==================== design 1
**config.mk**
```make
export PLATFORM = sky130hd
export DESIGN_NAME = dca_matrix_lsu_rdata_assembler
export DESIGN_NICKNAME = d
export VERILOG_FILES = /design/src/rtl/dca_matrix_lsu_rdata_assembler.sv
export SDC_FILE = /design/constraint.sdc
export NUM_CORES = 1
export LEC_CHECK = 0
export CORE_ASPECT_RATIO = 1.1
export CORE_UTILIZATION = 55
export DETAILED_ROUTE_END_ITERATION = 12
export DONT_BUFFER_PORTS = 1
export PLACE_DENSITY = 0.73
export SLEW_MARGIN = 20
export SYNTH_ARGS = -nofsm -noshare
export SYNTH_HDL_FRONTEND = slang
export SYNTH_SLANG_ARGS = --single-unit
```
**constraint.sdc**
```tcl
create_clock -name clk -period 2.13 [get_ports clk]
set_input_delay 0.639 -clock clk [delete_from_list [all_inputs] [get_ports clk]]
set_output_delay 0.639 -clock clk [all_outputs]
set_load 0.01 [all_outputs]
```
**src/rtl/dca_matrix_lsu_rdata_assembler.sv**
```systemverilog
// ============================================================================
// Module      : dca_matrix_lsu_rdata_assembler
// Description : Packs AXI read-data beats into one row buffer per row
//               descriptor and hands the tagged row to the unpack stage.
//               Optional rlast checking: DCA_RDATA_ASSEMBLER_RLAST_CHECK_EN.
// Revision    : 1.0 - initial release
// ============================================================================
`default_nettype none

module dca_matrix_lsu_rdata_assembler #(
    parameter int BW_AXI_DATA    = 32,
    parameter int MATRIX_NUM_COL = 4,
    parameter int BW_TXN_INFO    = 16,
    localparam int BW_ROW        = 32 * MATRIX_NUM_COL,
    localparam int MAX_BEAT      = BW_ROW / BW_AXI_DATA,
    localparam int BW_BEAT       = (MAX_BEAT > 1) ? $clog2(MAX_BEAT) : 1
) (
    input  logic                   clk,
    input  logic                   rstnn,
    input  logic                   clear,
    input  logic                   enable,
    input  logic                   desc_valid,
    output logic                   desc_ready,
    input  logic [BW_BEAT-1:0]     desc_num_beat_m1,
    input  logic [BW_TXN_INFO-1:0] desc_txn_info,
    input  logic                   rvalid,
    output logic                   rready,
    input  logic [BW_AXI_DATA-1:0] rdata,
    input  logic                   rlast,
    output logic                   row_valid,
    input  logic                   row_ready,
    output logic [BW_ROW-1:0]      row_data,
    output logic [BW_TXN_INFO-1:0] row_txn_info
`ifdef DCA_RDATA_ASSEMBLER_RLAST_CHECK_EN
    ,
    output logic                   err_rlast,
    input  logic                   err_clear,
    output logic                   row_rlast_ok
`endif
);

    localparam logic [1:0] c_IDLE    = 2'd0;
    localparam logic [1:0] c_COLLECT = 2'd1;
    localparam logic [1:0] c_HOLD    = 2'd2;

    logic [1:0]             r_state;
    logic [BW_BEAT-1:0]     r_beat_cnt;
    logic [BW_BEAT-1:0]     r_num_m1;
    logic [BW_ROW-1:0]      r_row;
    logic [BW_TXN_INFO-1:0] r_txn;

    logic                   w_active;
    logic                   w_desc_hs;
    logic                   w_r_hs;
    logic                   w_row_hs;
    logic                   w_last_beat;
    logic [BW_BEAT-1:0]     w_num_m1;

    // Reset and clear also suppress every handshake offered in their cycle.
    assign w_active    = enable & rstnn & ~clear;
    assign desc_ready  = w_active & ((r_state == c_IDLE) | ((r_state == c_HOLD) & row_ready));
    assign rready      = w_active & (r_state == c_COLLECT);
    assign row_valid   = w_active & (r_state == c_HOLD);
    assign row_data    = r_row;
    assign row_txn_info = r_txn;

    assign w_desc_hs   = desc_valid & desc_ready;
    assign w_r_hs      = rvalid & rready;
    assign w_row_hs    = row_valid & row_ready;
    assign w_last_beat = (r_beat_cnt == r_num_m1);

    // Clamping is only needed when the counter can encode more than MAX_BEAT.
    generate
        if ((1 << BW_BEAT) > MAX_BEAT) begin : g_clamp
            localparam logic [BW_BEAT-1:0] c_MAX_M1 = BW_BEAT'(MAX_BEAT - 1);
            assign w_num_m1 = (desc_num_beat_m1 > c_MAX_M1) ? c_MAX_M1 : desc_num_beat_m1;
        end else begin : g_no_clamp
            assign w_num_m1 = desc_num_beat_m1;
        end
    endgenerate

    always_ff @(posedge clk) begin
        if (!rstnn || clear) begin
            r_state    <= c_IDLE;
            r_beat_cnt <= '0;
            r_num_m1   <= '0;
            r_row      <= '0;
            r_txn      <= '0;
        end else begin
            if (w_desc_hs) begin
                r_state    <= c_COLLECT;
                r_txn      <= desc_txn_info;
                r_num_m1   <= w_num_m1;
                r_row      <= '0;
                r_beat_cnt <= '0;
            end else if (w_row_hs) begin
                r_state <= c_IDLE;
            end
            if (w_r_hs) begin
                for (int i = 0; i < MAX_BEAT; i++) begin
                    if (r_beat_cnt == BW_BEAT'(i)) begin
                        r_row[i*BW_AXI_DATA +: BW_AXI_DATA] <= rdata;
                    end
                end
                if (w_last_beat) begin
                    r_beat_cnt <= '0;
                    r_state    <= c_HOLD;
                end else begin
                    r_beat_cnt <= r_beat_cnt + BW_BEAT'(1);
                end
            end
        end
    end

`ifdef DCA_RDATA_ASSEMBLER_RLAST_CHECK_EN
    logic r_err_rlast;
    logic r_row_ok;
    logic w_beat_bad;

    // rlast must be low on every beat but the counted final one.
    assign w_beat_bad   = w_r_hs & (rlast != w_last_beat);
    assign err_rlast    = r_err_rlast;
    assign row_rlast_ok = row_valid & r_row_ok;

    always_ff @(posedge clk) begin
        if (!rstnn || clear) begin
            r_err_rlast <= 1'b0;
            r_row_ok    <= 1'b0;
        end else begin
            if (w_beat_bad) begin
                r_err_rlast <= 1'b1;
            end else if (err_clear) begin
                r_err_rlast <= 1'b0;
            end
            if (w_desc_hs) begin
                r_row_ok <= 1'b1;
            end else if (w_beat_bad) begin
                r_row_ok <= 1'b0;
            end
        end
    end
`else
    logic w_unused_rlast;
    assign w_unused_rlast = rlast;
`endif

endmodule

`default_nettype wire
```
==================== design 2
`config.mk`:
```
export PLATFORM = sky130hd
export DESIGN_NAME = slow_set_ctl_flat
export DESIGN_NICKNAME = d
export VERILOG_FILES = /design/src/rtl/slow_set_ctl_if.sv /design/src/rtl/slow_set_ctl.sv /design/src/flat_wrapper.sv
export SDC_FILE = /design/constraint.sdc
export NUM_CORES = 1
export LEC_CHECK = 0
export CORE_UTILIZATION = 42
export DETAILED_ROUTE_END_ITERATION = 12
export GPL_TIMING_DRIVEN = 0
export PLACE_DENSITY = 0.73
export SLEW_MARGIN = 20
export SYNTH_ARGS = -nofsm -noshare
export SYNTH_HDL_FRONTEND = slang
export SYNTH_SLANG_ARGS = --single-unit
```
`constraint.sdc`:
```
create_clock -name CLK -period 3 [get_ports CLK]
set_clock_uncertainty 0.1 [all_clocks]
set_input_delay 0.6 -clock CLK [delete_from_list [all_inputs] [get_ports CLK]]
set_output_delay 0.6 -clock CLK [all_outputs]
set_load 0.01 [all_outputs]
```
`src/rtl/slow_set_ctl_if.sv`:
```
// Bus-side bundle for slow_set_ctl: decode/strobe inputs toward the controller,
// settings and slow-window state back out to the steering logic.
interface slow_set_ctl_if #(
   parameter int NDEV = 6,
   parameter int TW   = 4
);
   logic                   BACT;
   logic                   SetCSWR;
   logic [NDEV+TW+2:1]     A;
   logic [NDEV-1:0]        DevSel;
   logic                   TickEn;
   logic [NDEV-1:0]        SlowEn;
   logic [TW-1:0]          SlowTimeout;
   logic                   SlowClockGate;
   logic                   SetLocked;
   logic                   SlowActive;

   modport master (
      output BACT, SetCSWR, A, DevSel, TickEn,
      input  SlowEn, SlowTimeout, SlowClockGate, SetLocked, SlowActive
   );

   modport slave (
      input  BACT, SetCSWR, A, DevSel, TickEn,
      output SlowEn, SlowTimeout, SlowClockGate, SetLocked, SlowActive
   );
endinterface

```
`src/rtl/slow_set_ctl.sv`:
```
// Slow-device settings register (address-encoded writes, sticky lock) and
// the slow-window timer that the accelerator core reads as SlowActive.
module slow_set_ctl #(
   parameter int              NDEV     = 6,
   parameter int              TW       = 4,
   parameter logic [NDEV-1:0] SLOW_RST = 6'b111001,
   parameter logic [TW-1:0]   TO_RST   = 4'h3,
   parameter logic            CG_RST   = 1'b0
) (
   input  logic          CLK,
   input  logic          nPOR,
   slow_set_ctl_if.slave bus
);
   logic                   wr_r;
   logic [NDEV+TW+2:1]     a_r;
   logic                   bact_r;
   logic [NDEV-1:0]        en_r;
   logic [TW-1:0]          to_r;
   logic                   cg_r;
   logic                   lock_r;
   logic [TW-1:0]          cnt;
   logic [TW-1:0]          cnt_nx;
   logic                   active_r;
   logic                   qual;

   // Only the rising edge of BACT counts, so a held cycle loads once.
   assign qual = bus.BACT & ~bact_r & |(bus.DevSel & en_r);

   always_comb begin
      cnt_nx = cnt;
      if (qual)
         cnt_nx = to_r;
      else if (bus.TickEn && cnt != '0)
         cnt_nx = cnt - TW'(1);
   end

   always_ff @(posedge CLK) begin
      if (!nPOR) begin
         wr_r     <= 1'b0;
         a_r      <= '0;
         bact_r   <= 1'b0;
         en_r     <= SLOW_RST;
         to_r     <= TO_RST;
         cg_r     <= CG_RST;
         lock_r   <= 1'b0;
         cnt      <= '0;
         active_r <= 1'b0;
      end else begin
         wr_r     <= bus.BACT & bus.SetCSWR;
         a_r      <= bus.A;
         bact_r   <= bus.BACT;
         cnt      <= cnt_nx;
         active_r <= (cnt_nx != '0);
         // The locking write still lands its own fields before closing the door.
         if (wr_r && !lock_r) begin
            cg_r   <= a_r[1];
            en_r   <= a_r[NDEV+1:2];
            to_r   <= a_r[NDEV+TW+1:NDEV+2];
            lock_r <= a_r[NDEV+TW+2];
         end
      end
   end

   assign bus.SlowEn        = en_r;
   assign bus.SlowTimeout   = to_r;
   assign bus.SlowClockGate = cg_r;
   assign bus.SetLocked     = lock_r;
   assign bus.SlowActive    = active_r;
endmodule
```
`src/flat_wrapper.sv`:
```
// flat-port wrapper written by rule: the top's interface ports become plain ports
module slow_set_ctl_flat 
#(
   parameter int              NDEV     = 6,
   parameter int              TW       = 4,
   parameter logic [NDEV-1:0] SLOW_RST = 6'b111001,
   parameter logic [TW-1:0]   TO_RST   = 4'h3,
   parameter logic            CG_RST   = 1'b0
)
  (CLK, nPOR, bus_BACT, bus_SetCSWR, bus_A, bus_DevSel, bus_TickEn, bus_SlowEn, bus_SlowTimeout, bus_SlowClockGate, bus_SetLocked, bus_SlowActive);
  slow_set_ctl_if #(.NDEV(NDEV), .TW(TW)) bus_i ();
  input  logic CLK;
  input  logic nPOR;
  input wire logic [$bits(bus_i.BACT)-1:0] bus_BACT;
  input wire logic [$bits(bus_i.SetCSWR)-1:0] bus_SetCSWR;
  input wire logic [$bits(bus_i.A)-1:0] bus_A;
  input wire logic [$bits(bus_i.DevSel)-1:0] bus_DevSel;
  input wire logic [$bits(bus_i.TickEn)-1:0] bus_TickEn;
  output wire logic [$bits(bus_i.SlowEn)-1:0] bus_SlowEn;
  output wire logic [$bits(bus_i.SlowTimeout)-1:0] bus_SlowTimeout;
  output wire logic [$bits(bus_i.SlowClockGate)-1:0] bus_SlowClockGate;
  output wire logic [$bits(bus_i.SetLocked)-1:0] bus_SetLocked;
  output wire logic [$bits(bus_i.SlowActive)-1:0] bus_SlowActive;
  assign bus_i.BACT = bus_BACT;
  assign bus_i.SetCSWR = bus_SetCSWR;
  assign bus_i.A = bus_A;
  assign bus_i.DevSel = bus_DevSel;
  assign bus_i.TickEn = bus_TickEn;
  assign bus_SlowEn = bus_i.SlowEn;
  assign bus_SlowTimeout = bus_i.SlowTimeout;
  assign bus_SlowClockGate = bus_i.SlowClockGate;
  assign bus_SetLocked = bus_i.SetLocked;
  assign bus_SlowActive = bus_i.SlowActive;
  slow_set_ctl #(.NDEV(NDEV), .TW(TW), .SLOW_RST(SLOW_RST), .TO_RST(TO_RST), .CG_RST(CG_RST)) u_core (.CLK(CLK), .nPOR(nPOR), .bus(bus_i));
endmodule
```
### Track usage over the die, design 2

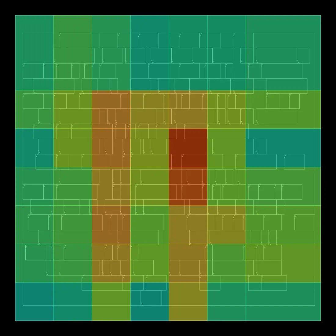
met1 Use GR: 0.204
WL/cell: 11.2 um

==> reports/metrics.cfg, design 2 <==
[synth]
edf_count = 0
ys_cells = 126
synth_top_cell_by_area = dfxtp_1
async_flop_share = 0
synth_seq_share = 0.529
synth_nets = 150
ys_area_mm2 = 0.00117
synth_top_flop_cell = dfxtp_1
fa_ha_area_frac = 0.0107
syn_area_per_cell_um2 = 9.31
mux_area_frac = 0.00853

[clocking]
cts_buffers = 5
cts_buffer_depth = 2
clkTransAtPathRegs_ps = 90
cts-root-buf = clkbuf_4
cts_hold_buf = 0
cts.sinks = 31
cts_tree = yes

[global_routing]
gr-usage-met3 = 0.0583
overflow = 0
antenna_found_initial = 0
grt_pass1_vias = 813

[sta]
setup_ws_ps = 997
min_period_ps = 2000
tns_ps = 0
holdWs_ps = 338
max_freq_mhz = 499
finalSetupViolations = 0
final_max_slew_viol_count = 0
rsz0062_at_grt = false
hold_violations = 0
min_period_over_period = 0.668
slew_headroom = 0.725

[critical_path]
crit_family = buffers and inverters
endpoint = bus_SlowTimeout[3]
worst-r2r-cell-count = 7
cp_max_fo = 5
critPathKind = reg -> out
startpoint = u_core.bus.SlowTimeout[3]
required_ps = 2300
startpoint_type = flop

[power_and_ir_drop]
switchingPower_mw = 0.199
pg_seq_mw = 0.453
maxPowerGroup = registers
p_clk_mw = 0.262
powerDensity_mw_per_mm2 = 528
p_sw_frac = 0.231
peakVddDrop_v = 0.000333
internal-power_mw = 0.662
power_leakage_nw = 0.680

[finish]
nets = 192
drive_gt1_frac = 0.0592
syn2layout_area_growth_pct = 38.9
largest_reg_flops = 12
n_fill_cell = 232

[outcome]
outcome = finished, final reports clean

[placed_design]
io_buffer_count = 35
dpl.hpwl_mm = 1.71
gp_congestion = 0.751

[hold_path]
min_path_type = reg -> reg
min-delay-start = u_core.a_r[1]

[die]
die_h_um = 54.9
chipArea_mm2 = 0.00301

[routing]
first_iter_violations = 10
wl_met1_mm = 1.00
via_count = 934

[design 2: layout make-up]
class | count | area (um2) | area share
plain buffers | 6 | 30.0 | 0.0184
clock buffers | 8 | 68.8 | 0.0422
inverters | 4 | 15.0 | 0.00921
multi-input cells | 85 | 508 | 0.312
flip-flops and latches | 31 | 621 | 0.381
well taps | 30 | 37.5 | 0.0230
repair buffers | 35 | 350 | 0.215
[design 2: synthesized netlist by cell type (all sizes together), types with 2 or more instances]
master,count
xnor2,2
dfxtp,31
clkbuf,5
o21ai,3
a22oi,3
nand3,6
a21oi,4
nor3,2
and2,13
a21boi,5
nor2b,4
o211a,3
nand2,28
inv,4
### The metal 1 layer, design 1

Scale bar: 20 um. Supply wires on this layer in gray. Cells faint in the background.
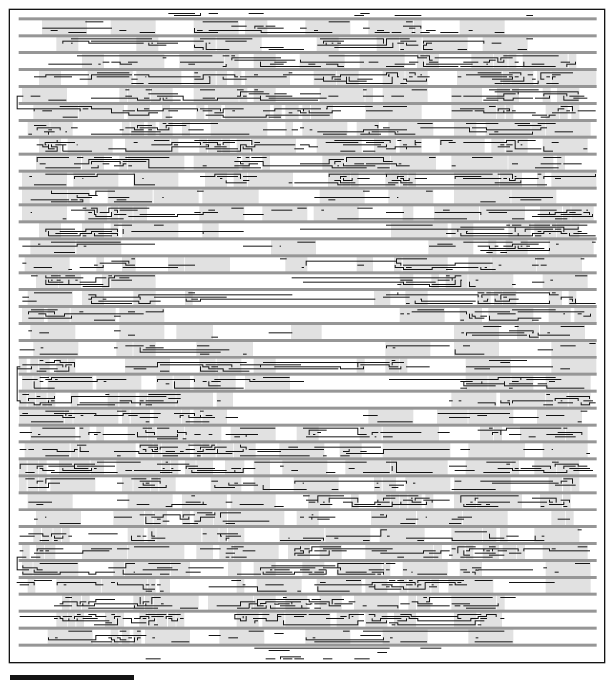
share of all routed wire	37%
longest straight run	32.7 um
main direction	horizontal
nets with wire on the layer	518
met1 Use GR: 0.286
via count: 3975
final WL: 13.0 mm

==> reports/metrics.cfg, design 1 <==
[synth]
yosysMostFrequentCell = dfxtp_1
xor_share = 0.00332
topCombFamilyByArea = AND-OR/OR-AND gates
syn_area_per_cell_um2 = 10.7
async_flop_share = 0

[critical_path]
critPathKind = in -> out
cp_max_fo = 5
startpoint_type = input pin
crit_family = simple AND/OR/NAND/NOR gates
crit_path_top_delay_cell = nand2b_1
cpPeakStageDelay_ps = 300
path_common_cell = buf_4
crit_path_end_kind = output pin

[placed_design]
dpl.hpwl_mm = 8.29
dpl.cell_count = 577
placed_cell_area_mm2 = 0.00528

[routing]
drc = 0
wl_met1_mm = 4.84

[sta]
worstMarginPinSlew_ps = 881
final_max_slew_viol_count = 0
slew_headroom = 0.411

[power_and_ir_drop]
internal-power_mw = 4.62
comb_power_share = 0.022
p_clk_frac = 0.494
power_leakage_nw = 2.07
peakVddDrop_v = 0.000616

[die]
die_h_um = 105
dieWidth_um = 95.4

[outcome]
outcome = finished, final reports clean

[finish]
diodes = 0
nets = 541

-- design 1: final timing paths --
path | from | to | slack, ps | depth (start not counted)
max | clear | rready | 70 | 4
min | rdata[18] | row_data[114] | 250 | 1
max reg2reg | r_state[1] | row_data[113] | 180 | 4
min reg2reg | r_num_m1[0] | r_num_m1[0] | 470 | 2
-- design 1: final cells by class --
type                            instances  area [um2]  area share
Inverter                                4        15.0     0.00256
Clock buffer                           23         477      0.0814
Timing Repair Buffer                   16         133      0.0227
Tap cell                              117         146      0.0250
Clock inverter                          8        97.6      0.0167
Sequential cell                       150        3000       0.513
Multi-Input combinational cell        290        1980       0.339

==================== design 3
### The metal 1 layer, design 3

Scale bar: 20 um. Supply wires on this layer in gray. Cells faint in the background.
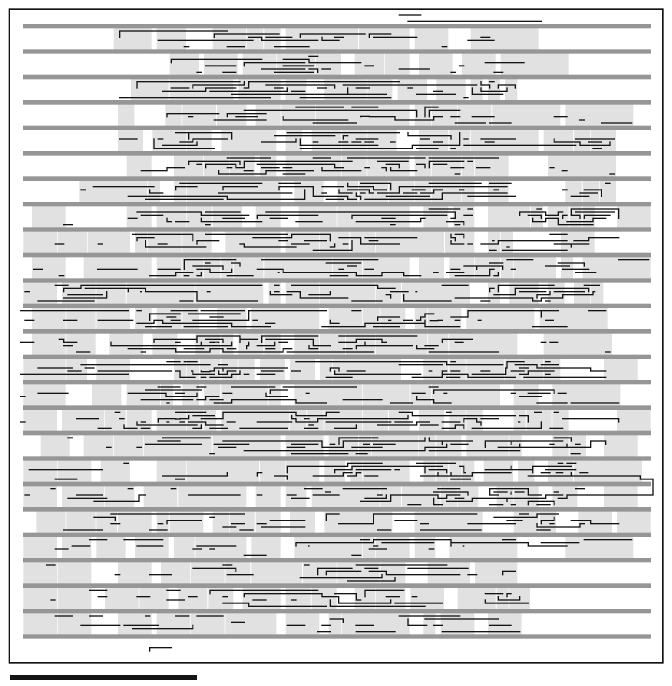

`src/rtl/hazard_unit_mc.sv`:
```
// Decode-side hazard unit: E/M forwarding, one multi-cycle unit scoreboard,
// multi-cycle branch squash window and a saturating stall-cycle counter.
module hazard_unit_mc #(
  parameter int DATA_W    = 16,
  parameter int REG_AW    = 4,
  parameter int MUL_LAT   = 3,
  parameter int BR_SQUASH = 1,
  parameter int ZERO_REG  = 1,
  parameter int FWD_M_EN  = 1,
  parameter int CNT_W     = 16
) (
  input  logic              clk,
  input  logic              reset,
  input  logic              branchD,
  input  logic [DATA_W-1:0] srcData1D,
  input  logic [DATA_W-1:0] srcData2D,
  input  logic              immediateD,
  input  logic              forwardEnD,
  input  logic              mulD,
  input  logic [REG_AW-1:0] srcAdd1D,
  input  logic [REG_AW-1:0] srcAdd2D,
  input  logic              RegWriteE,
  input  logic              MemToRegE,
  input  logic [REG_AW-1:0] destAddE,
  input  logic              mulStartE,
  input  logic              RegWriteM,
  input  logic [REG_AW-1:0] destAddM,
  input  logic              flushExt,
  output logic              stallF,
  output logic              stallD,
  output logic              flushD,
  output logic              flushE,
  output logic [1:0]        fwdA,
  output logic [1:0]        fwdB,
  output logic              InstBranch,
  output logic              mulBusy,
  output logic [CNT_W-1:0]  stallCount
);

  logic              mul_pend;
  logic [REG_AW-1:0] mul_dest;
  logic [3:0]        mul_cnt;
  logic [2:0]        br_cnt;

  logic use1, use2;
  logic mul_rdy, mul_wait;
  logic a_mul, a_e, a_m, b_mul, b_e, b_m;
  logic lw_stall, mul_raw_stall, mul_struct_stall, haz_stall;
  logic br_taken;

  function automatic logic addr_match(input logic [REG_AW-1:0] x,
                                      input logic [REG_AW-1:0] y);
    return (x == y) && !((ZERO_REG != 0) && (x == '0));
  endfunction

  // src2 is meaningless when decode substitutes the immediate
  assign use1 = forwardEnD;
  assign use2 = forwardEnD && !immediateD;

  assign mul_rdy  = mul_pend && (mul_cnt == 4'd0);
  assign mul_wait = mul_pend && (mul_cnt != 4'd0);

  assign a_mul = use1 && addr_match(srcAdd1D, mul_dest);
  assign b_mul = use2 && addr_match(srcAdd2D, mul_dest);
  assign a_e   = use1 && addr_match(srcAdd1D, destAddE);
  assign b_e   = use2 && addr_match(srcAdd2D, destAddE);
  assign a_m   = use1 && addr_match(srcAdd1D, destAddM);
  assign b_m   = use2 && addr_match(srcAdd2D, destAddM);

  always_comb begin
    fwdA = 2'b00;
    if (mul_rdy && a_mul)                           fwdA = 2'b11;
    else if (RegWriteE && !MemToRegE && a_e)        fwdA = 2'b01;
    else if ((FWD_M_EN != 0) && RegWriteM && a_m)   fwdA = 2'b10;
  end

  always_comb begin
    fwdB = 2'b00;
    if (mul_rdy && b_mul)                           fwdB = 2'b11;
    else if (RegWriteE && !MemToRegE && b_e)        fwdB = 2'b01;
    else if ((FWD_M_EN != 0) && RegWriteM && b_m)   fwdB = 2'b10;
  end

  assign lw_stall         = MemToRegE && (a_e || b_e);
  assign mul_raw_stall    = mul_wait && (a_mul || b_mul);
  // a new multi-cycle op may issue in the cycle before the unit frees up
  assign mul_struct_stall = mulD && mul_pend && (mul_cnt > 4'd1);
  assign haz_stall        = lw_stall || mul_raw_stall || mul_struct_stall;

  assign br_taken   = branchD && (srcData1D == srcData2D) && !haz_stall;
  assign InstBranch = br_taken;

  assign stallF  = haz_stall;
  assign stallD  = haz_stall;
  assign flushD  = br_taken || (br_cnt != 3'd0) || flushExt;
  assign flushE  = haz_stall || flushExt;
  assign mulBusy = mul_pend;

  always_ff @(posedge clk) begin
    if (reset) begin
      mul_pend <= 1'b0;
      mul_dest <= '0;
      mul_cnt  <= 4'd0;
    end else if (mulStartE) begin
      mul_pend <= 1'b1;
      mul_dest <= destAddE;
      mul_cnt  <= 4'(MUL_LAT - 1);
    end else if (mul_wait) begin
      mul_cnt  <= mul_cnt - 4'd1;
    end else if (mul_pend) begin
      mul_pend <= 1'b0;
    end
  end

  // an external flush cancels any pending branch squash window
  always_ff @(posedge clk) begin
    if (reset || flushExt) br_cnt <= 3'd0;
    else if (br_taken)     br_cnt <= 3'(BR_SQUASH - 1);
    else if (br_cnt != 3'd0) br_cnt <= br_cnt - 3'd1;
  end

  always_ff @(posedge clk) begin
    if (reset)
      stallCount <= '0;
    else if (haz_stall && (stallCount != {CNT_W{1'b1}}))
      stallCount <= stallCount + CNT_W'(1);
  end

endmodule

```
`config.mk`:
```
export PLATFORM = sky130hd
export DESIGN_NAME = hazard_unit_mc
export DESIGN_NICKNAME = d
export VERILOG_FILES = /design/src/rtl/hazard_unit_mc.sv
export SDC_FILE = /design/constraint.sdc
export NUM_CORES = 1
export LEC_CHECK = 0
export CAP_MARGIN = 20
export CORE_UTILIZATION = 43
export DETAILED_ROUTE_END_ITERATION = 10
export PLACE_DENSITY = 0.81
export SETUP_SLACK_MARGIN = 0.05
export SLEW_MARGIN = 20
export SYNTH_ARGS = -nofsm -noshare
export SYNTH_HDL_FRONTEND = slang
export SYNTH_SLANG_ARGS = --single-unit
```
`constraint.sdc`:
```
create_clock -name clk -period 3 [get_ports clk]
set_clock_uncertainty 0.1 [all_clocks]
set_input_delay 0.6 -clock clk [delete_from_list [all_inputs] [get_ports clk]]
set_output_delay 0.6 -clock clk [all_outputs]
set_load 0.05 [all_outputs]
```
==================== design 4
$ cat config.mk
export PLATFORM = sky130hd
export DESIGN_NAME = async_fifo
export DESIGN_NICKNAME = d
export VERILOG_FILES = /design/src/rtl/async_fifo.sv
export SDC_FILE = /design/constraint.sdc
export NUM_CORES = 1
export LEC_CHECK = 0
export CAP_MARGIN = 0
export CORE_ASPECT_RATIO = 0.6
export CORE_MARGIN = 2
export CORE_UTILIZATION = 30
export CTS_CLUSTER_DIAMETER = 50
export CTS_CLUSTER_SIZE = 24
export DETAILED_ROUTE_END_ITERATION = 10
export GPL_TIMING_DRIVEN = 0
export PLACE_DENSITY_LB_ADDON = 0.15
export RECOVER_POWER = 50
export SLEW_MARGIN = 5
export SYNTH_ARGS = -nofsm -noshare
export SYNTH_HDL_FRONTEND = slang
export SYNTH_SLANG_ARGS = --single-unit
$ cat constraint.sdc
create_clock -name clk -period 6.4 [get_ports clk]
set_input_delay 0.96 -clock clk [delete_from_list [all_inputs] [get_ports clk]]
set_output_delay 0.96 -clock clk [all_outputs]
set_load 0.01 [all_outputs]
$ cat src/rtl/async_fifo.sv
// async_fifo: single-clock FIFO with a registered read port and full/empty
// flags. The name is kept for drop-in compatibility; there is no clock-domain
// crossing. Pointers carry one extra wrap bit so that full and empty can be
// told apart when the storage indices are equal.
module async_fifo #(
   parameter int FIFO_WIDTH = 8,
   parameter int FIFO_DEPTH = 16,
   parameter int ADDR_WIDTH = 4
) (
   input  logic                  clk,
   input  logic                  rst,
   input  logic                  wr_en,
   input  logic [FIFO_WIDTH-1:0] din,
   input  logic                  rd_en,
   output logic [FIFO_WIDTH-1:0] dout,
   output logic                  empty,
   output logic                  full
);

   typedef logic [ADDR_WIDTH:0]   ptr_t;
   typedef logic [FIFO_WIDTH-1:0] word_t;

   localparam ptr_t PTR_ONE = ptr_t'(1);

   ptr_t  wr_ptr_q, wr_ptr_d;
   ptr_t  rd_ptr_q, rd_ptr_d;
   word_t dout_q, dout_d;
   word_t mem_q [FIFO_DEPTH];

   logic wr_accept;
   logic rd_accept;

   // Flags derive only from the registered pointers.
   always_comb begin
      empty = (wr_ptr_q == rd_ptr_q);
      full  = (wr_ptr_q[ADDR_WIDTH] != rd_ptr_q[ADDR_WIDTH]) &&
              (wr_ptr_q[ADDR_WIDTH-1:0] == rd_ptr_q[ADDR_WIDTH-1:0]);
   end

   // Accept decisions and next-state values for pointers and read data.
   always_comb begin
      // NOTE: every output of this block is assigned a default first so no
      // path leaves a value unassigned, which would infer a latch.
      wr_ptr_d  = wr_ptr_q;
      rd_ptr_d  = rd_ptr_q;
      dout_d    = dout_q;
      rd_accept = rd_en && !empty;
      // When full, a simultaneous read frees the slot this write lands in.
      wr_accept = wr_en && (!full || rd_accept);
      if (rd_accept) begin
         dout_d   = mem_q[rd_ptr_q[ADDR_WIDTH-1:0]];
         rd_ptr_d = rd_ptr_q + PTR_ONE;
      end
      if (wr_accept) begin
         wr_ptr_d = wr_ptr_q + PTR_ONE;
      end
   end

   // Pointer and read-data registers, cleared by the asynchronous reset.
   always_ff @(posedge clk or posedge rst) begin
      // NOTE: sequential state uses non-blocking assignments so every register
      // samples pre-edge values regardless of statement order.
      if (rst) begin
         wr_ptr_q <= '0;
         rd_ptr_q <= '0;
         dout_q   <= '0;
      end else begin
         wr_ptr_q <= wr_ptr_d;
         rd_ptr_q <= rd_ptr_d;
         dout_q   <= dout_d;
      end
   end

   // Storage array write port.
   always_ff @(posedge clk) begin
      // NOTE: the array is deliberately not reset; the pointers alone define
      // which entries are valid, and leaving it reset-free lets it map to RAM.
      if (wr_accept) begin
         mem_q[wr_ptr_q[ADDR_WIDTH-1:0]] <= din;
      end
   end

   assign dout = dout_q;

endmodule

==================== design 5
### src/rtl/serial_adder.sv
// serial_adder: bit-serial adder, one bit pair per clock, LSB first.
// An accepted start loads the operands into shift registers; WIDTH RUN
// cycles later Sum/Carry update and done pulses for one cycle.
// Optional build macro SERIAL_ADDER_SUB_EN adds a 'sub' input that turns
// the operation into a - b (b inverted on load, carry-in forced to 1).
module serial_adder #(
    parameter int WIDTH = 8
) (
    input  logic             clk,
    input  logic             rst_n,
    input  logic             start,
`ifdef SERIAL_ADDER_SUB_EN
    input  logic             sub,
`endif
    input  logic [WIDTH-1:0] a,
    input  logic [WIDTH-1:0] b,
    output logic             busy,
    output logic             done,
    output logic [WIDTH-1:0] Sum,
    output logic             Carry
);

    localparam int CW = (WIDTH > 2) ? $clog2(WIDTH) : 1;
    localparam logic [CW-1:0] LAST_BIT = CW'(WIDTH - 1);

    typedef enum logic [1:0] {
        ST_IDLE = 2'd0,
        ST_RUN  = 2'd1,
        ST_DONE = 2'd2
    } state_t;

    state_t           state_q, state_d;
    logic [WIDTH-1:0] a_sh_q, a_sh_d;
    logic [WIDTH-1:0] b_sh_q, b_sh_d;
    logic [WIDTH-1:0] res_q, res_d;
    logic [WIDTH-1:0] sum_q, sum_d;
    logic             carry_q, carry_d;
    logic             cout_q, cout_d;
    logic [CW-1:0]    cnt_q, cnt_d;

    // Operand/carry-in as presented at the accepting edge.
    logic [WIDTH-1:0] b_load;
    logic             cin_load;

`ifdef SERIAL_ADDER_SUB_EN
    // Subtraction as a + ~b + 1: invert b and seed the carry with 1.
    always_comb begin
        b_load   = sub ? ~b : b;
        cin_load = sub;
    end
`else
    // Plain addition: b as-is, carry-in 0.
    always_comb begin
        b_load   = b;
        cin_load = 1'b0;
    end
`endif

    // Full-adder bit of the current LSB pair and the shifted result word.
    logic             bit_s;
    logic             bit_c;
    logic [WIDTH-1:0] res_shifted;

    // One full-adder slice; sum bit enters the result from the MSB side.
    always_comb begin
        bit_s       = a_sh_q[0] ^ b_sh_q[0] ^ carry_q;
        bit_c       = (a_sh_q[0] & b_sh_q[0]) | (a_sh_q[0] & carry_q) | (b_sh_q[0] & carry_q);
        res_shifted = {bit_s, res_q[WIDTH-1:1]};
    end

    // Next-state logic: accept start outside RUN, step one bit per RUN cycle.
    always_comb begin
        state_d = state_q;
        a_sh_d  = a_sh_q;
        b_sh_d  = b_sh_q;
        res_d   = res_q;
        sum_d   = sum_q;
        carry_d = carry_q;
        cout_d  = cout_q;
        cnt_d   = cnt_q;

        case (state_q)
            ST_IDLE, ST_DONE: begin
                if (start) begin
                    a_sh_d  = a;
                    b_sh_d  = b_load;
                    carry_d = cin_load;
                    res_d   = '0;
                    cnt_d   = '0;
                    state_d = ST_RUN;
                end else begin
                    state_d = ST_IDLE;
                end
            end
            ST_RUN: begin
                // start is deliberately ignored here.
                a_sh_d  = a_sh_q >> 1;
                b_sh_d  = b_sh_q >> 1;
                res_d   = res_shifted;
                carry_d = bit_c;
                if (cnt_q == LAST_BIT) begin
                    sum_d   = res_shifted;
                    cout_d  = bit_c;
                    state_d = ST_DONE;
                end else begin
                    cnt_d = cnt_q + CW'(1);
                end
            end
            default: begin
                state_d = ST_IDLE;
            end
        endcase
    end

    // State and datapath registers; reset clears everything at once.
    always_ff @(posedge clk or negedge rst_n) begin
        if (!rst_n) begin
            state_q <= ST_IDLE;
            a_sh_q  <= '0;
            b_sh_q  <= '0;
            res_q   <= '0;
            sum_q   <= '0;
            carry_q <= 1'b0;
            cout_q  <= 1'b0;
            cnt_q   <= '0;
        end else begin
            state_q <= state_d;
            a_sh_q  <= a_sh_d;
            b_sh_q  <= b_sh_d;
            res_q   <= res_d;
            sum_q   <= sum_d;
            carry_q <= carry_d;
            cout_q  <= cout_d;
            cnt_q   <= cnt_d;
        end
    end

    // Status and results are decoded straight from registers.
    always_comb begin
        busy  = (state_q == ST_RUN);
        done  = (state_q == ST_DONE);
        Sum   = sum_q;
        Carry = cout_q;
    end

endmodule

### config.mk
export PLATFORM = sky130hd
export DESIGN_NAME = serial_adder
export DESIGN_NICKNAME = d
export VERILOG_FILES = /design/src/rtl/serial_adder.sv
export SDC_FILE = /design/constraint.sdc
export NUM_CORES = 1
export LEC_CHECK = 0
export CAP_MARGIN = 0
export CORE_MARGIN = 4
export CORE_UTILIZATION = 30
export DETAILED_ROUTE_END_ITERATION = 7
export GPL_TIMING_DRIVEN = 0
export RECOVER_POWER = 50
export SETUP_SLACK_MARGIN = 0.2
export SYNTH_ARGS = -nofsm -noshare
export SYNTH_HDL_FRONTEND = slang
export SYNTH_SLANG_ARGS = --single-unit
### constraint.sdc
create_clock -name clk -period 3.77 [get_ports clk]
set_input_delay 0.377 -clock clk [delete_from_list [all_inputs] [get_ports clk]]
set_output_delay 0.377 -clock clk [all_outputs]
set_load 0.05 [all_outputs]
==================== design 6
<file path="src/rtl/div32_seq.sv">
// Sequential restoring divider: one quotient bit per clock, signed or unsigned operands.
// Reports divide-by-zero with Q = all ones and R = dividend.
module div32_seq #(
    parameter int WIDTH = 32
) (
    input  logic             clk,
    input  logic             rst,
    input  logic             start,
    input  logic             sign,
    input  logic [WIDTH-1:0] A,
    input  logic [WIDTH-1:0] B,
    output logic             busy,
    output logic             done,
    output logic [WIDTH-1:0] Q,
    output logic [WIDTH-1:0] R,
    output logic             DZ
);

    localparam int CW = $clog2(WIDTH) + 1;

    typedef enum logic [1:0] {
        IDLE,
        CALC,
        FIN
    } state_t;

    state_t           state;
    logic [WIDTH-1:0] dividend;
    logic [WIDTH-1:0] divisor;
    logic [WIDTH-1:0] rem;
    logic [CW-1:0]    count;
    logic             neg_q;
    logic             neg_r;
    logic             dz_pend;

    // The shifted partial remainder needs one extra bit.
    // Bit WIDTH of the trial difference is its sign.
    logic [WIDTH:0] shifted;
    logic [WIDTH:0] trial;

    always_comb begin
        shifted = {rem, dividend[WIDTH-1]};
        trial   = shifted - {1'b0, divisor};
    end

    always_ff @(posedge clk or posedge rst) begin
        if (rst) begin
            state    <= IDLE;
            busy     <= 1'b0;
            done     <= 1'b0;
            Q        <= '0;
            R        <= '0;
            DZ       <= 1'b0;
            dividend <= '0;
            divisor  <= '0;
            rem      <= '0;
            count    <= '0;
            neg_q    <= 1'b0;
            neg_r    <= 1'b0;
            dz_pend  <= 1'b0;
        end else begin
            done <= 1'b0;
            case (state)
                IDLE: begin
                    if (start) begin
                        busy  <= 1'b1;
                        rem   <= '0;
                        count <= '0;
                        if (B == '0) begin
                            dz_pend  <= 1'b1;
                            dividend <= A;
                            state    <= FIN;
                        end else begin
                            // The magnitude of the most negative value is still correct when read as unsigned.
                            dz_pend  <= 1'b0;
                            dividend <= (sign && A[WIDTH-1]) ? -A : A;
                            divisor  <= (sign && B[WIDTH-1]) ? -B : B;
                            neg_q    <= sign & (A[WIDTH-1] ^ B[WIDTH-1]);
                            neg_r    <= sign & A[WIDTH-1];
                            state    <= CALC;
                        end
                    end
                end
                CALC: begin
                    // The dividend register fills with quotient bits from the right as it shifts out.
                    if (!trial[WIDTH]) begin
                        rem      <= trial[WIDTH-1:0];
                        dividend <= {dividend[WIDTH-2:0], 1'b1};
                    end else begin
                        rem      <= shifted[WIDTH-1:0];
                        dividend <= {dividend[WIDTH-2:0], 1'b0};
                    end
                    count <= count + CW'(1);
                    if (count == CW'(WIDTH - 1)) begin
                        state <= FIN;
                    end
                end
                FIN: begin
                    if (dz_pend) begin
                        Q  <= '1;
                        R  <= dividend;
                        DZ <= 1'b1;
                    end else begin
                        Q  <= neg_q ? -dividend : dividend;
                        R  <= neg_r ? -rem : rem;
                        DZ <= 1'b0;
                    end
                    done  <= 1'b1;
                    busy  <= 1'b0;
                    state <= IDLE;
                end
                default: state <= IDLE;
            endcase
        end
    end

endmodule

</file>
<file path="config.mk">
export PLATFORM = sky130hd
export DESIGN_NAME = div32_seq
export DESIGN_NICKNAME = d
export VERILOG_FILES = /design/src/rtl/div32_seq.sv
export SDC_FILE = /design/constraint.sdc
export NUM_CORES = 1
export LEC_CHECK = 0
export CAP_MARGIN = 10
export CORE_MARGIN = 1.5
export CORE_UTILIZATION = 37
export DETAILED_ROUTE_END_ITERATION = 10
export SYNTH_ARGS = -nofsm -noshare
export SYNTH_HDL_FRONTEND = slang
export SYNTH_SLANG_ARGS = --single-unit
</file>
<file path="constraint.sdc">
create_clock -name clk -period 5.4 [get_ports clk]
set_input_delay 1.08 -clock clk [delete_from_list [all_inputs] [get_ports clk]]
set_output_delay 1.08 -clock clk [all_outputs]
set_load 0.02 [all_outputs]
</file>
### Wires at chosen ports, followed through buffers, design 6

Scale bar: 50 um.
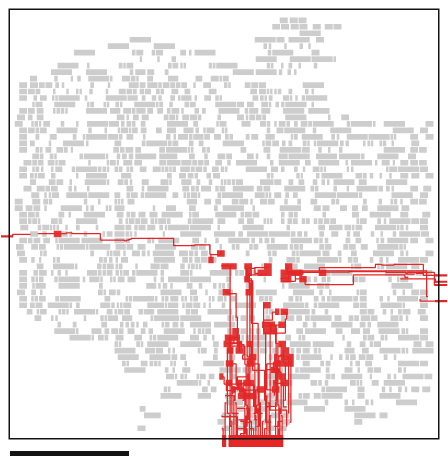
color	port	bits	direction	end cells	wire
red	A	32	input	66	1870 um
# port buffers: 134
I/O pin total: 135

==> reports/metrics.cfg, design 6 <==
[critical_path]
path_common_cell = nor4_1
crit_family = simple AND/OR/NAND/NOR gates
cpPeakStageDelay_ps = 600
cp_num_buf_inv = 2
required_ps = 5730

[routing]
post_drt_via_cell_ratio = 5.56
first_iter_violations = 901
top_layer_used = met4
wl_met1_mm = 16.0
routed-wl-met2_mm = 15.9

[finish]
n_all_buffers = 151
fin_area_mm2 = 0.0139
sh_comb_area = 0.484
layout_top_cells = 173 x dfrtp_1, 151 x o21ai_0, 147 x nand2_1
largest_class = logic gates
nets = 1583
final-clk-cell-share = 0.0431
nClkBuffers = 17
drive_gt1_frac = 0.0510

[placed_design]
dpl.hpwl_mm = 25.5
gp_congestion = 0.909

[sta]
setup_ws_ps = 1370

[die]
core-area_mm2 = 0.0307
rows = 64
tapCellCount = 396

[synth]
synth_top_cell_by_area = dfrtp_1
ys_warn_count = 0
ys_area_mm2 = 0.0116

[outcome]
outcome = finished, final reports clean

[hold_path]
holdPathStages = 2

[power_and_ir_drop]
internal-power_mw = 4.17
pg_seq_mw = 2.48
peakVddDrop_v = 0.000310
p_clk_mw = 1.27

[global_routing]
grt_usage = 0.215
busiest_layer = met2
gr-usage-met1 = 0.295

[clocking]
cts_setup_buffers = 0
cts_buffers = 17
cts_hold_buf = 0
clock_latency_ps = 440

design 6: cell usage after synthesis (31+ instances only):
library cell and number:
inv_1 56, o31ai_1 31, clkbuf_1 68, xor2_1 89, o21ai_0 151, a21oi_1 141, xnor2_1 57, nand2_1 149
nor2_1 125, dfrtp_1 174, ha_1 37
design 6: cell families (layout without fill, tap and decap cells):
logic type      Yosys count  after routing
compound gates          441            441
fa+ha+maj                38             38
xor+xnor                146            146
mux                      28             28
flops                   174            174
buf+inv                 137            240
simple gates            423            423
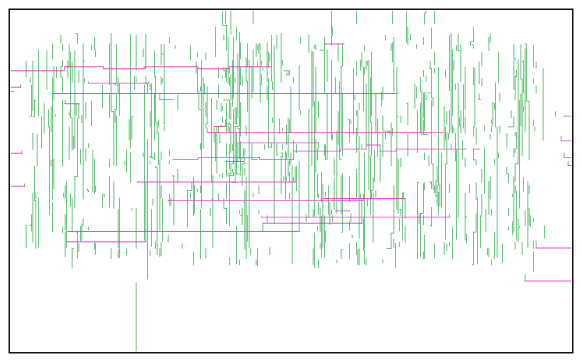
*Wiring by layer, design 4*
Two of the layers only.
color	layer	wire length
green	met2	5520 um
magenta	met3	846 um
WL/cell: 22.2 um
final WL: 13.9 mm
Overall Global Routing Usage: 0.140
via count: 2926

### The metal 1 layer, design 4

Scale bar: 50 um. Supply wires on this layer in gray. Cells faint in the background.
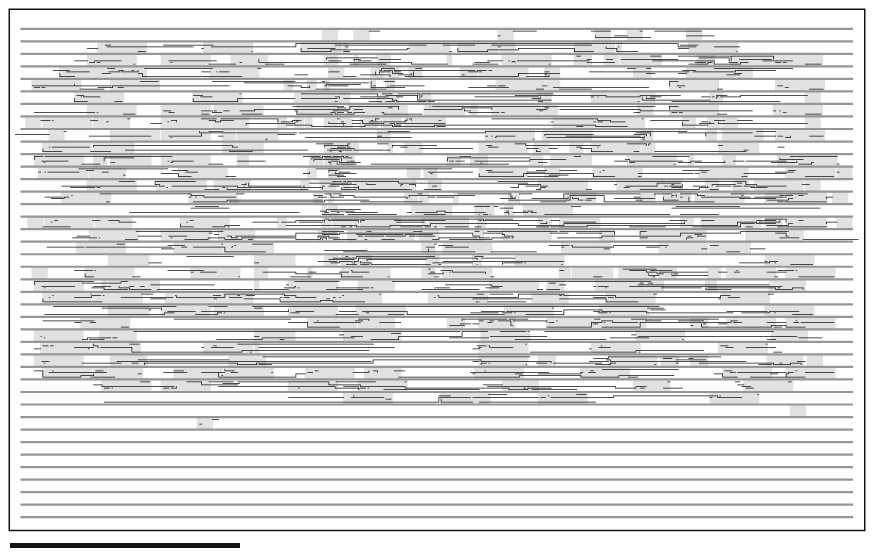
wire length on this layer	7450 um
main direction	horizontal
met1 Use GR: 0.230

==> reports/metrics.cfg, design 4 <==
[outcome]
outcome = finished, final reports clean

[finish]
comb_area_mm2 = 0.00152
final_common_cell = edfxtp_1
layout_top_cells = 128 x edfxtp_1, 24 x mux4_2, 18 x mux2_2, 18 x dfrtp_1, 17 x clkbuf_16
drive_gt1_frac = 0.227
fin_area_mm2 = 0.00704
layout.cells.non_filler = 624
nonClkBufAreaFrac = 0.0414
final-clk-cell-share = 0.0830

[routing]
first_iter_violations = 281
post_drt_via_cell_ratio = 4.69
detail-route-antenna-nets = 0
drt_pass1_iterations = 4

[die]
fp_util = 0.309
die_h_um = 113
num_io_pins = 22

[synth]
synth_top_flop_cell = edfxtp_1
synth.distinct_cells = 32
synth_seq_share = 0.724
top_cell_area_share = 0.648
syn_area_mm2 = 0.00593
synthTopCellsByCount = 128 x edfxtp_1, 24 x mux4_2, 18 x dfrtp_1, 18 x mux2_2, 16 x mux2i_1
synthTopCellsByArea = edfxtp_1 65%, mux4_2 9.1%, dfrtp_1 7.6%

[power_and_ir_drop]
internal-power_mw = 2.25
powerDensity_mw_per_mm2 = 471
pg_seq_mw = 1.24
p_total_mw = 3.32
power_frac_seq = 0.375
p_sw_frac = 0.320

[placed_design]
dpl.cell_count = 591
placed_cell_area_mm2 = 0.00646

[critical_path]
crit_path_top_delay_cell = clkbuf_1
critPathKind = reg -> out
worst-r2r-cell-count = 7
worstReg2RegEnd = dout[1]

[clocking]
cts_hold_buf = 0
h-tree-depth = 4
cts_buffers = 17
cts_setup_buffers = 0

[sta]
holdWs_ps = 512

[global_routing]
grt_pass1_vias = 3008
antenna_found_initial = 0
grt_max_degree = 19

[hold_path]
min_path_type = reg -> reg
holdPathStages = 1

==> design 4: logic make-up after synthesis <==
logic type / Yosys count / synth area share
AOI/OAI and AO/OA: 24 / 0.0348
xor gates and xnor gates: 14 / 0.0207
adders and majority gates: 5 / 0.0106
buffers and inverters: 21 / 0.0190
DFF: 146 / 0.724
muxes: 58 / 0.152
and+or+nand+nor: 37 / 0.0382
==> design 4: metal layers <==
layer | share of wire | global-route usage | wire (um)
met1 | 0.54 | 0.230 | 7450
met2 | 0.40 | 0.179 | 5520
met3 | 0.061 | 0.0354 | 845
met4 | 0.0049 | 0.0381 | 68
met5 | 0 | 0 | 0
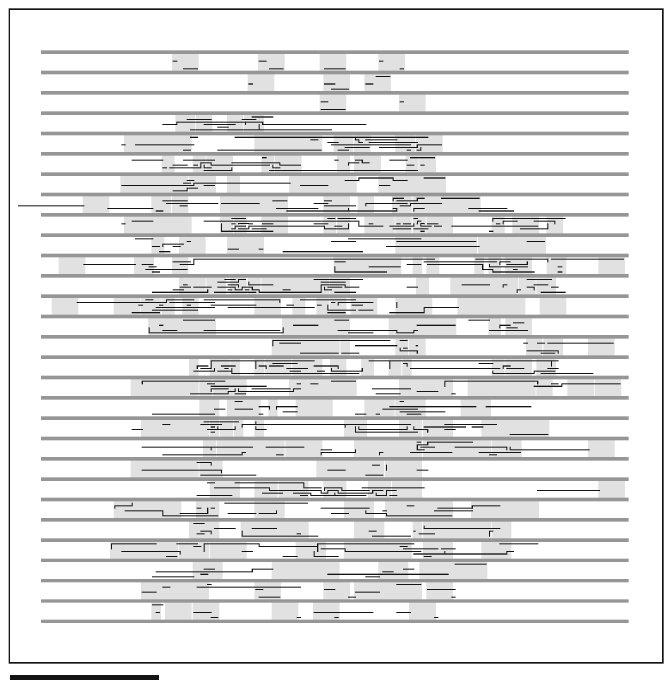
*The metal 1 layer, design 5*
Scale bar: 20 um. Supply wires on this layer in gray. Cells faint in the background.
share of all routed wire	48%
nets with wire on the layer	195
main direction	horizontal
wire length on this layer	1850 um
longest straight run	32.2 um
via count: 1313
met1 Use GR: 0.153
final WL: 3.83 mm

==> reports/metrics.cfg, design 5 <==
[outcome]
outcome = finished with violations
violations = max-capacitance violations, max-slew violations

[synth]
syn-instance-count = 158
synth_nets = 180
ys_sh_aoi = 0.141
synthTopCellsByArea = dfrtp_1 50%, mux2i_1 9.0%, mux2_1 6.0%
synth.distinct_cells = 24
synth_seq_share = 0.505
ys.flops = 38

[clocking]
cts_resized = 0
cts_setup_buffers = 0
clock_latency_ps = 290
cts.sinks = 38
cts_tree = yes

[finish]
flops = 38
layout.cells.non_filler = 270
inv_count = 1
drive_gt1_frac = 0.133
n_all_buffers = 40
n_fill_cell = 584
diodes = 0
fin_area_mm2 = 0.00236
comb_area_um2 = 855
nonClkBufAreaFrac = 0.148
register_area_um2 = 951
nets = 216

[routing]
first_iter_violations = 89
detail-route-antenna-nets = 0
drt_pass1_iterations = 5
routed-wl-met2_mm = 1.73
met3_length_um = 187

[sta]
max_freq_mhz = 398
rsz0062_at_grt = false
final_max_slew_viol_count = 39
min_period_over_period = 0.667
worstMarginPinSlew_ps = 2040

[critical_path]
worst-r2r-cell-count = 4
path_common_cell = buf_6
cp_max_fo = 10
rrSetupSlack_ps = 2160
cpPeakStageDelay_ps = 810
crit_family = buffers and inverters
required_ps = 3390

[power_and_ir_drop]
peakVddDrop_v = 0.000309
p_total_mw = 1.93

[global_routing]
grt_pass1_wl_mm = 6.40
busiest_layer = met2

[hold_path]
min-delay-start = Sum[3]
min_path_type = reg -> reg

[flow_run]
max_cap_viol_count = 1
warning_count = 26

[die]
chipArea_mm2 = 0.00761
tapCellCount = 75
dieWidth_um = 87.3

[placed_design]
gp_congestion = 0.768

-- design 5: where the power goes --
part	internal (mW)	switching, mW
Sequential	0.597	0.134
Combinational	0.405	0.453
Clock	0.195	0.144
-- design 5: synthesized netlist by cell type, drive strengths merged --
master,count
nand2,7
a211oi,14
o21ai,3
nand3,4
ha,2
mux2i,17
fa,1
a21oi,14
nor2,2
mux2,18
nor2b,16
inv,1
clkbuf,2
a22o,7
dfrtp,38
o211ai,2
buf,9
nand2b,1
### Wires at chosen ports, followed through buffers, design 3

Scale bar: 20 um.
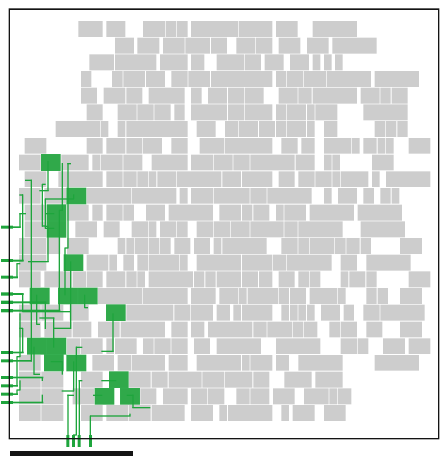
color	port	bits	direction	end cells	wire
green	srcData2D	16	input	16	304 um
I/O pin total: 85
# port buffers: 84

About 'The metal 1 layer' of design 3:
wire length on this layer	2620 um
nets with wire on the layer	360
main direction	horizontal
longest straight run	20.2 um
met1 Use GR: 0.290
via count: 2222

==> reports/metrics.cfg, design 3 <==
[finish]
final_util = 0.765
reg.largest.list = stallCount x16, mul_cnt x4, mul_dest x4
largest_reg_flops = 16
final_common_cell = clkdlybuf4s50_1
fin_area_mm2 = 0.00336
nets = 413
syn2layout_area_growth_pct = 70.2
layout.cells.non_filler = 400
diodes = 0

[die]
core-area_mm2 = 0.00438
rows = 24

[synth]
synth_seq_share = 0.284
ys.flops = 28
ys_sh_aoi = 0.120
edf_count = 0
synthTopCellsByCount = 28 x dfxtp_1, 24 x xor2_1, 19 x xnor2_1
ys_warn_count = 0
synthTopCellsByArea = dfxtp_1 28%, xor2_1 11%, xnor2_1 8.4%
simple_gate_area_frac = 0.282
synth_top_flop_cell = dfxtp_1
mux_area_frac = 0.0425
yosysMostFrequentCell = dfxtp_1
syn_area_per_cell_um2 = 8.36
synth_top_cell_by_area = dfxtp_1

[hold_path]
min_path_type = reg -> reg
whs_endpoint = stallCount[14]

[sta]
slew_headroom = 0.491
finalSetupViolations = 3
min_period_over_period = 1.02
tns_ps = -113
holdWs_ps = 421
setup_ws_ps = -73.9
rsz0062_at_grt = true
final_max_slew_viol_count = 0

[clocking]
cts.sinks = 28
cts_setup_buffers = 10
clkTransAtPathRegs_ps = 100
cts_hold_buf = 0
cts_resized = 66

[routing]
first_iter_violations = 201
wl_mm = 6.62
routed-wl-met2_mm = 3.46
met3_length_um = 328

[placed_design]
dpl.hpwl_mm = 4.40
dp_slack_ps = -469

[critical_path]
cp_cell_sequence = buf_8 -> xor2_1 -> nor4_4 -> a22oi_2 -> o221a_1 -> and2_4 -> or3_4 -> buf_12
worstReg2RegEnd = stallCount[8]
r2r_start = mul_dest[1]
rrSetupSlack_ps = 120
required_ps = 2300
cp_max_fo = 4
critPathKind = in -> out
endpoint = flushD
worst-r2r-cell-count = 10

[flow_run]
max_cap_viol_count = 0

[outcome]
violations = negative setup slack
outcome = finished with violations

[global_routing]
grt_max_degree = 27
overflow = 0

[power_and_ir_drop]
power_leakage_nw = 1.34

design 3: power by group:
part           total (mW)  internal (mW)  switching (mW)
Clock               0.238          0.118           0.121
Sequential          0.388          0.380         0.00873
Combinational       0.308          0.164           0.144
Total               0.935          0.661           0.273
design 3: worst max-delay path: cells and delay by family:
family,cells,cell delay (ps)
xor+xnor,1,170
compound gates,2,440
simple gates,3,880
buf+inv,2,280
design 3: layout make-up:
cell class              count  area [um2]
clock buffers               4        55.1
fillers                   284        1030
inverters                  11        45.0
multi-input cells         187        1450
flip-flops and latches     28         561
well taps                  52        65.1
repair buffers            118        1180

==================== design 7
### Wiring by layer, design 7

Two of the layers only.
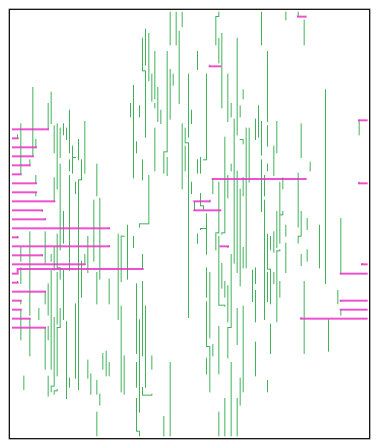

## config.mk

```make
export PLATFORM = sky130hd
export DESIGN_NAME = ctrl_mc
export DESIGN_NICKNAME = d
export VERILOG_FILES = /design/src/rtl/ctrl_mc.sv
export SDC_FILE = /design/constraint.sdc
export NUM_CORES = 1
export LEC_CHECK = 0
export CORE_ASPECT_RATIO = 1.2
export CORE_UTILIZATION = 35
export CTS_BUF_LIST = sky130_fd_sc_hd__clkbuf_4
export CTS_CLUSTER_SIZE = 30
export DETAILED_ROUTE_END_ITERATION = 8
export PLACE_DENSITY_LB_ADDON = 0.15
export SYNTH_ARGS = -nofsm -noshare
export SYNTH_HDL_FRONTEND = slang
export SYNTH_SLANG_ARGS = --single-unit
```

## constraint.sdc

```tcl
create_clock -name clk -period 4.6 [get_ports clk]
set_clock_uncertainty 0.05 [all_clocks]
set_input_delay 1.15 -clock clk [delete_from_list [all_inputs] [get_ports clk]]
set_output_delay 1.15 -clock clk [all_outputs]
set_load 0.01 [all_outputs]
```

## src/rtl/ctrl_mc.sv

```systemverilog
// Multi-cycle CPU control FSM: fetch/decode/execute/mem/writeback sequencing with Moore/Mealy control strobes.
// Outputs are combinational (zero latency); MEM stalls on LOD/STR until mem_rdy; async active-high reset.
module ctrl_mc #(
  parameter int OPW      = 4,
  parameter int MMW      = 4,
  parameter int CNTW     = 16,
  parameter int IMM_CODE = 8
) (
  input  logic            clk,
  input  logic            rst,
  input  logic [OPW-1:0]  opcode,
  input  logic [MMW-1:0]  mm,
  input  logic [MMW-1:0]  stat,
  input  logic            mem_rdy,
  output logic            ir_load,
  output logic            pc_write,
  output logic            pc_sel,
  output logic            pc_rel,
  output logic            rf_we,
  output logic            wb_sel,
  output logic            dm_we,
  output logic            stat_we,
  output logic            halt,
  output logic [1:0]      alu_op,
  output logic [2:0]      state,
  output logic [CNTW-1:0] instr_cnt
);

  localparam logic [2:0] S_START     = 3'd0;
  localparam logic [2:0] S_FETCH     = 3'd1;
  localparam logic [2:0] S_DECODE    = 3'd2;
  localparam logic [2:0] S_EXECUTE   = 3'd3;
  localparam logic [2:0] S_MEM       = 3'd4;
  localparam logic [2:0] S_WRITEBACK = 3'd5;
  localparam logic [2:0] S_HALT      = 3'd6;

  localparam logic [OPW-1:0] OP_LOD = OPW'(1);
  localparam logic [OPW-1:0] OP_STR = OPW'(2);
  localparam logic [OPW-1:0] OP_BRA = OPW'(4);
  localparam logic [OPW-1:0] OP_BRR = OPW'(5);
  localparam logic [OPW-1:0] OP_BNE = OPW'(6);
  localparam logic [OPW-1:0] OP_BNR = OPW'(7);
  localparam logic [OPW-1:0] OP_ALU = OPW'(8);
  localparam logic [OPW-1:0] OP_HLT = OPW'(15);
  localparam logic [MMW-1:0] IMM_MM = MMW'(IMM_CODE);

  logic [2:0] state_q;
  logic [2:0] state_d;

  logic       is_lod;
  logic       is_str;
  logic       is_mem;
  logic       is_alu;
  logic       flag_hit;
  logic       br_taken;
  logic       br_rel;
  logic [1:0] alu_code;

  assign is_lod   = (opcode == OP_LOD);
  assign is_str   = (opcode == OP_STR);
  assign is_mem   = is_lod | is_str;
  assign is_alu   = (opcode == OP_ALU);
  assign flag_hit = |(stat & mm);
  assign br_taken = ((opcode == OP_BRA || opcode == OP_BRR) &&  flag_hit) ||
                    ((opcode == OP_BNE || opcode == OP_BNR) && !flag_hit);
  assign br_rel   = (opcode == OP_BRR) || (opcode == OP_BNR);
  assign alu_code = is_mem ? 2'b10 :
                    (is_alu && mm == IMM_MM) ? 2'b01 : 2'b00;

  always_ff @(posedge clk or posedge rst) begin
    if (rst) state_q <= S_START;
    else     state_q <= state_d;
  end

  always_comb begin
    state_d = S_FETCH;
    case (state_q)
      S_FETCH:     state_d = S_DECODE;
      S_DECODE:    state_d = (opcode == OP_HLT) ? S_HALT : S_EXECUTE;
      S_EXECUTE:   state_d = S_MEM;
      S_MEM:       state_d = (is_mem && !mem_rdy) ? S_MEM : S_WRITEBACK;
      S_WRITEBACK: state_d = S_FETCH;
      S_HALT:      state_d = S_HALT;
      default:     state_d = S_FETCH;  // START and the unused encoding 7
    endcase
  end

  always_comb begin
    ir_load  = 1'b0;
    pc_write = 1'b0;
    pc_sel   = 1'b0;
    pc_rel   = 1'b0;
    rf_we    = 1'b0;
    wb_sel   = 1'b0;
    dm_we    = 1'b0;
    stat_we  = 1'b0;
    halt     = 1'b0;
    alu_op   = 2'b00;
    case (state_q)
      S_FETCH: begin
        ir_load  = 1'b1;
        pc_write = 1'b1;
      end
      S_EXECUTE: begin
        alu_op  = alu_code;
        stat_we = is_alu;
        if (br_taken) begin
          pc_write = 1'b1;
          pc_sel   = 1'b1;
          pc_rel   = br_rel;
        end
      end
      S_MEM: begin
        alu_op = alu_code;
        dm_we  = is_str;
      end
      S_WRITEBACK: begin
        alu_op = alu_code;
        rf_we  = is_alu | is_lod;
        wb_sel = is_lod;
      end
      S_HALT:  halt = 1'b1;
      default: ;
    endcase
  end

  // Retire count advances on the WRITEBACK->FETCH edge; HLT never reaches WRITEBACK.
  always_ff @(posedge clk or posedge rst) begin
    if (rst)                                        instr_cnt <= '0;
    else if (state_q == S_WRITEBACK && ~&instr_cnt) instr_cnt <= instr_cnt + CNTW'(1);
  end

  assign state = state_q;

endmodule

```

==================== design 8
File: src/rtl/fb_frame_scheduler.sv
// Frame sequencer for the double-buffered framebuffer: clears the back buffer,
// hands the write port to the rasterizer, then swaps on the next vsync fall.
module fb_frame_scheduler #(
    parameter int ADDR_WIDTH = 17,
    parameter int H_RES      = 320,
    parameter int V_RES      = 240
) (
    input  logic                  clk,
    input  logic                  rst,
    input  logic                  vsync,
    input  logic                  frame_start,
    input  logic [7:0]            clear_color,
    input  logic                  px_valid,
    input  logic [ADDR_WIDTH-1:0] px_addr,
    input  logic [7:0]            px_data,
    output logic                  px_ready,
    input  logic                  frame_done,
    output logic                  wea,
    output logic [ADDR_WIDTH-1:0] addra,
    output logic [7:0]            dina,
    output logic                  swap,
    output logic                  busy,
    output logic [15:0]           frame_count
);

    localparam int NPIX = H_RES * V_RES;
    localparam logic [ADDR_WIDTH-1:0] LAST_ADDR = ADDR_WIDTH'(NPIX - 1);
    // One extra bit so the range check stays correct even if NPIX == 2**ADDR_WIDTH.
    localparam logic [ADDR_WIDTH:0]   NPIX_EXT  = (ADDR_WIDTH + 1)'(NPIX);

    typedef enum logic [2:0] {
        S_IDLE,
        S_CLEAR,
        S_DRAW,
        S_WAIT_VSYNC,
        S_SWAP
    } state_t;

    state_t                state_q;
    logic [ADDR_WIDTH-1:0] clr_cnt_q;
    logic [7:0]            color_q;
    logic                  wea_q;
    logic [ADDR_WIDTH-1:0] addra_q;
    logic [7:0]            dina_q;
    logic                  swap_q;
    logic [15:0]           frame_count_q;

    logic vs_meta_q;
    logic vs_sync_q;
    logic vs_prev_q;
    logic vs_fall_q;

    // vsync crosses from the pixel clock: two-flop synchronizer, then a
    // registered falling-edge pulse that is only honoured in WAIT_VSYNC.
    always_ff @(posedge clk) begin
        if (rst) begin
            vs_meta_q <= 1'b0;
            vs_sync_q <= 1'b0;
            vs_prev_q <= 1'b0;
            vs_fall_q <= 1'b0;
        end else begin
            vs_meta_q <= vsync;
            vs_sync_q <= vs_meta_q;
            vs_prev_q <= vs_sync_q;
            vs_fall_q <= vs_prev_q & ~vs_sync_q;
        end
    end

    always_ff @(posedge clk) begin
        if (rst) begin
            state_q       <= S_IDLE;
            clr_cnt_q     <= '0;
            color_q       <= 8'd0;
            wea_q         <= 1'b0;
            addra_q       <= '0;
            dina_q        <= 8'd0;
            swap_q        <= 1'b0;
            frame_count_q <= 16'd0;
        end else begin
            wea_q   <= 1'b0;
            addra_q <= '0;
            dina_q  <= 8'd0;
            swap_q  <= 1'b0;
            unique case (state_q)
                S_IDLE: begin
                    if (frame_start) begin
                        color_q   <= clear_color;
                        clr_cnt_q <= '0;
                        state_q   <= S_CLEAR;
                    end
                end
                S_CLEAR: begin
                    wea_q     <= 1'b1;
                    addra_q   <= clr_cnt_q;
                    dina_q    <= color_q;
                    clr_cnt_q <= clr_cnt_q + ADDR_WIDTH'(1);
                    if (clr_cnt_q == LAST_ADDR) begin
                        state_q <= S_DRAW;
                    end
                end
                S_DRAW: begin
                    // Out-of-range pixels are consumed without a write.
                    if (px_valid && ({1'b0, px_addr} < NPIX_EXT)) begin
                        wea_q   <= 1'b1;
                        addra_q <= px_addr;
                        dina_q  <= px_data;
                    end
                    if (frame_done) begin
                        state_q <= S_WAIT_VSYNC;
                    end
                end
                S_WAIT_VSYNC: begin
                    if (vs_fall_q) begin
                        swap_q        <= 1'b1;
                        frame_count_q <= frame_count_q + 16'd1;
                        state_q       <= S_SWAP;
                    end
                end
                S_SWAP: begin
                    state_q <= S_IDLE;
                end
                default: begin
                    state_q <= S_IDLE;
                end
            endcase
        end
    end

    assign px_ready    = (state_q == S_DRAW);
    assign busy        = (state_q != S_IDLE);
    assign wea         = wea_q;
    assign addra       = addra_q;
    assign dina        = dina_q;
    assign swap        = swap_q;
    assign frame_count = frame_count_q;

endmodule

File: config.mk
export PLATFORM = sky130hd
export DESIGN_NAME = fb_frame_scheduler
export DESIGN_NICKNAME = d
export VERILOG_FILES = /design/src/rtl/fb_frame_scheduler.sv
export SDC_FILE = /design/constraint.sdc
export NUM_CORES = 1
export LEC_CHECK = 0
export CORE_AREA = 2 2 73 93
export DETAILED_ROUTE_END_ITERATION = 12
export DIE_AREA = 0 0 75 95
export PLACE_DENSITY = 0.79
export SYNTH_ARGS = -nofsm -noshare
export SYNTH_HDL_FRONTEND = slang
export SYNTH_SLANG_ARGS = --single-unit
File: constraint.sdc
create_clock -name clk -period 3.5 [get_ports clk]
set_input_delay 0.525 -clock clk [delete_from_list [all_inputs] [get_ports clk]]
set_output_delay 0.525 -clock clk [all_outputs]
set_load 0.1 [all_outputs]
### Sequential cells colored by netlist name, design 7

Scale bar: 20 um. Other cells in gray.
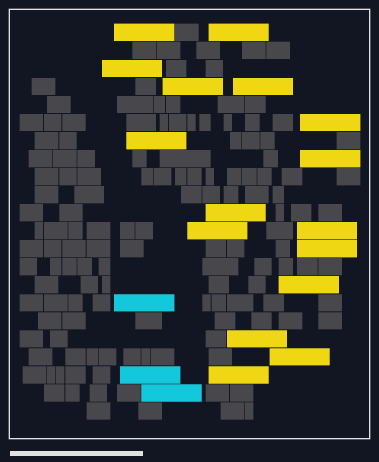
color	netlist name	flops
cyan	state	3
yellow	instr_cnt	16
fin util: 0.534
flop share of the area: 0.289

### Track usage over the die, design 7

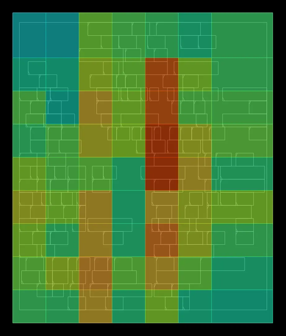
met1 Use GR: 0.185
Overall Global Routing Usage: 0.160
met2 Use GR: 0.274

## Picture notes: 'Wiring by layer' of design 7
color	layer	wire length
green	met2	1260 um
magenta	met3	167 um
WL/cell: 13.2 um
via count: 1037
final WL: 2.52 mm

==> reports/metrics.cfg, design 7 <==
[outcome]
outcome = finished, final reports clean

[clocking]
h-tree-depth = 1
cts_resized = 0
cts_setup_buffers = 0
cts-root-buf = clkbuf_4
cts_tree = yes
cts.sinks = 19
cts_buffer_depth = 2

[critical_path]
crit_path_top_delay_cell = or4b_2
r2r_start = state[1]
crit_path_end_kind = output pin
cp_cell_sequence = clkdlybuf4s50_1 -> or4b_2 -> a211oi_1 -> clkdlybuf4s50_1
worstReg2RegEnd = instr_cnt[11]
crit_family = buffers and inverters
worst-r2r-cell-count = 4
cp_max_fo = 6
rrSetupSlack_ps = 2750

[hold_path]
whs_endpoint = instr_cnt[7]
min-delay-start = instr_cnt[7]
holdPathStages = 1

[placed_design]
dpl.hpwl_mm = 1.97
io_buffer_count = 44
dpl.cell_count = 187
gp_congestion = 0.753

[finish]
nets = 172
n_fill_cell = 292
layout_top_cells = 44 x clkdlybuf4s50_1, 19 x dfrtp_1, 9 x xnor2_1
final_common_cell = clkdlybuf4s50_1
syn2layout_area_growth_pct = 44.0
diodes = 0

[synth]
mux_area_frac = 0.0230
ys_cells = 109
ys_sh_aoi = 0.106
yosysMostFrequentCell = dfrtp_1
synthTopCellsByArea = dfrtp_1 42%, xnor2_1 6.9%, xor2_1 3.8%
synth_top_flop_cell = dfrtp_1
edf_count = 0
synth_top_cell_by_area = dfrtp_1
async_flop_share = 1.00
topCombFamilyByArea = simple AND/OR/NAND/NOR gates
synth_seq_share = 0.416

[routing]
detail-route-antenna-nets = 0
top_layer_used = met4
drc = 0
met3_length_um = 167
post_drt_via_cell_ratio = 5.43

[sta]
min_period_over_period = 0.955
finalSetupViolations = 0
holdWs_ps = 462
min_period_ps = 4390
max_freq_mhz = 228
worstMarginPinSlew_ps = 720
rsz0062_at_grt = false

[power_and_ir_drop]
p_total_mw = 0.603
powerDensity_mw_per_mm2 = 367
peakVddDrop_v = 0.000213

[global_routing]
grt_pass1_wl_mm = 4.25
antenna_found_initial = 0
gr-usage-met3 = 0.0305
grt_max_degree = 20

[die]
core-area_mm2 = 0.00308
rows = 22
dieWidth_um = 54.2
die_h_um = 64.6

[flow_run]
max_cap_viol_count = 0

## design 7: power breakdown
group          internal (mW)  leakage, nW  switching, mW
Clock                 0.0325       0.0177         0.0552
Combinational          0.148        0.391          0.101
Sequential             0.198        0.253         0.0680
Total                  0.379        0.661          0.224
## design 7: layout make-up
type	count	area (um2)	share of cell area
inverters	2	7.51	0.00456
clock inverters	1	5.00	0.00304
multi-input cells	85	642	0.390
clock buffers	3	22.5	0.0137
well taps	36	45.0	0.0274
flip-flops and latches	19	475	0.289
repair buffers	45	448	0.272
### The metal 1 layer, design 8

Scale bar: 20 um. Supply wires on this layer in gray. Cells faint in the background.
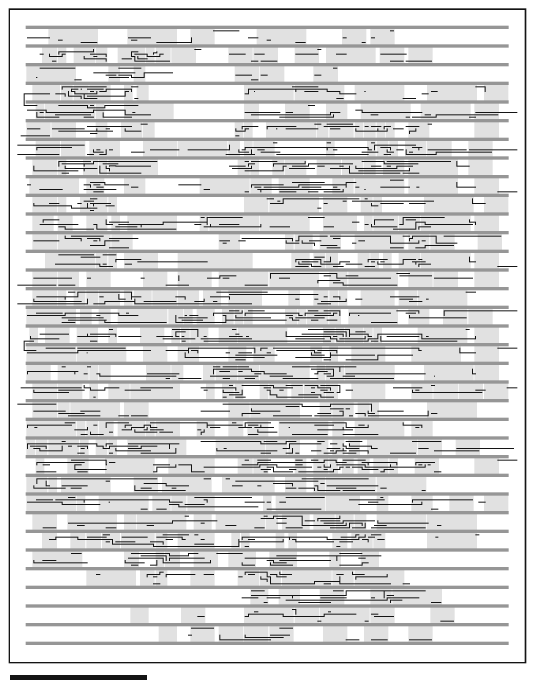
nets with wire on the layer	395
longest straight run	21.2 um
main direction	horizontal
wire length on this layer	3010 um
share of all routed wire	42%
via count: 2694
final WL: 7.11 mm

==> reports/metrics.cfg, design 8 <==
[finish]
n_fill_cell = 537
nets = 445
diodes = 0
layout_top_cells = 80 x clkdlybuf4s50_1, 75 x dfxtp_1, 34 x nand2_1
final_util = 0.658
fin_area_mm2 = 0.00416
syn2layout_area_growth_pct = 31.7
flops = 75

[clocking]
h-tree-depth = 3
cts_hold_buf = 0
cts_buffer_depth = 2

[sta]
min_period_ps = 2510
min_period_over_period = 0.717
slew_headroom = 0.333
max_freq_mhz = 398

[die]
die_h_um = 95
rows = 33
chipArea_mm2 = 0.00713
tapCellCount = 87

[flow_run]
warning_count = 26
max_cap_viol_count = 0

[routing]
wl_met1_mm = 3.01
routedWlPerCell_um = 14.4
detail-route-antenna-nets = 0
first_iter_violations = 224
post_drt_via_cell_ratio = 5.44
drc = 0
top_layer_used = met4

[global_routing]
grt_max_degree = 56
busiest_layer = met2

[critical_path]
worst-r2r-cell-count = 4
crit_family = buffers and inverters
startpoint_type = flop
required_ps = 2970
rrSetupSlack_ps = 1230
crit_path_end_kind = output pin

[synth]
ys_warn_count = 0
edf_count = 0
mux_area_frac = 0.0206
top_cell_area_share = 0.476
ys.flops = 75
simple_gate_area_frac = 0.242
async_flop_share = 0
synth_top_flop_cell = dfxtp_1
synth_nets = 370

[placed_design]
io_buffer_count = 83
placed_cell_area_mm2 = 0.00396
dpl.cell_count = 480

[hold_path]
min-delay-start = vs_sync_q
holdPathStages = 1

[power_and_ir_drop]
maxPowerGroup = registers
power_leakage_nw = 1.49
power_frac_seq = 0.499
internal-power_mw = 1.31
pg_seq_mw = 0.892
pg_comb_mw = 0.246
switchingPower_mw = 0.480

[outcome]
outcome = finished, final reports clean

==> design 8: sequential cells by signal, indices dropped and copies added, names as in the netlist <==
register / count
color_q: 8
clr_cnt_q: 17
vs_fall_q: 1
dina: 8
state_q: 3
vs_prev_q: 1
wea: 1
addra: 17
vs_sync_q: 1
swap: 1
vs_meta_q: 1
frame_count: 16
==> design 8: cell usage after synthesis (5+ instances only) <==
cell type  number
xnor2_1        10
nand2_1        34
clkbuf_1        6
dfxtp_1        75
a21oi_1        29
or4_1           6
nor2b_1         5
nor2_1         29
buf_2           7
nand3_1        13
nor4_1          5
o21ai_0         8
buf_6           6
nor3_1          6
a22o_1         21

==================== design 9
**src/rtl/dmem_responder.sv**
```systemverilog
// Data-memory target for the multi-cycle MIPS core: one request at a time, fixed wait, then response.
// Define DMEM_BYTE_EN to honour req_be on stores; otherwise every store writes the full word.
module dmem_responder #(
  parameter int ADDR_W  = 5,
  parameter int LATENCY = 2
) (
  input  logic        clock,
  input  logic        reset,
  input  logic        req_valid,
  output logic        req_ready,
  input  logic        req_write,
  input  logic [31:0] req_addr,
  input  logic [31:0] req_wdata,
  input  logic [3:0]  req_be,
  output logic        rsp_valid,
  input  logic        rsp_ready,
  output logic [31:0] rsp_rdata,
  output logic        rsp_err
);
  localparam int DEPTH = 1 << ADDR_W;
  localparam logic [2:0] CNT_INIT = 3'(LATENCY - 1);

  typedef enum logic [1:0] {IDLE, WAIT, RESP} state_t;

  state_t              r_state, w_next;
  logic [2:0]          r_cnt;
  logic                r_write;
  logic [31:0]         r_addr;
  logic [31:0]         r_wdata;
  logic [3:0]          r_be;
  logic [31:0]         r_mem [DEPTH];
  logic [31:0]         r_rdata;
  logic                r_err;
  logic                w_accept, w_fire, w_done, w_err;
  logic [ADDR_W-1:0]   w_idx;
  logic [3:0]          w_be;

  assign w_idx     = r_addr[ADDR_W+1:2];
  assign w_err     = (r_addr[1:0] != 2'b00) || (r_addr[31:ADDR_W+2] != '0);
  assign rsp_rdata = r_rdata;
  assign rsp_err   = r_err;

`ifdef DMEM_BYTE_EN
  assign w_be = r_be;
`else
  logic w_unused_be;
  assign w_unused_be = ^r_be;
  assign w_be        = 4'hF;
`endif

  always_ff @(posedge clock or posedge reset) begin
    if (reset) r_state <= IDLE;
    else       r_state <= w_next;
  end

  always_comb begin
    w_next    = r_state;
    req_ready = 1'b0;
    rsp_valid = 1'b0;
    w_accept  = 1'b0;
    w_fire    = 1'b0;
    w_done    = 1'b0;
    case (r_state)
      IDLE: begin
        req_ready = 1'b1;
        if (req_valid) begin
          w_accept = 1'b1;
          w_next   = WAIT;
        end
      end
      WAIT: begin
        if (r_cnt == 3'd0) begin
          w_fire = 1'b1;
          w_next = RESP;
        end
      end
      RESP: begin
        rsp_valid = 1'b1;
        if (rsp_ready) begin
          w_done = 1'b1;
          w_next = IDLE;
        end
      end
      default: w_next = IDLE;
    endcase
  end

  always_ff @(posedge clock or posedge reset) begin
    if (reset)                              r_cnt <= 3'd0;
    else if (w_accept)                      r_cnt <= CNT_INIT;
    else if (r_state == WAIT && r_cnt != 0) r_cnt <= r_cnt - 3'd1;
  end

  // Request fields are frozen at acceptance; the core may change its inputs afterwards.
  always_ff @(posedge clock or posedge reset) begin
    if (reset) begin
      r_write <= 1'b0;
      r_addr  <= '0;
      r_wdata <= '0;
      r_be    <= '0;
    end else if (w_accept) begin
      r_write <= req_write;
      r_addr  <= req_addr;
      r_wdata <= req_wdata;
      r_be    <= req_be;
    end
  end

  always_ff @(posedge clock or posedge reset) begin
    if (reset) begin
      r_rdata <= '0;
      r_err   <= 1'b0;
    end else if (w_fire) begin
      r_err   <= w_err;
      r_rdata <= (w_err || r_write) ? 32'd0 : r_mem[w_idx];
    end else if (w_done) begin
      r_rdata <= '0;
      r_err   <= 1'b0;
    end
  end

  always_ff @(posedge clock or posedge reset) begin
    if (reset) begin
      for (int i = 0; i < DEPTH; i++) r_mem[i] <= '0;
    end else if (w_fire && r_write && !w_err) begin
      for (int k = 0; k < 4; k++)
        if (w_be[k]) r_mem[w_idx][8*k +: 8] <= r_wdata[8*k +: 8];
    end
  end
endmodule

```
**config.mk**
```make
export PLATFORM = sky130hd
export DESIGN_NAME = dmem_responder
export DESIGN_NICKNAME = d
export VERILOG_FILES = /design/src/rtl/dmem_responder.sv
export SDC_FILE = /design/constraint.sdc
export NUM_CORES = 2
export LEC_CHECK = 0
export ABC_AREA = 0
export CAP_MARGIN = 10
export CORE_MARGIN = 2
export CORE_UTILIZATION = 52
export DETAILED_ROUTE_END_ITERATION = 8
export PLACE_DENSITY = 0.66
export SKIP_CTS_REPAIR_TIMING = 1
export SLEW_MARGIN = 20
export SYNTH_ARGS = -nofsm -noshare
export SYNTH_HDL_FRONTEND = slang
export SYNTH_SLANG_ARGS = --single-unit
export TNS_END_PERCENT = 20
```
**constraint.sdc**
```tcl
create_clock -name clock -period 47.6 [get_ports clock]
set_clock_uncertainty 0.05 [all_clocks]
set_input_delay 11.9 -clock clock [delete_from_list [all_inputs] [get_ports clock]]
set_output_delay 11.9 -clock clock [all_outputs]
set_load 0.005 [all_outputs]
```
==================== design 10
## src/rtl/connect_four_pkg.sv

```systemverilog
// rtl/connect_four_pkg.sv - shared timing defaults and auto-repeat state type
package connect_four_pkg;

  localparam int DEBOUNCE_CYCLES_DEFAULT = 250000;
  localparam int REPEAT_DELAY_DEFAULT    = 12500000;
  localparam int REPEAT_RATE_DEFAULT     = 5000000;

  typedef enum logic [1:0] {
    IDLE   = 2'd0,
    DELAY  = 2'd1,
    REPEAT = 2'd2
  } repeat_state_t;

endpackage

```

## src/rtl/button_debouncer.sv

```systemverilog
// rtl/button_debouncer.sv - synchroniser plus debounce counter with press/release event pulses
module button_debouncer
  import connect_four_pkg::*;
#(
  parameter int DEBOUNCE_CYCLES = DEBOUNCE_CYCLES_DEFAULT
) (
  input  logic clk_i,
  input  logic rst_ni,
  input  logic btn_raw_i,
  output logic press_o,
  output logic release_o
);

  localparam int CW = $clog2(DEBOUNCE_CYCLES + 1);
  localparam logic [CW-1:0] CNT_LAST = CW'(DEBOUNCE_CYCLES - 1);

  logic          sync1_q, sync2_q;
  logic          stable_q, stable_d;
  logic          press_q, press_d;
  logic          release_q, release_d;
  logic [CW-1:0] cnt_q, cnt_d;

  // The counter only runs while the synchronised level disagrees with stable.
  always_comb begin
    stable_d  = stable_q;
    cnt_d     = '0;
    press_d   = 1'b0;
    release_d = 1'b0;
    if (sync2_q != stable_q) begin
      if (cnt_q == CNT_LAST) begin
        stable_d  = sync2_q;
        press_d   = sync2_q;
        release_d = ~sync2_q;
      end else begin
        cnt_d = cnt_q + CW'(1);
      end
    end
  end

  always_ff @(posedge clk_i or negedge rst_ni) begin
    if (!rst_ni) begin
      sync1_q   <= 1'b0;
      sync2_q   <= 1'b0;
      stable_q  <= 1'b0;
      cnt_q     <= '0;
      press_q   <= 1'b0;
      release_q <= 1'b0;
    end else begin
      sync1_q   <= btn_raw_i;
      sync2_q   <= sync1_q;
      stable_q  <= stable_d;
      cnt_q     <= cnt_d;
      press_q   <= press_d;
      release_q <= release_d;
    end
  end

  assign press_o   = press_q;
  assign release_o = release_q;

endmodule

```

## src/rtl/connect_four_input_conditioner.sv

```systemverilog
// rtl/connect_four_input_conditioner.sv - debounced, auto-repeating, arbitrated button command strobes
module connect_four_input_conditioner
  import connect_four_pkg::*;
#(
  parameter int DEBOUNCE_CYCLES = DEBOUNCE_CYCLES_DEFAULT,
  parameter int REPEAT_DELAY    = REPEAT_DELAY_DEFAULT,
  parameter int REPEAT_RATE     = REPEAT_RATE_DEFAULT
) (
  input  logic clk_25MHz,
  input  logic rst_n,
  input  logic btn_right_raw,
  input  logic btn_left_raw,
  input  logic btn_drop_raw,
  output logic move_right,
  output logic move_left,
  output logic drop_piece
);

  localparam int RMAX = (REPEAT_DELAY > REPEAT_RATE) ? REPEAT_DELAY : REPEAT_RATE;
  localparam int RW   = $clog2(RMAX + 1);
  localparam logic [RW-1:0] DELAY_LAST = RW'(REPEAT_DELAY - 1);
  localparam logic [RW-1:0] RATE_LAST  = RW'(REPEAT_RATE - 1);

  logic [1:0] btn_raw, press, release_evt, move_strobe;
  logic       drop_press, drop_release_unused;
  logic       move_right_d, move_left_d, drop_piece_d;

  assign btn_raw = {btn_left_raw, btn_right_raw};

  // Index 0 is the right channel, index 1 the left channel.
  for (genvar g = 0; g < 2; g++) begin : g_move
    repeat_state_t   state_q;
    logic [RW-1:0]   cnt_q;

    button_debouncer #(.DEBOUNCE_CYCLES(DEBOUNCE_CYCLES)) u_debounce (
      .clk_i     (clk_25MHz),
      .rst_ni    (rst_n),
      .btn_raw_i (btn_raw[g]),
      .press_o   (press[g]),
      .release_o (release_evt[g])
    );

    // A release in the same cycle as a due repeat wins.
    assign move_strobe[g] = !release_evt[g] &&
                            ((state_q == IDLE   && press[g]) ||
                             (state_q == DELAY  && cnt_q == DELAY_LAST) ||
                             (state_q == REPEAT && cnt_q == RATE_LAST));

    always_ff @(posedge clk_25MHz or negedge rst_n) begin
      if (!rst_n) begin
        state_q <= IDLE;
        cnt_q   <= '0;
      end else begin
        case (state_q)
          IDLE: begin
            cnt_q <= '0;
            if (press[g]) state_q <= DELAY;
          end
          DELAY: begin
            if (release_evt[g]) begin
              state_q <= IDLE;
              cnt_q   <= '0;
            end else if (cnt_q == DELAY_LAST) begin
              state_q <= REPEAT;
              cnt_q   <= '0;
            end else begin
              cnt_q <= cnt_q + RW'(1);
            end
          end
          REPEAT: begin
            if (release_evt[g]) begin
              state_q <= IDLE;
              cnt_q   <= '0;
            end else if (cnt_q == RATE_LAST) begin
              cnt_q <= '0;
            end else begin
              cnt_q <= cnt_q + RW'(1);
            end
          end
          default: begin
            state_q <= IDLE;
            cnt_q   <= '0;
          end
        endcase
      end
    end
  end

  button_debouncer #(.DEBOUNCE_CYCLES(DEBOUNCE_CYCLES)) u_drop_debounce (
    .clk_i     (clk_25MHz),
    .rst_ni    (rst_n),
    .btn_raw_i (btn_drop_raw),
    .press_o   (drop_press),
    .release_o (drop_release_unused)
  );

  // Drop discards any concurrent move; opposing moves cancel each other.
  always_comb begin
    drop_piece_d = drop_press;
    move_right_d = move_strobe[0] && !move_strobe[1] && !drop_press;
    move_left_d  = move_strobe[1] && !move_strobe[0] && !drop_press;
  end

  always_ff @(posedge clk_25MHz or negedge rst_n) begin
    if (!rst_n) begin
      move_right <= 1'b0;
      move_left  <= 1'b0;
      drop_piece <= 1'b0;
    end else begin
      move_right <= move_right_d;
      move_left  <= move_left_d;
      drop_piece <= drop_piece_d;
    end
  end

endmodule

```

## config.mk

```make
export PLATFORM = sky130hd
export DESIGN_NAME = connect_four_input_conditioner
export DESIGN_NICKNAME = d
export VERILOG_FILES = /design/src/rtl/connect_four_pkg.sv /design/src/rtl/button_debouncer.sv /design/src/rtl/connect_four_input_conditioner.sv
export SDC_FILE = /design/constraint.sdc
export NUM_CORES = 1
export LEC_CHECK = 0
export CAP_MARGIN = 20
export CORE_AREA = 2 2 158 160
export CTS_CLUSTER_SIZE = 25
export DETAILED_ROUTE_END_ITERATION = 7
export DIE_AREA = 0 0 160 162
export PLACE_DENSITY_LB_ADDON = 0.12
export SLEW_MARGIN = 20
export SYNTH_ARGS = -nofsm -noshare
export SYNTH_HDL_FRONTEND = slang
export SYNTH_SLANG_ARGS = --single-unit
```

## constraint.sdc

```tcl
create_clock -name clk_25MHz -period 3.9 [get_ports clk_25MHz]
set_input_delay 0.78 -clock clk_25MHz [delete_from_list [all_inputs] [get_ports clk_25MHz]]
set_output_delay 0.78 -clock clk_25MHz [all_outputs]
set_load 0.02 [all_outputs]
```

==================== design 11
--- config.mk ---
export PLATFORM = sky130hd
export DESIGN_NAME = mac
export DESIGN_NICKNAME = d
export VERILOG_FILES = /design/src/rtl/mac.sv
export SDC_FILE = /design/constraint.sdc
export NUM_CORES = 1
export LEC_CHECK = 0
export CORE_AREA = 2 2 110 112
export DETAILED_ROUTE_END_ITERATION = 7
export DIE_AREA = 0 0 112 114
export HOLD_SLACK_MARGIN = 0.05
export PLACE_DENSITY = 0.79
export SLEW_MARGIN = 20
export SYNTH_ARGS = -nofsm -noshare
export SYNTH_HDL_FRONTEND = slang
export SYNTH_SLANG_ARGS = --single-unit
--- constraint.sdc ---
create_clock -name clk -period 13.82 [get_ports clk]
set_clock_uncertainty 0.1 [all_clocks]
set_input_delay 4.146 -clock clk [delete_from_list [all_inputs] [get_ports clk]]
set_output_delay 4.146 -clock clk [all_outputs]
set_load 0.01 [all_outputs]
--- src/rtl/mac.sv ---
// Multiply-accumulate unit for one neuron.
// Sign-magnitude input x weight products are summed into a saturating two's-complement
// accumulator; the bias is added combinationally and the result is clamped and re-encoded
// as sign-magnitude. Define MAC_RELU_EN to force negative results to zero.
module mac #(
    parameter int unsigned DATA_W = 8,
    parameter int unsigned ACC_W  = 20
) (
    input  logic              clk,
    input  logic              rst,
    input  logic              rst_Acc,
    input  logic              ld_Acc,
    input  logic [DATA_W-1:0] cur_input,
    input  logic [DATA_W-1:0] cur_weight,
    input  logic [DATA_W-1:0] cur_bios,
    output logic [DATA_W-1:0] result
);

    localparam int unsigned PROD_W = 2 * DATA_W;
    // One guard bit so acc + product (and acc + bias) can be compared before clamping.
    localparam int unsigned SUM_W  = ACC_W + 1;

    localparam logic signed [SUM_W-1:0] ACC_MAX = {2'b00, {(ACC_W-1){1'b1}}};
    localparam logic signed [SUM_W-1:0] ACC_MIN = -ACC_MAX;
    localparam logic [SUM_W-1:0]        MAG_MAX = {{(SUM_W-DATA_W+1){1'b0}}, {(DATA_W-1){1'b1}}};

    // Sign-magnitude to two's complement; negative zero decodes to 0.
    function automatic logic signed [DATA_W-1:0] decode(input logic [DATA_W-1:0] v);
        logic signed [DATA_W-1:0] mag;
        mag = {1'b0, v[DATA_W-2:0]};
        return v[DATA_W-1] ? -mag : mag;
    endfunction

    logic signed [ACC_W-1:0]  acc_q;
    logic signed [ACC_W-1:0]  acc_d;
    logic signed [DATA_W-1:0] in_dec;
    logic signed [DATA_W-1:0] w_dec;
    logic signed [DATA_W-1:0] bias_dec;
    logic signed [PROD_W-1:0] in_ext;
    logic signed [PROD_W-1:0] w_ext;
    logic signed [PROD_W-1:0] product;
    logic signed [SUM_W-1:0]  acc_sum;
    logic signed [SUM_W-1:0]  out_sum;
    logic [SUM_W-1:0]         out_abs;
    logic                     out_neg;
    logic [DATA_W-2:0]        out_mag;

    // Decode operands and form the saturated next accumulator value.
    always_comb begin
        in_dec   = decode(cur_input);
        w_dec    = decode(cur_weight);
        bias_dec = decode(cur_bios);
        in_ext   = {{DATA_W{in_dec[DATA_W-1]}}, in_dec};
        w_ext    = {{DATA_W{w_dec[DATA_W-1]}}, w_dec};
        product  = in_ext * w_ext;
        acc_sum  = {acc_q[ACC_W-1], acc_q} + {{(SUM_W-PROD_W){product[PROD_W-1]}}, product};
        if (acc_sum > ACC_MAX) begin
            acc_d = ACC_MAX[ACC_W-1:0];
        end else if (acc_sum < ACC_MIN) begin
            acc_d = ACC_MIN[ACC_W-1:0];
        end else begin
            acc_d = acc_sum[ACC_W-1:0];
        end
    end

    // Accumulator register: reset, then clear, then load; otherwise hold.
    always_ff @(posedge clk) begin
        if (!rst) begin
            acc_q <= '0;
        end else if (rst_Acc) begin
            acc_q <= '0;
        end else if (ld_Acc) begin
            acc_q <= acc_d;
        end
    end

    // Add bias, clamp the magnitude and encode; zero is always positive zero.
    always_comb begin
        out_sum = {acc_q[ACC_W-1], acc_q} + {{(SUM_W-DATA_W){bias_dec[DATA_W-1]}}, bias_dec};
        out_neg = out_sum[SUM_W-1];
        out_abs = out_neg ? -out_sum : out_sum;
        out_mag = (out_abs > MAG_MAX) ? {(DATA_W-1){1'b1}} : out_abs[DATA_W-2:0];
`ifdef MAC_RELU_EN
        result = out_neg ? '0 : {1'b0, out_mag};
`else
        result = {out_neg, out_mag};
`endif
    end

endmodule

==================== design 12
--- src/rtl/tinker_mem_pkg.sv ---
// Shared types and constants for the Tinker memory arbiter and its neighbours.
package tinker_mem_pkg;

   typedef enum logic {IDLE, WAIT} arb_state_t;
   typedef enum logic {OWN_FETCH, OWN_DATA} arb_owner_t;

   localparam int TINKER_ADDR_W = 32;
   localparam logic [31:0] TINKER_RESET_PC = 32'h0000_2000;

   // Width of a counter that must hold 0..max inclusive.
   function automatic int starve_w(input int max);
      return (max < 1) ? 1 : $clog2(max + 1);
   endfunction

endpackage

--- src/rtl/tinker_mem_arbiter_if.sv ---
// Request/response and memory-side bundle of the Tinker memory arbiter.
interface tinker_mem_arbiter_if #(parameter int ADDR_W = tinker_mem_pkg::TINKER_ADDR_W);

   logic              f_req;
   logic [ADDR_W-1:0] f_addr;
   logic              f_gnt;
   logic              f_rvalid;
   logic [31:0]       f_rdata;
   logic              d_req;
   logic              d_we;
   logic [ADDR_W-1:0] d_addr;
   logic [63:0]       d_wdata;
   logic              d_gnt;
   logic              d_rvalid;
   logic [63:0]       d_rdata;
   logic              m_en;
   logic              m_we;
   logic [ADDR_W-1:0] m_addr;
   logic [63:0]       m_wdata;
   logic [63:0]       m_rdata;
   logic              busy;

   modport slave (
      input  f_req, f_addr, d_req, d_we, d_addr, d_wdata, m_rdata,
      output f_gnt, f_rvalid, f_rdata, d_gnt, d_rvalid, d_rdata,
             m_en, m_we, m_addr, m_wdata, busy
   );

   modport master (
      output f_req, f_addr, d_req, d_we, d_addr, d_wdata, m_rdata,
      input  f_gnt, f_rvalid, f_rdata, d_gnt, d_rvalid, d_rdata,
             m_en, m_we, m_addr, m_wdata, busy
   );

endinterface

--- src/rtl/tinker_arb_pick.sv ---
// Combinational winner select: data by default, fetch when alone or starved.
module tinker_arb_pick (
   input  logic f_req,
   input  logic d_req,
   input  logic starve,
   output logic f_win,
   output logic d_win
);

   // Winner decode
   always_comb begin
      f_win = f_req & (~d_req | starve);
      d_win = d_req & ~f_win;
   end

endmodule

--- src/rtl/tinker_mem_arbiter.sv ---
// Fetch/data arbiter for the single-ported Tinker memory with fixed read latency.
// Optional fetch anti-starvation counter under macro TINKER_ARB_STARVE_EN.
module tinker_mem_arbiter
   import tinker_mem_pkg::*;
#(
   parameter int ADDR_W     = TINKER_ADDR_W,
   parameter int LATENCY    = 2,
   parameter int STARVE_MAX = 4
) (
   input logic clk,
   input logic reset,
   tinker_mem_arbiter_if.slave bus
);

   localparam logic [2:0] LAT_LOAD = 3'(LATENCY);

   arb_state_t state_r, state_s;
   arb_owner_t owner_r, owner_s;
   logic [2:0] cnt_r, cnt_s;
   logic       f_win_s, d_win_s, starve_s;
   logic       issue_ok_s, f_gnt_s, d_gnt_s, rd_issue_s, capture_s;
   logic       f_rvalid_r, d_rvalid_r;
   logic [31:0] f_rdata_r;
   logic [63:0] d_rdata_r;

   tinker_arb_pick u_pick (
      .f_req  (bus.f_req),
      .d_req  (bus.d_req),
      .starve (starve_s),
      .f_win  (f_win_s),
      .d_win  (d_win_s)
   );

   // Grant path; held off while in reset so every output reads 0
   always_comb begin
      issue_ok_s = reset & (state_r == IDLE);
      f_gnt_s    = issue_ok_s & f_win_s;
      d_gnt_s    = issue_ok_s & d_win_s;
      rd_issue_s = f_gnt_s | (d_gnt_s & ~bus.d_we);
      bus.f_gnt  = f_gnt_s;
      bus.d_gnt  = d_gnt_s;
      bus.m_en   = f_gnt_s | d_gnt_s;
      bus.m_we   = d_gnt_s & bus.d_we;
      if (f_gnt_s) begin
         bus.m_addr  = bus.f_addr;
         bus.m_wdata = 64'd0;
      end else if (d_gnt_s) begin
         bus.m_addr  = bus.d_addr;
         bus.m_wdata = bus.d_wdata;
      end else begin
         bus.m_addr  = '0;
         bus.m_wdata = 64'd0;
      end
   end

   // Next-state, latency counter and read owner
   always_comb begin
      state_s   = state_r;
      cnt_s     = cnt_r;
      owner_s   = owner_r;
      capture_s = 1'b0;
      case (state_r)
         IDLE: begin
            if (rd_issue_s) begin
               state_s = WAIT;
               cnt_s   = LAT_LOAD;
               owner_s = f_gnt_s ? OWN_FETCH : OWN_DATA;
            end else begin
               state_s = IDLE;
            end
         end
         WAIT: begin
            cnt_s = cnt_r - 3'd1;
            if (cnt_r == 3'd1) begin
               capture_s = 1'b1;
               state_s   = IDLE;
            end else begin
               state_s = WAIT;
            end
         end
         default: begin
            state_s = IDLE;
            cnt_s   = 3'd0;
         end
      endcase
   end

   // FSM state, counter and owner registers
   always_ff @(posedge clk or negedge reset) begin
      if (!reset) begin
         state_r <= IDLE;
         cnt_r   <= 3'd0;
         owner_r <= OWN_FETCH;
      end else begin
         state_r <= state_s;
         cnt_r   <= cnt_s;
         owner_r <= owner_s;
      end
   end

   // Registered read responses to the owning requester
   always_ff @(posedge clk or negedge reset) begin
      if (!reset) begin
         f_rvalid_r <= 1'b0;
         d_rvalid_r <= 1'b0;
         f_rdata_r  <= 32'd0;
         d_rdata_r  <= 64'd0;
      end else begin
         f_rvalid_r <= capture_s & (owner_r == OWN_FETCH);
         d_rvalid_r <= capture_s & (owner_r == OWN_DATA);
         if (capture_s && owner_r == OWN_FETCH) begin
            f_rdata_r <= bus.m_rdata[31:0];
         end
         if (capture_s && owner_r == OWN_DATA) begin
            d_rdata_r <= bus.m_rdata;
         end
      end
   end

   assign bus.f_rvalid = f_rvalid_r;
   assign bus.d_rvalid = d_rvalid_r;
   assign bus.f_rdata  = f_rdata_r;
   assign bus.d_rdata  = d_rdata_r;
   assign bus.busy     = (state_r == WAIT);

`ifdef TINKER_ARB_STARVE_EN
   localparam int SW = starve_w(STARVE_MAX);
   localparam logic [SW-1:0] SMAX = SW'(STARVE_MAX);

   logic [SW-1:0] starve_cnt_r, starve_cnt_s;

   // Count data wins while fetch waits; a fetch grant or idle fetch clears it
   always_comb begin
      starve_cnt_s = starve_cnt_r;
      if (f_gnt_s) begin
         starve_cnt_s = '0;
      end else if (state_r == IDLE && !bus.f_req) begin
         starve_cnt_s = '0;
      end else if (d_gnt_s && bus.f_req && starve_cnt_r != SMAX) begin
         starve_cnt_s = starve_cnt_r + 1'b1;
      end else begin
         starve_cnt_s = starve_cnt_r;
      end
   end

   // Starvation counter register
   always_ff @(posedge clk or negedge reset) begin
      if (!reset) begin
         starve_cnt_r <= '0;
      end else begin
         starve_cnt_r <= starve_cnt_s;
      end
   end

   assign starve_s = (starve_cnt_r == SMAX);
`else
   assign starve_s = 1'b0;
`endif

endmodule

--- src/flat_wrapper.sv ---
// flat-port wrapper written by rule: the top's interface ports become plain ports
module tinker_mem_arbiter_flat import tinker_mem_pkg::*;
#(
   parameter int ADDR_W     = TINKER_ADDR_W,
   parameter int LATENCY    = 2,
   parameter int STARVE_MAX = 4
)
  (clk, reset, bus_f_req, bus_f_addr, bus_d_req, bus_d_we, bus_d_addr, bus_d_wdata, bus_m_rdata, bus_f_gnt, bus_f_rvalid, bus_f_rdata, bus_d_gnt, bus_d_rvalid, bus_d_rdata, bus_m_en, bus_m_we, bus_m_addr, bus_m_wdata, bus_busy);
  tinker_mem_arbiter_if #(.ADDR_W(ADDR_W)) bus_i ();
  input logic clk;
  input logic reset;
  input wire logic [$bits(bus_i.f_req)-1:0] bus_f_req;
  input wire logic [$bits(bus_i.f_addr)-1:0] bus_f_addr;
  input wire logic [$bits(bus_i.d_req)-1:0] bus_d_req;
  input wire logic [$bits(bus_i.d_we)-1:0] bus_d_we;
  input wire logic [$bits(bus_i.d_addr)-1:0] bus_d_addr;
  input wire logic [$bits(bus_i.d_wdata)-1:0] bus_d_wdata;
  input wire logic [$bits(bus_i.m_rdata)-1:0] bus_m_rdata;
  output wire logic [$bits(bus_i.f_gnt)-1:0] bus_f_gnt;
  output wire logic [$bits(bus_i.f_rvalid)-1:0] bus_f_rvalid;
  output wire logic [$bits(bus_i.f_rdata)-1:0] bus_f_rdata;
  output wire logic [$bits(bus_i.d_gnt)-1:0] bus_d_gnt;
  output wire logic [$bits(bus_i.d_rvalid)-1:0] bus_d_rvalid;
  output wire logic [$bits(bus_i.d_rdata)-1:0] bus_d_rdata;
  output wire logic [$bits(bus_i.m_en)-1:0] bus_m_en;
  output wire logic [$bits(bus_i.m_we)-1:0] bus_m_we;
  output wire logic [$bits(bus_i.m_addr)-1:0] bus_m_addr;
  output wire logic [$bits(bus_i.m_wdata)-1:0] bus_m_wdata;
  output wire logic [$bits(bus_i.busy)-1:0] bus_busy;
  assign bus_i.f_req = bus_f_req;
  assign bus_i.f_addr = bus_f_addr;
  assign bus_i.d_req = bus_d_req;
  assign bus_i.d_we = bus_d_we;
  assign bus_i.d_addr = bus_d_addr;
  assign bus_i.d_wdata = bus_d_wdata;
  assign bus_i.m_rdata = bus_m_rdata;
  assign bus_f_gnt = bus_i.f_gnt;
  assign bus_f_rvalid = bus_i.f_rvalid;
  assign bus_f_rdata = bus_i.f_rdata;
  assign bus_d_gnt = bus_i.d_gnt;
  assign bus_d_rvalid = bus_i.d_rvalid;
  assign bus_d_rdata = bus_i.d_rdata;
  assign bus_m_en = bus_i.m_en;
  assign bus_m_we = bus_i.m_we;
  assign bus_m_addr = bus_i.m_addr;
  assign bus_m_wdata = bus_i.m_wdata;
  assign bus_busy = bus_i.busy;
  tinker_mem_arbiter #(.ADDR_W(ADDR_W), .LATENCY(LATENCY), .STARVE_MAX(STARVE_MAX)) u_core (.clk(clk), .reset(reset), .bus(bus_i));
endmodule
--- config.mk ---
export PLATFORM = sky130hd
export DESIGN_NAME = tinker_mem_arbiter_flat
export DESIGN_NICKNAME = d
export VERILOG_FILES = /design/src/rtl/tinker_mem_pkg.sv /design/src/rtl/tinker_mem_arbiter_if.sv /design/src/rtl/tinker_arb_pick.sv /design/src/rtl/tinker_mem_arbiter.sv /design/src/flat_wrapper.sv
export SDC_FILE = /design/constraint.sdc
export NUM_CORES = 1
export LEC_CHECK = 0
export CORE_AREA = 2 2 155 157
export CTS_CLUSTER_SIZE = 28
export DETAILED_ROUTE_END_ITERATION = 7
export DIE_AREA = 0 0 157 159
export GPL_TIMING_DRIVEN = 0
export REMOVE_ABC_BUFFERS = 1
export SLEW_MARGIN = 20
export SYNTH_ARGS = -nofsm -noshare
export SYNTH_HDL_FRONTEND = slang
export SYNTH_HIERARCHICAL = 1
export SYNTH_SLANG_ARGS = --single-unit
--- constraint.sdc ---
create_clock -name clk -period 5.2 [get_ports clk]
set_input_delay 1.04 -clock clk [delete_from_list [all_inputs] [get_ports clk]]
set_output_delay 1.04 -clock clk [all_outputs]
set_load 0.1 [all_outputs]
### Wires at chosen ports, followed through buffers, design 10

Scale bar: 50 um.
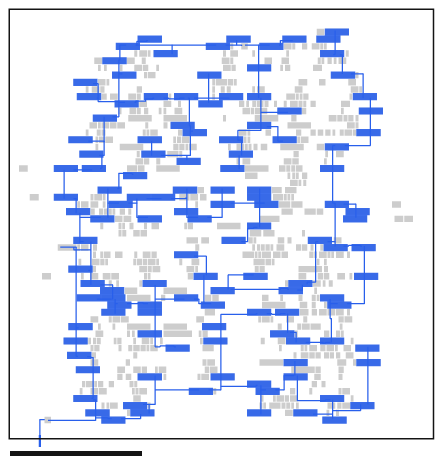
color	port	bits	direction	end cells	wire
blue	rst_n	1	input	123	1180 um
I/O pin total: 8
# port buffers: 7

==> reports/metrics.cfg, design 10 <==
[hold_path]
whs_endpoint = u_drop_debounce.sync2_q
holdPathStages = 0
min-delay-start = u_drop_debounce.sync1_q

[finish]
final_util = 0.288
nets = 630
syn2layout_area_growth_pct = 17.0
register_area_mm2 = 0.00308
regMostFlops = g_move.cnt_q
fin_area_mm2 = 0.00694
diodes = 0

[critical_path]
endpoint = g_move[1].cnt_q[3]
required_ps = 4150
r2r_start = g_move[1].cnt_q[0]
crit_path_end_kind = flop
rrSetupSlack_ps = 1300
startpoint_type = flop
worst-r2r-cell-count = 6
startpoint = g_move[1].cnt_q[0]
cpPeakStageDelay_ps = 670
crit_path_top_delay_cell = a211o_1
cp_num_buf_inv = 0
cp_max_fo = 24

[die]
rows = 57
core-area_mm2 = 0.0241
die_h_um = 162

[flow_run]
max_cap_viol_count = 0
warning_count = 32

[clocking]
cts_buffers = 17
clock_latency_ps = 410
cts_resized = 0
cts.sinks = 123
cts_buffer_depth = 2
h-tree-depth = 4

[placed_design]
gp_congestion = 0.759
placed_cell_area_mm2 = 0.00639

[global_routing]
antenna_found_initial = 0
busiest_layer = met2
grt_pass1_vias = 4306
met2_usage = 0.159

[sta]
worstMarginPinSlew_ps = 946
final_max_slew_viol_count = 0
holdWs_ps = 349
hold_violations = 0
tns_ps = 0
finClkSkew_ps = 9.06
min_period_ps = 2600

[synth]
ys_sh_aoi = 0.0192
ys_warn_count = 0
mux_area_frac = 0.00950
edf_count = 0
synthTopCellsByCount = 127 x nor2_1, 123 x dfrtp_1, 51 x xnor2_1
simple_gate_area_frac = 0.264
ys_cells = 594
ys_area_mm2 = 0.00593
topCombFamilyByArea = simple AND/OR/NAND/NOR gates
synth.distinct_cells = 43
synth_seq_share = 0.519

[routing]
drt_pass1_iterations = 4
drc = 0

[outcome]
outcome = finished, final reports clean

-- design 10: per-layer routing --
metal  vias to the layer above  share of wire
met3                        10          0.025
li1                       2068              -
met4                         0          0.013
met1                      2020           0.50
met5                         -              0
met2                        39           0.46
-- design 10: cell type report --
class,count,share of cell area
sequential,123,0.444
multi-input combinational,440,0.395
clock buffer,22,0.0683
tap,324,0.0584
timing repair buffer,9,0.0137
inverter,21,0.0114
clock inverter,8,0.0101
### PDN straps and rails, design 11

Pins as bars on the die edge. Tap cells in gray.
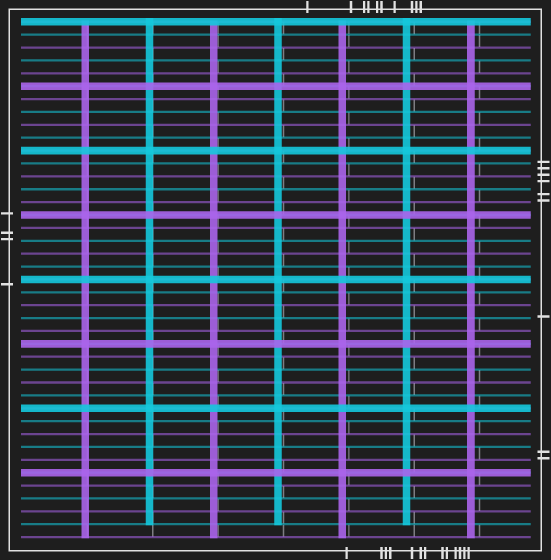
color	net
purple	VSS
cyan	VDD
signal pins	36
met4 straps	7
met5 straps	8
rows	40
tap cells	147
Die Wd: 112 um

==> reports/metrics.cfg, design 11 <==
[synth]
synthTopCellsByArea = fa_1 27%, ha_1 13%, inv_1 6.6%
xor_share = 0.0755
syn_area_per_cell_um2 = 8.15
ys_sh_aoi = 0.186
synth.distinct_cells = 73
ys_area_mm2 = 0.00685
ys_cells = 840
ys_warn_count = 0

[critical_path]
cp_num_buf_inv = 2
startpoint_type = input pin
worstReg2RegEnd = acc_q[5]

[hold_path]
holdPathStages = 2
whs_endpoint = acc_q[14]

[global_routing]
busiest_layer = met2
antenna_found_initial = 0
overflow = 0
grt_pass1_wl_mm = 26.9

[placed_design]
io_buffer_count = 35
placed_cell_area_mm2 = 0.00734
gp_congestion = 0.942

[routing]
routed-wl-met2_mm = 7.08
routedWlPerCell_um = 15.0
detail-route-antenna-nets = 0
post_drt_via_cell_ratio = 5.84

[die]
num_io_pins = 36

[finish]
largest_reg_flops = 20
layout.cells.non_filler = 1008
final_common_cell = inv_1
reg.largest.list = acc_q x20

[clocking]
cts_resized = 0
cts_buffer_depth = 2
cts_setup_buffers = 0

[sta]
hold_violations = 0
final_max_slew_viol_count = 0

[outcome]
outcome = finished, final reports clean

[design 11: layout make-up]
cell class | instances | area, um2
clock buffers | 3 | 75.1
fillers | 1046 | 4270
inverters | 121 | 454
multi-input cells | 674 | 5910
flip-flops and latches | 20 | 400
well taps | 147 | 184
repair buffers | 43 | 410
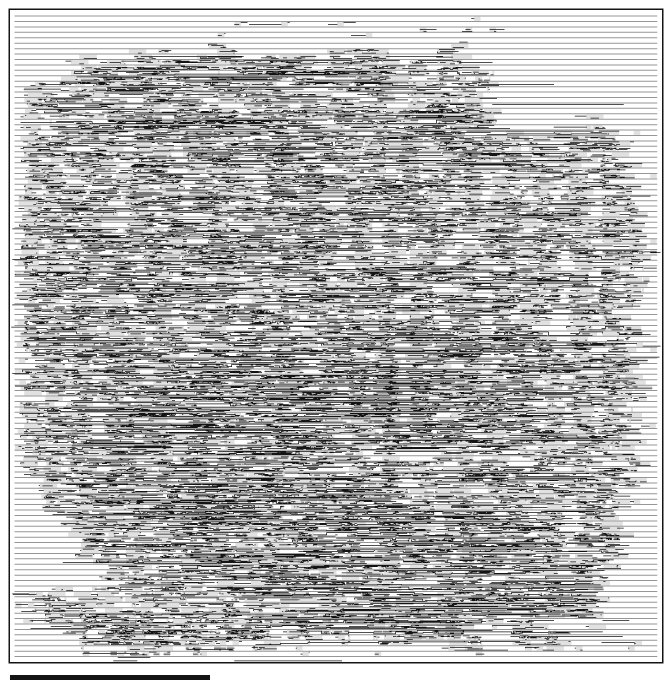
*The metal 1 layer, design 9*
Scale bar: 100 um. Supply wires on this layer in gray. Cells faint in the background.
wire length on this layer	65.2 mm
share of all routed wire	44%
nets with wire on the layer	3447
longest straight run	101 um
met1 Use GR: 0.392
final WL: 149 mm

==> reports/metrics.cfg, design 9 <==
[routing]
first_iter_violations = 2342
top_layer_used = met4
detail-route-antenna-nets = 0
drc = 0
routedWlPerCell_um = 29.8
drt_pass1_iterations = 8

[die]
core-area_mm2 = 0.103
rows = 118
die_h_um = 327

[critical_path]
required_ps = 48240
startpoint = reset
r2r_start = r_addr[3]
startpoint_type = input pin
endpoint = r_wdata[18]
critPathKind = in -> async
crit_path_end_kind = async pin
cp_max_fo = 113
worst-r2r-cell-count = 7

[global_routing]
overflow = 0
grt_pass1_vias = 33400
gr-usage-met3 = 0.0406
busiest_layer = met2

[placed_design]
dpl.hpwl_mm = 82.5
dp_slack_ps = 31070
io_buffer_count = 103
gp_congestion = 0.797

[synth]
ys_cells = 3550
ys_sh_aoi = 0.0345
simple_gate_area_frac = 0.0445
async_flop_share = 1.00
fa_ha_area_frac = 0.000462
synthTopCellsByArea = dfrtp_1 52%, mux2_4 18%, mux2i_1 5.2%
synth_top_flop_cell = dfrtp_1
mux_area_frac = 0.358
synth_nets = 3625

[sta]
worstMarginPinSlew_ps = 1210
holdWs_ps = 431
setup_ws_ps = 31910
min_period_ps = 15690
min_period_over_period = 0.330

[finish]
layout_top_cells = 1114 x dfrtp_1, 656 x mux2_4, 281 x mux2i_1
largest_reg_flops = 1024
drive_gt1_frac = 0.352

[clocking]
cts_buffer_depth = 3
cts_tree = yes

[hold_path]
holdPathStages = 2

[outcome]
outcome = finished, final reports clean

[design 9: final cells by class]
type                    instances  area, um2
fillers                      7947      43800
flip-flops and latches       1127      28200
clock inverters                45        552
well taps                    1380       1730
inverters                       5       26.3
clock buffers                 171       3530
multi-input cells            2083      23900
repair buffers                184       1680
[design 9: critical path, stage by stage]
cell and delay [ps]:
clkdlybuf4s50_1 490, inv_8 540, buf_4 710, buf_4 770, buf_4 860, buf_4 770
### The metal 1 layer, design 12

Scale bar: 50 um. Supply wires on this layer in gray. Cells faint in the background.
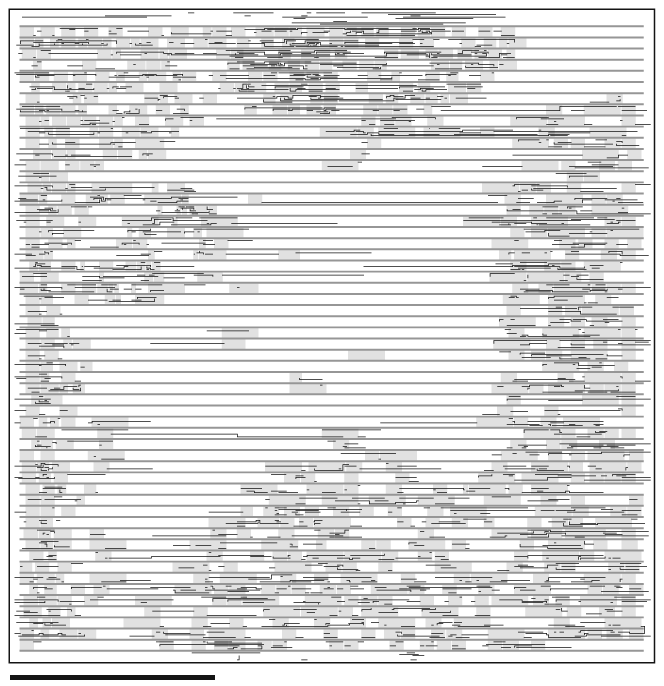
longest straight run	57.5 um
wire length on this layer	7070 um
nets with wire on the layer	790
share of all routed wire	40%
via count: 4317
final WL: 17.9 mm
met1 Use GR: 0.162

==> reports/metrics.cfg, design 12 <==
[finish]
nClkBuffers = 9
final_common_cell = clkdlybuf4s50_1
n_all_buffers = 402
logic_gate_count = 221
flops = 103
layout_top_cells = 316 x clkdlybuf4s50_1, 103 x dfrtp_1, 96 x mux2_2
nets = 943
drive_gt1_frac = 0.167

[hold_path]
holdPathStages = 1

[sta]
hold_violations = 0
holdWs_ps = 505
slew_headroom = 0.262
finalSetupViolations = 0
setup_ws_ps = 280
worstMarginPinSlew_ps = 1110

[global_routing]
grt_pass1_wl_mm = 26.5
grt_max_degree = 55
overflow = 0
gr-usage-met3 = 0.0474

[synth]
syn-instance-count = 354
synth_seq_share = 0.543
top_cell_area_share = 0.543
ys_cells = 354
ys_sh_aoi = 0.0691
mux_area_frac = 0.228

[routing]
routed-wl-met2_mm = 8.75
routedWlPerCell_um = 16.8
drt_pass1_iterations = 4
drc = 0

[die]
fp_util = 0.205
rows = 56
tapCellCount = 319

[critical_path]
crit_family = buffers and inverters
startpoint_type = input pin
critPathKind = in -> out
required_ps = 4160
path_common_cell = clkdlybuf4s50_1
crit_path_end_kind = output pin

[outcome]
outcome = finished, final reports clean

[placed_design]
dpl.cell_count = 1052
placed_cell_area_mm2 = 0.00908
io_buffer_count = 395

[flow_run]
max_cap_viol_count = 0

[clocking]
clkTransAtPathRegs_ps = 70
h-tree-depth = 3

[design 12: cells in the mapped netlist (all sizes together)]
library cell    n
o211a           1
nor2b           3
conb            1
nand3           1
clkbuf          6
nor3b           1
o21ai           3
nor2            3
nand2           5
buf            18
dfrtp         103
o21a            1
nand3b          1
and2           65
a21boi          2
mux2           96
xnor2           2
and3            1
ha              2
a22o           32
inv             7
[design 12: what timing repair did]
item / in CTS / in global routing
resized: 27 / 54
setup endpoints to repair: 36 / 54
pin swaps: 0 / 0


## Gallery

Sequential cells colored by netlist name.
Plate I
Scale bar: 100 um. Other sequential cells in the stronger gray, the rest of the logic in the fainter gray.
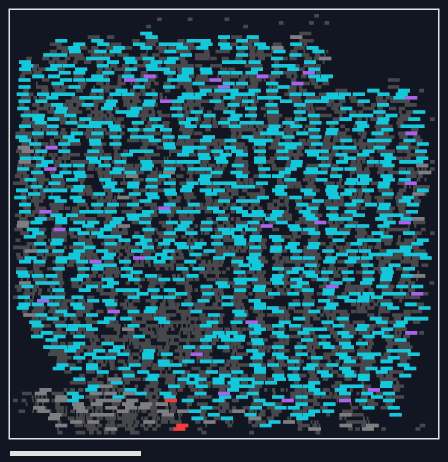
Plate II
Scale bar: 50 um. Other sequential cells in the stronger gray, the rest of the logic in the fainter gray.
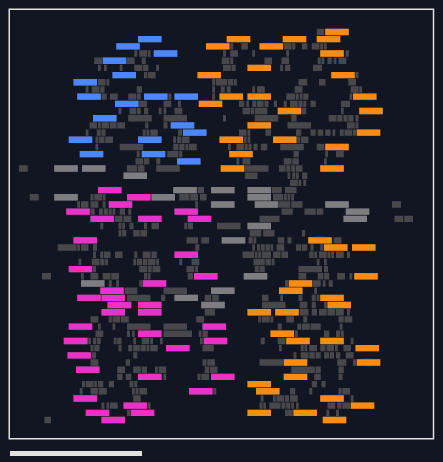
Plate III
Scale bar: 20 um. Other sequential cells in the stronger gray, the rest of the logic in the fainter gray.
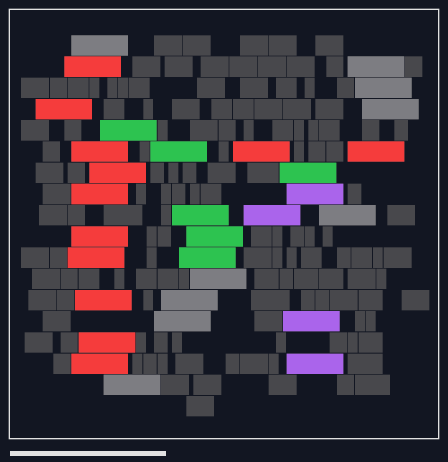
Plate IV
Scale bar: 50 um. Other sequential cells in the stronger gray, the rest of the logic in the fainter gray.
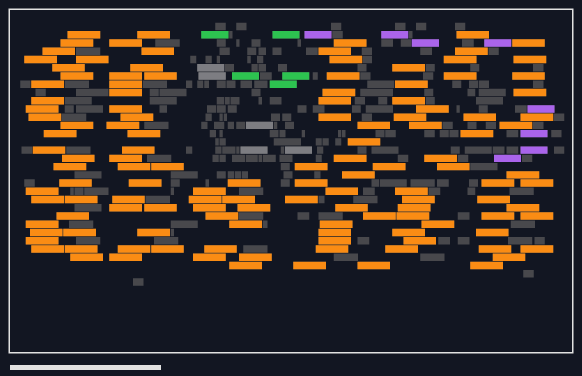
Plate V
Scale bar: 20 um. Other sequential cells in the stronger gray, the rest of the logic in the fainter gray.
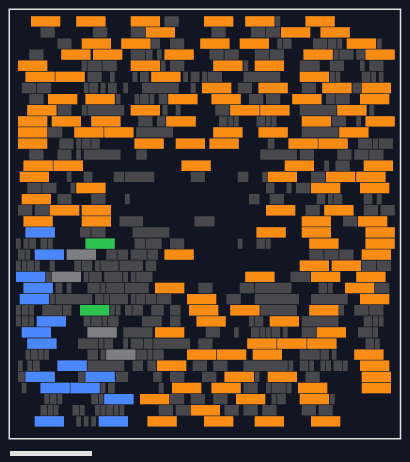
Plate VI
Scale bar: 20 um. Other sequential cells in the stronger gray, the rest of the logic in the fainter gray.
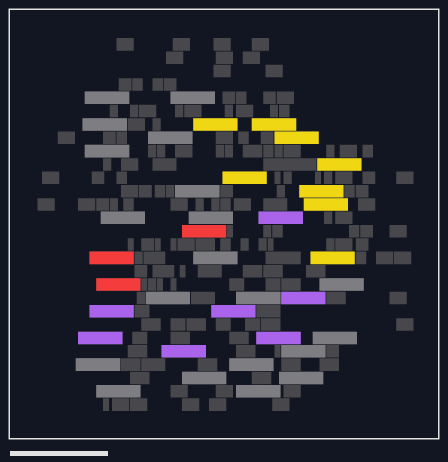
Design 2 is Plate III.
Design 4 is Plate IV.
Design 10 is Plate II.
Design 9 is Plate I.
Design 1 is Plate V.
Design 5 is Plate VI.


==> layout pictures side by side <==
Wires at chosen ports, followed through buffers.
shot_01.png
Scale bar: 20 um.
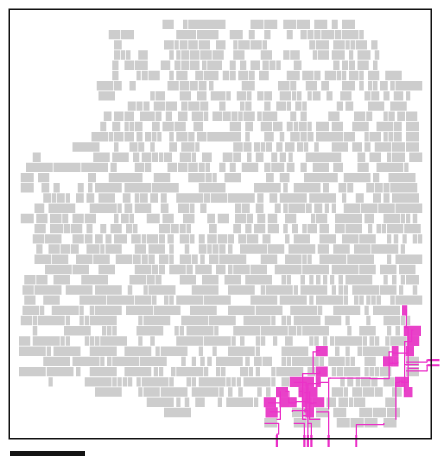
shot_02.png
Scale bar: 20 um.
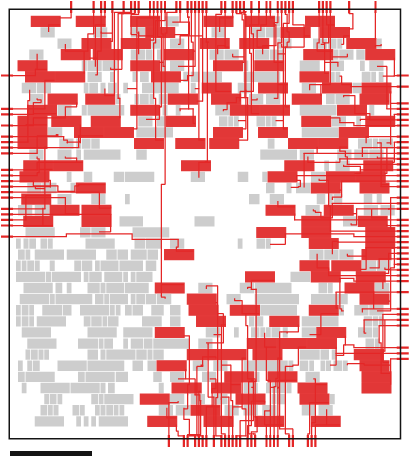
shot_03.png
Scale bar: 20 um.
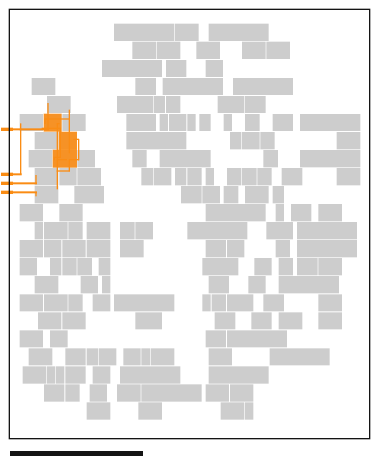
shot_04.png
Scale bar: 50 um.
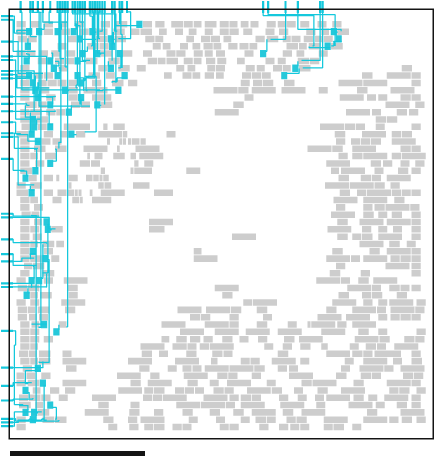
shot_05.png
Scale bar: 50 um.
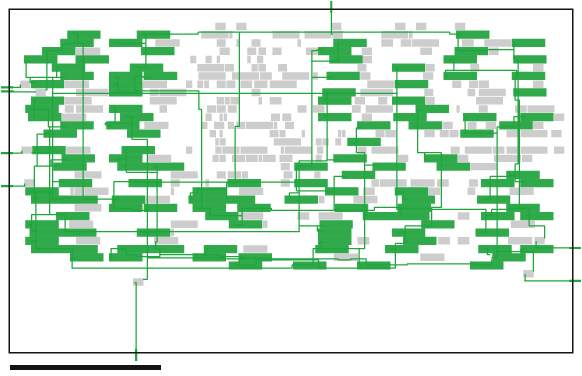
shot_06.png
Scale bar: 20 um.
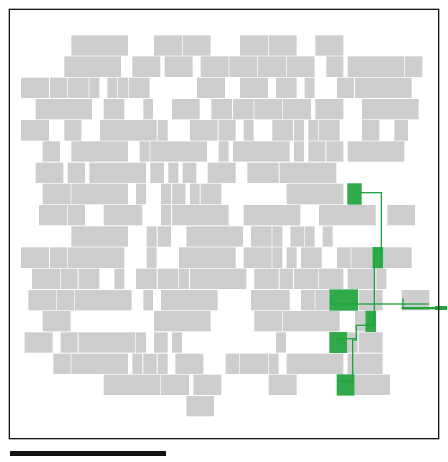
shot_06.png -> design 2
shot_01.png -> design 11
shot_04.png -> design 12
shot_02.png -> design 1
shot_03.png -> design 7
shot_05.png -> design 4

Key to shot_03.png:
color	port	bits	direction	end cells	wire
orange	mm	4	input	3	65.8 um

Power is estimated from default activity; no workload was simulated.
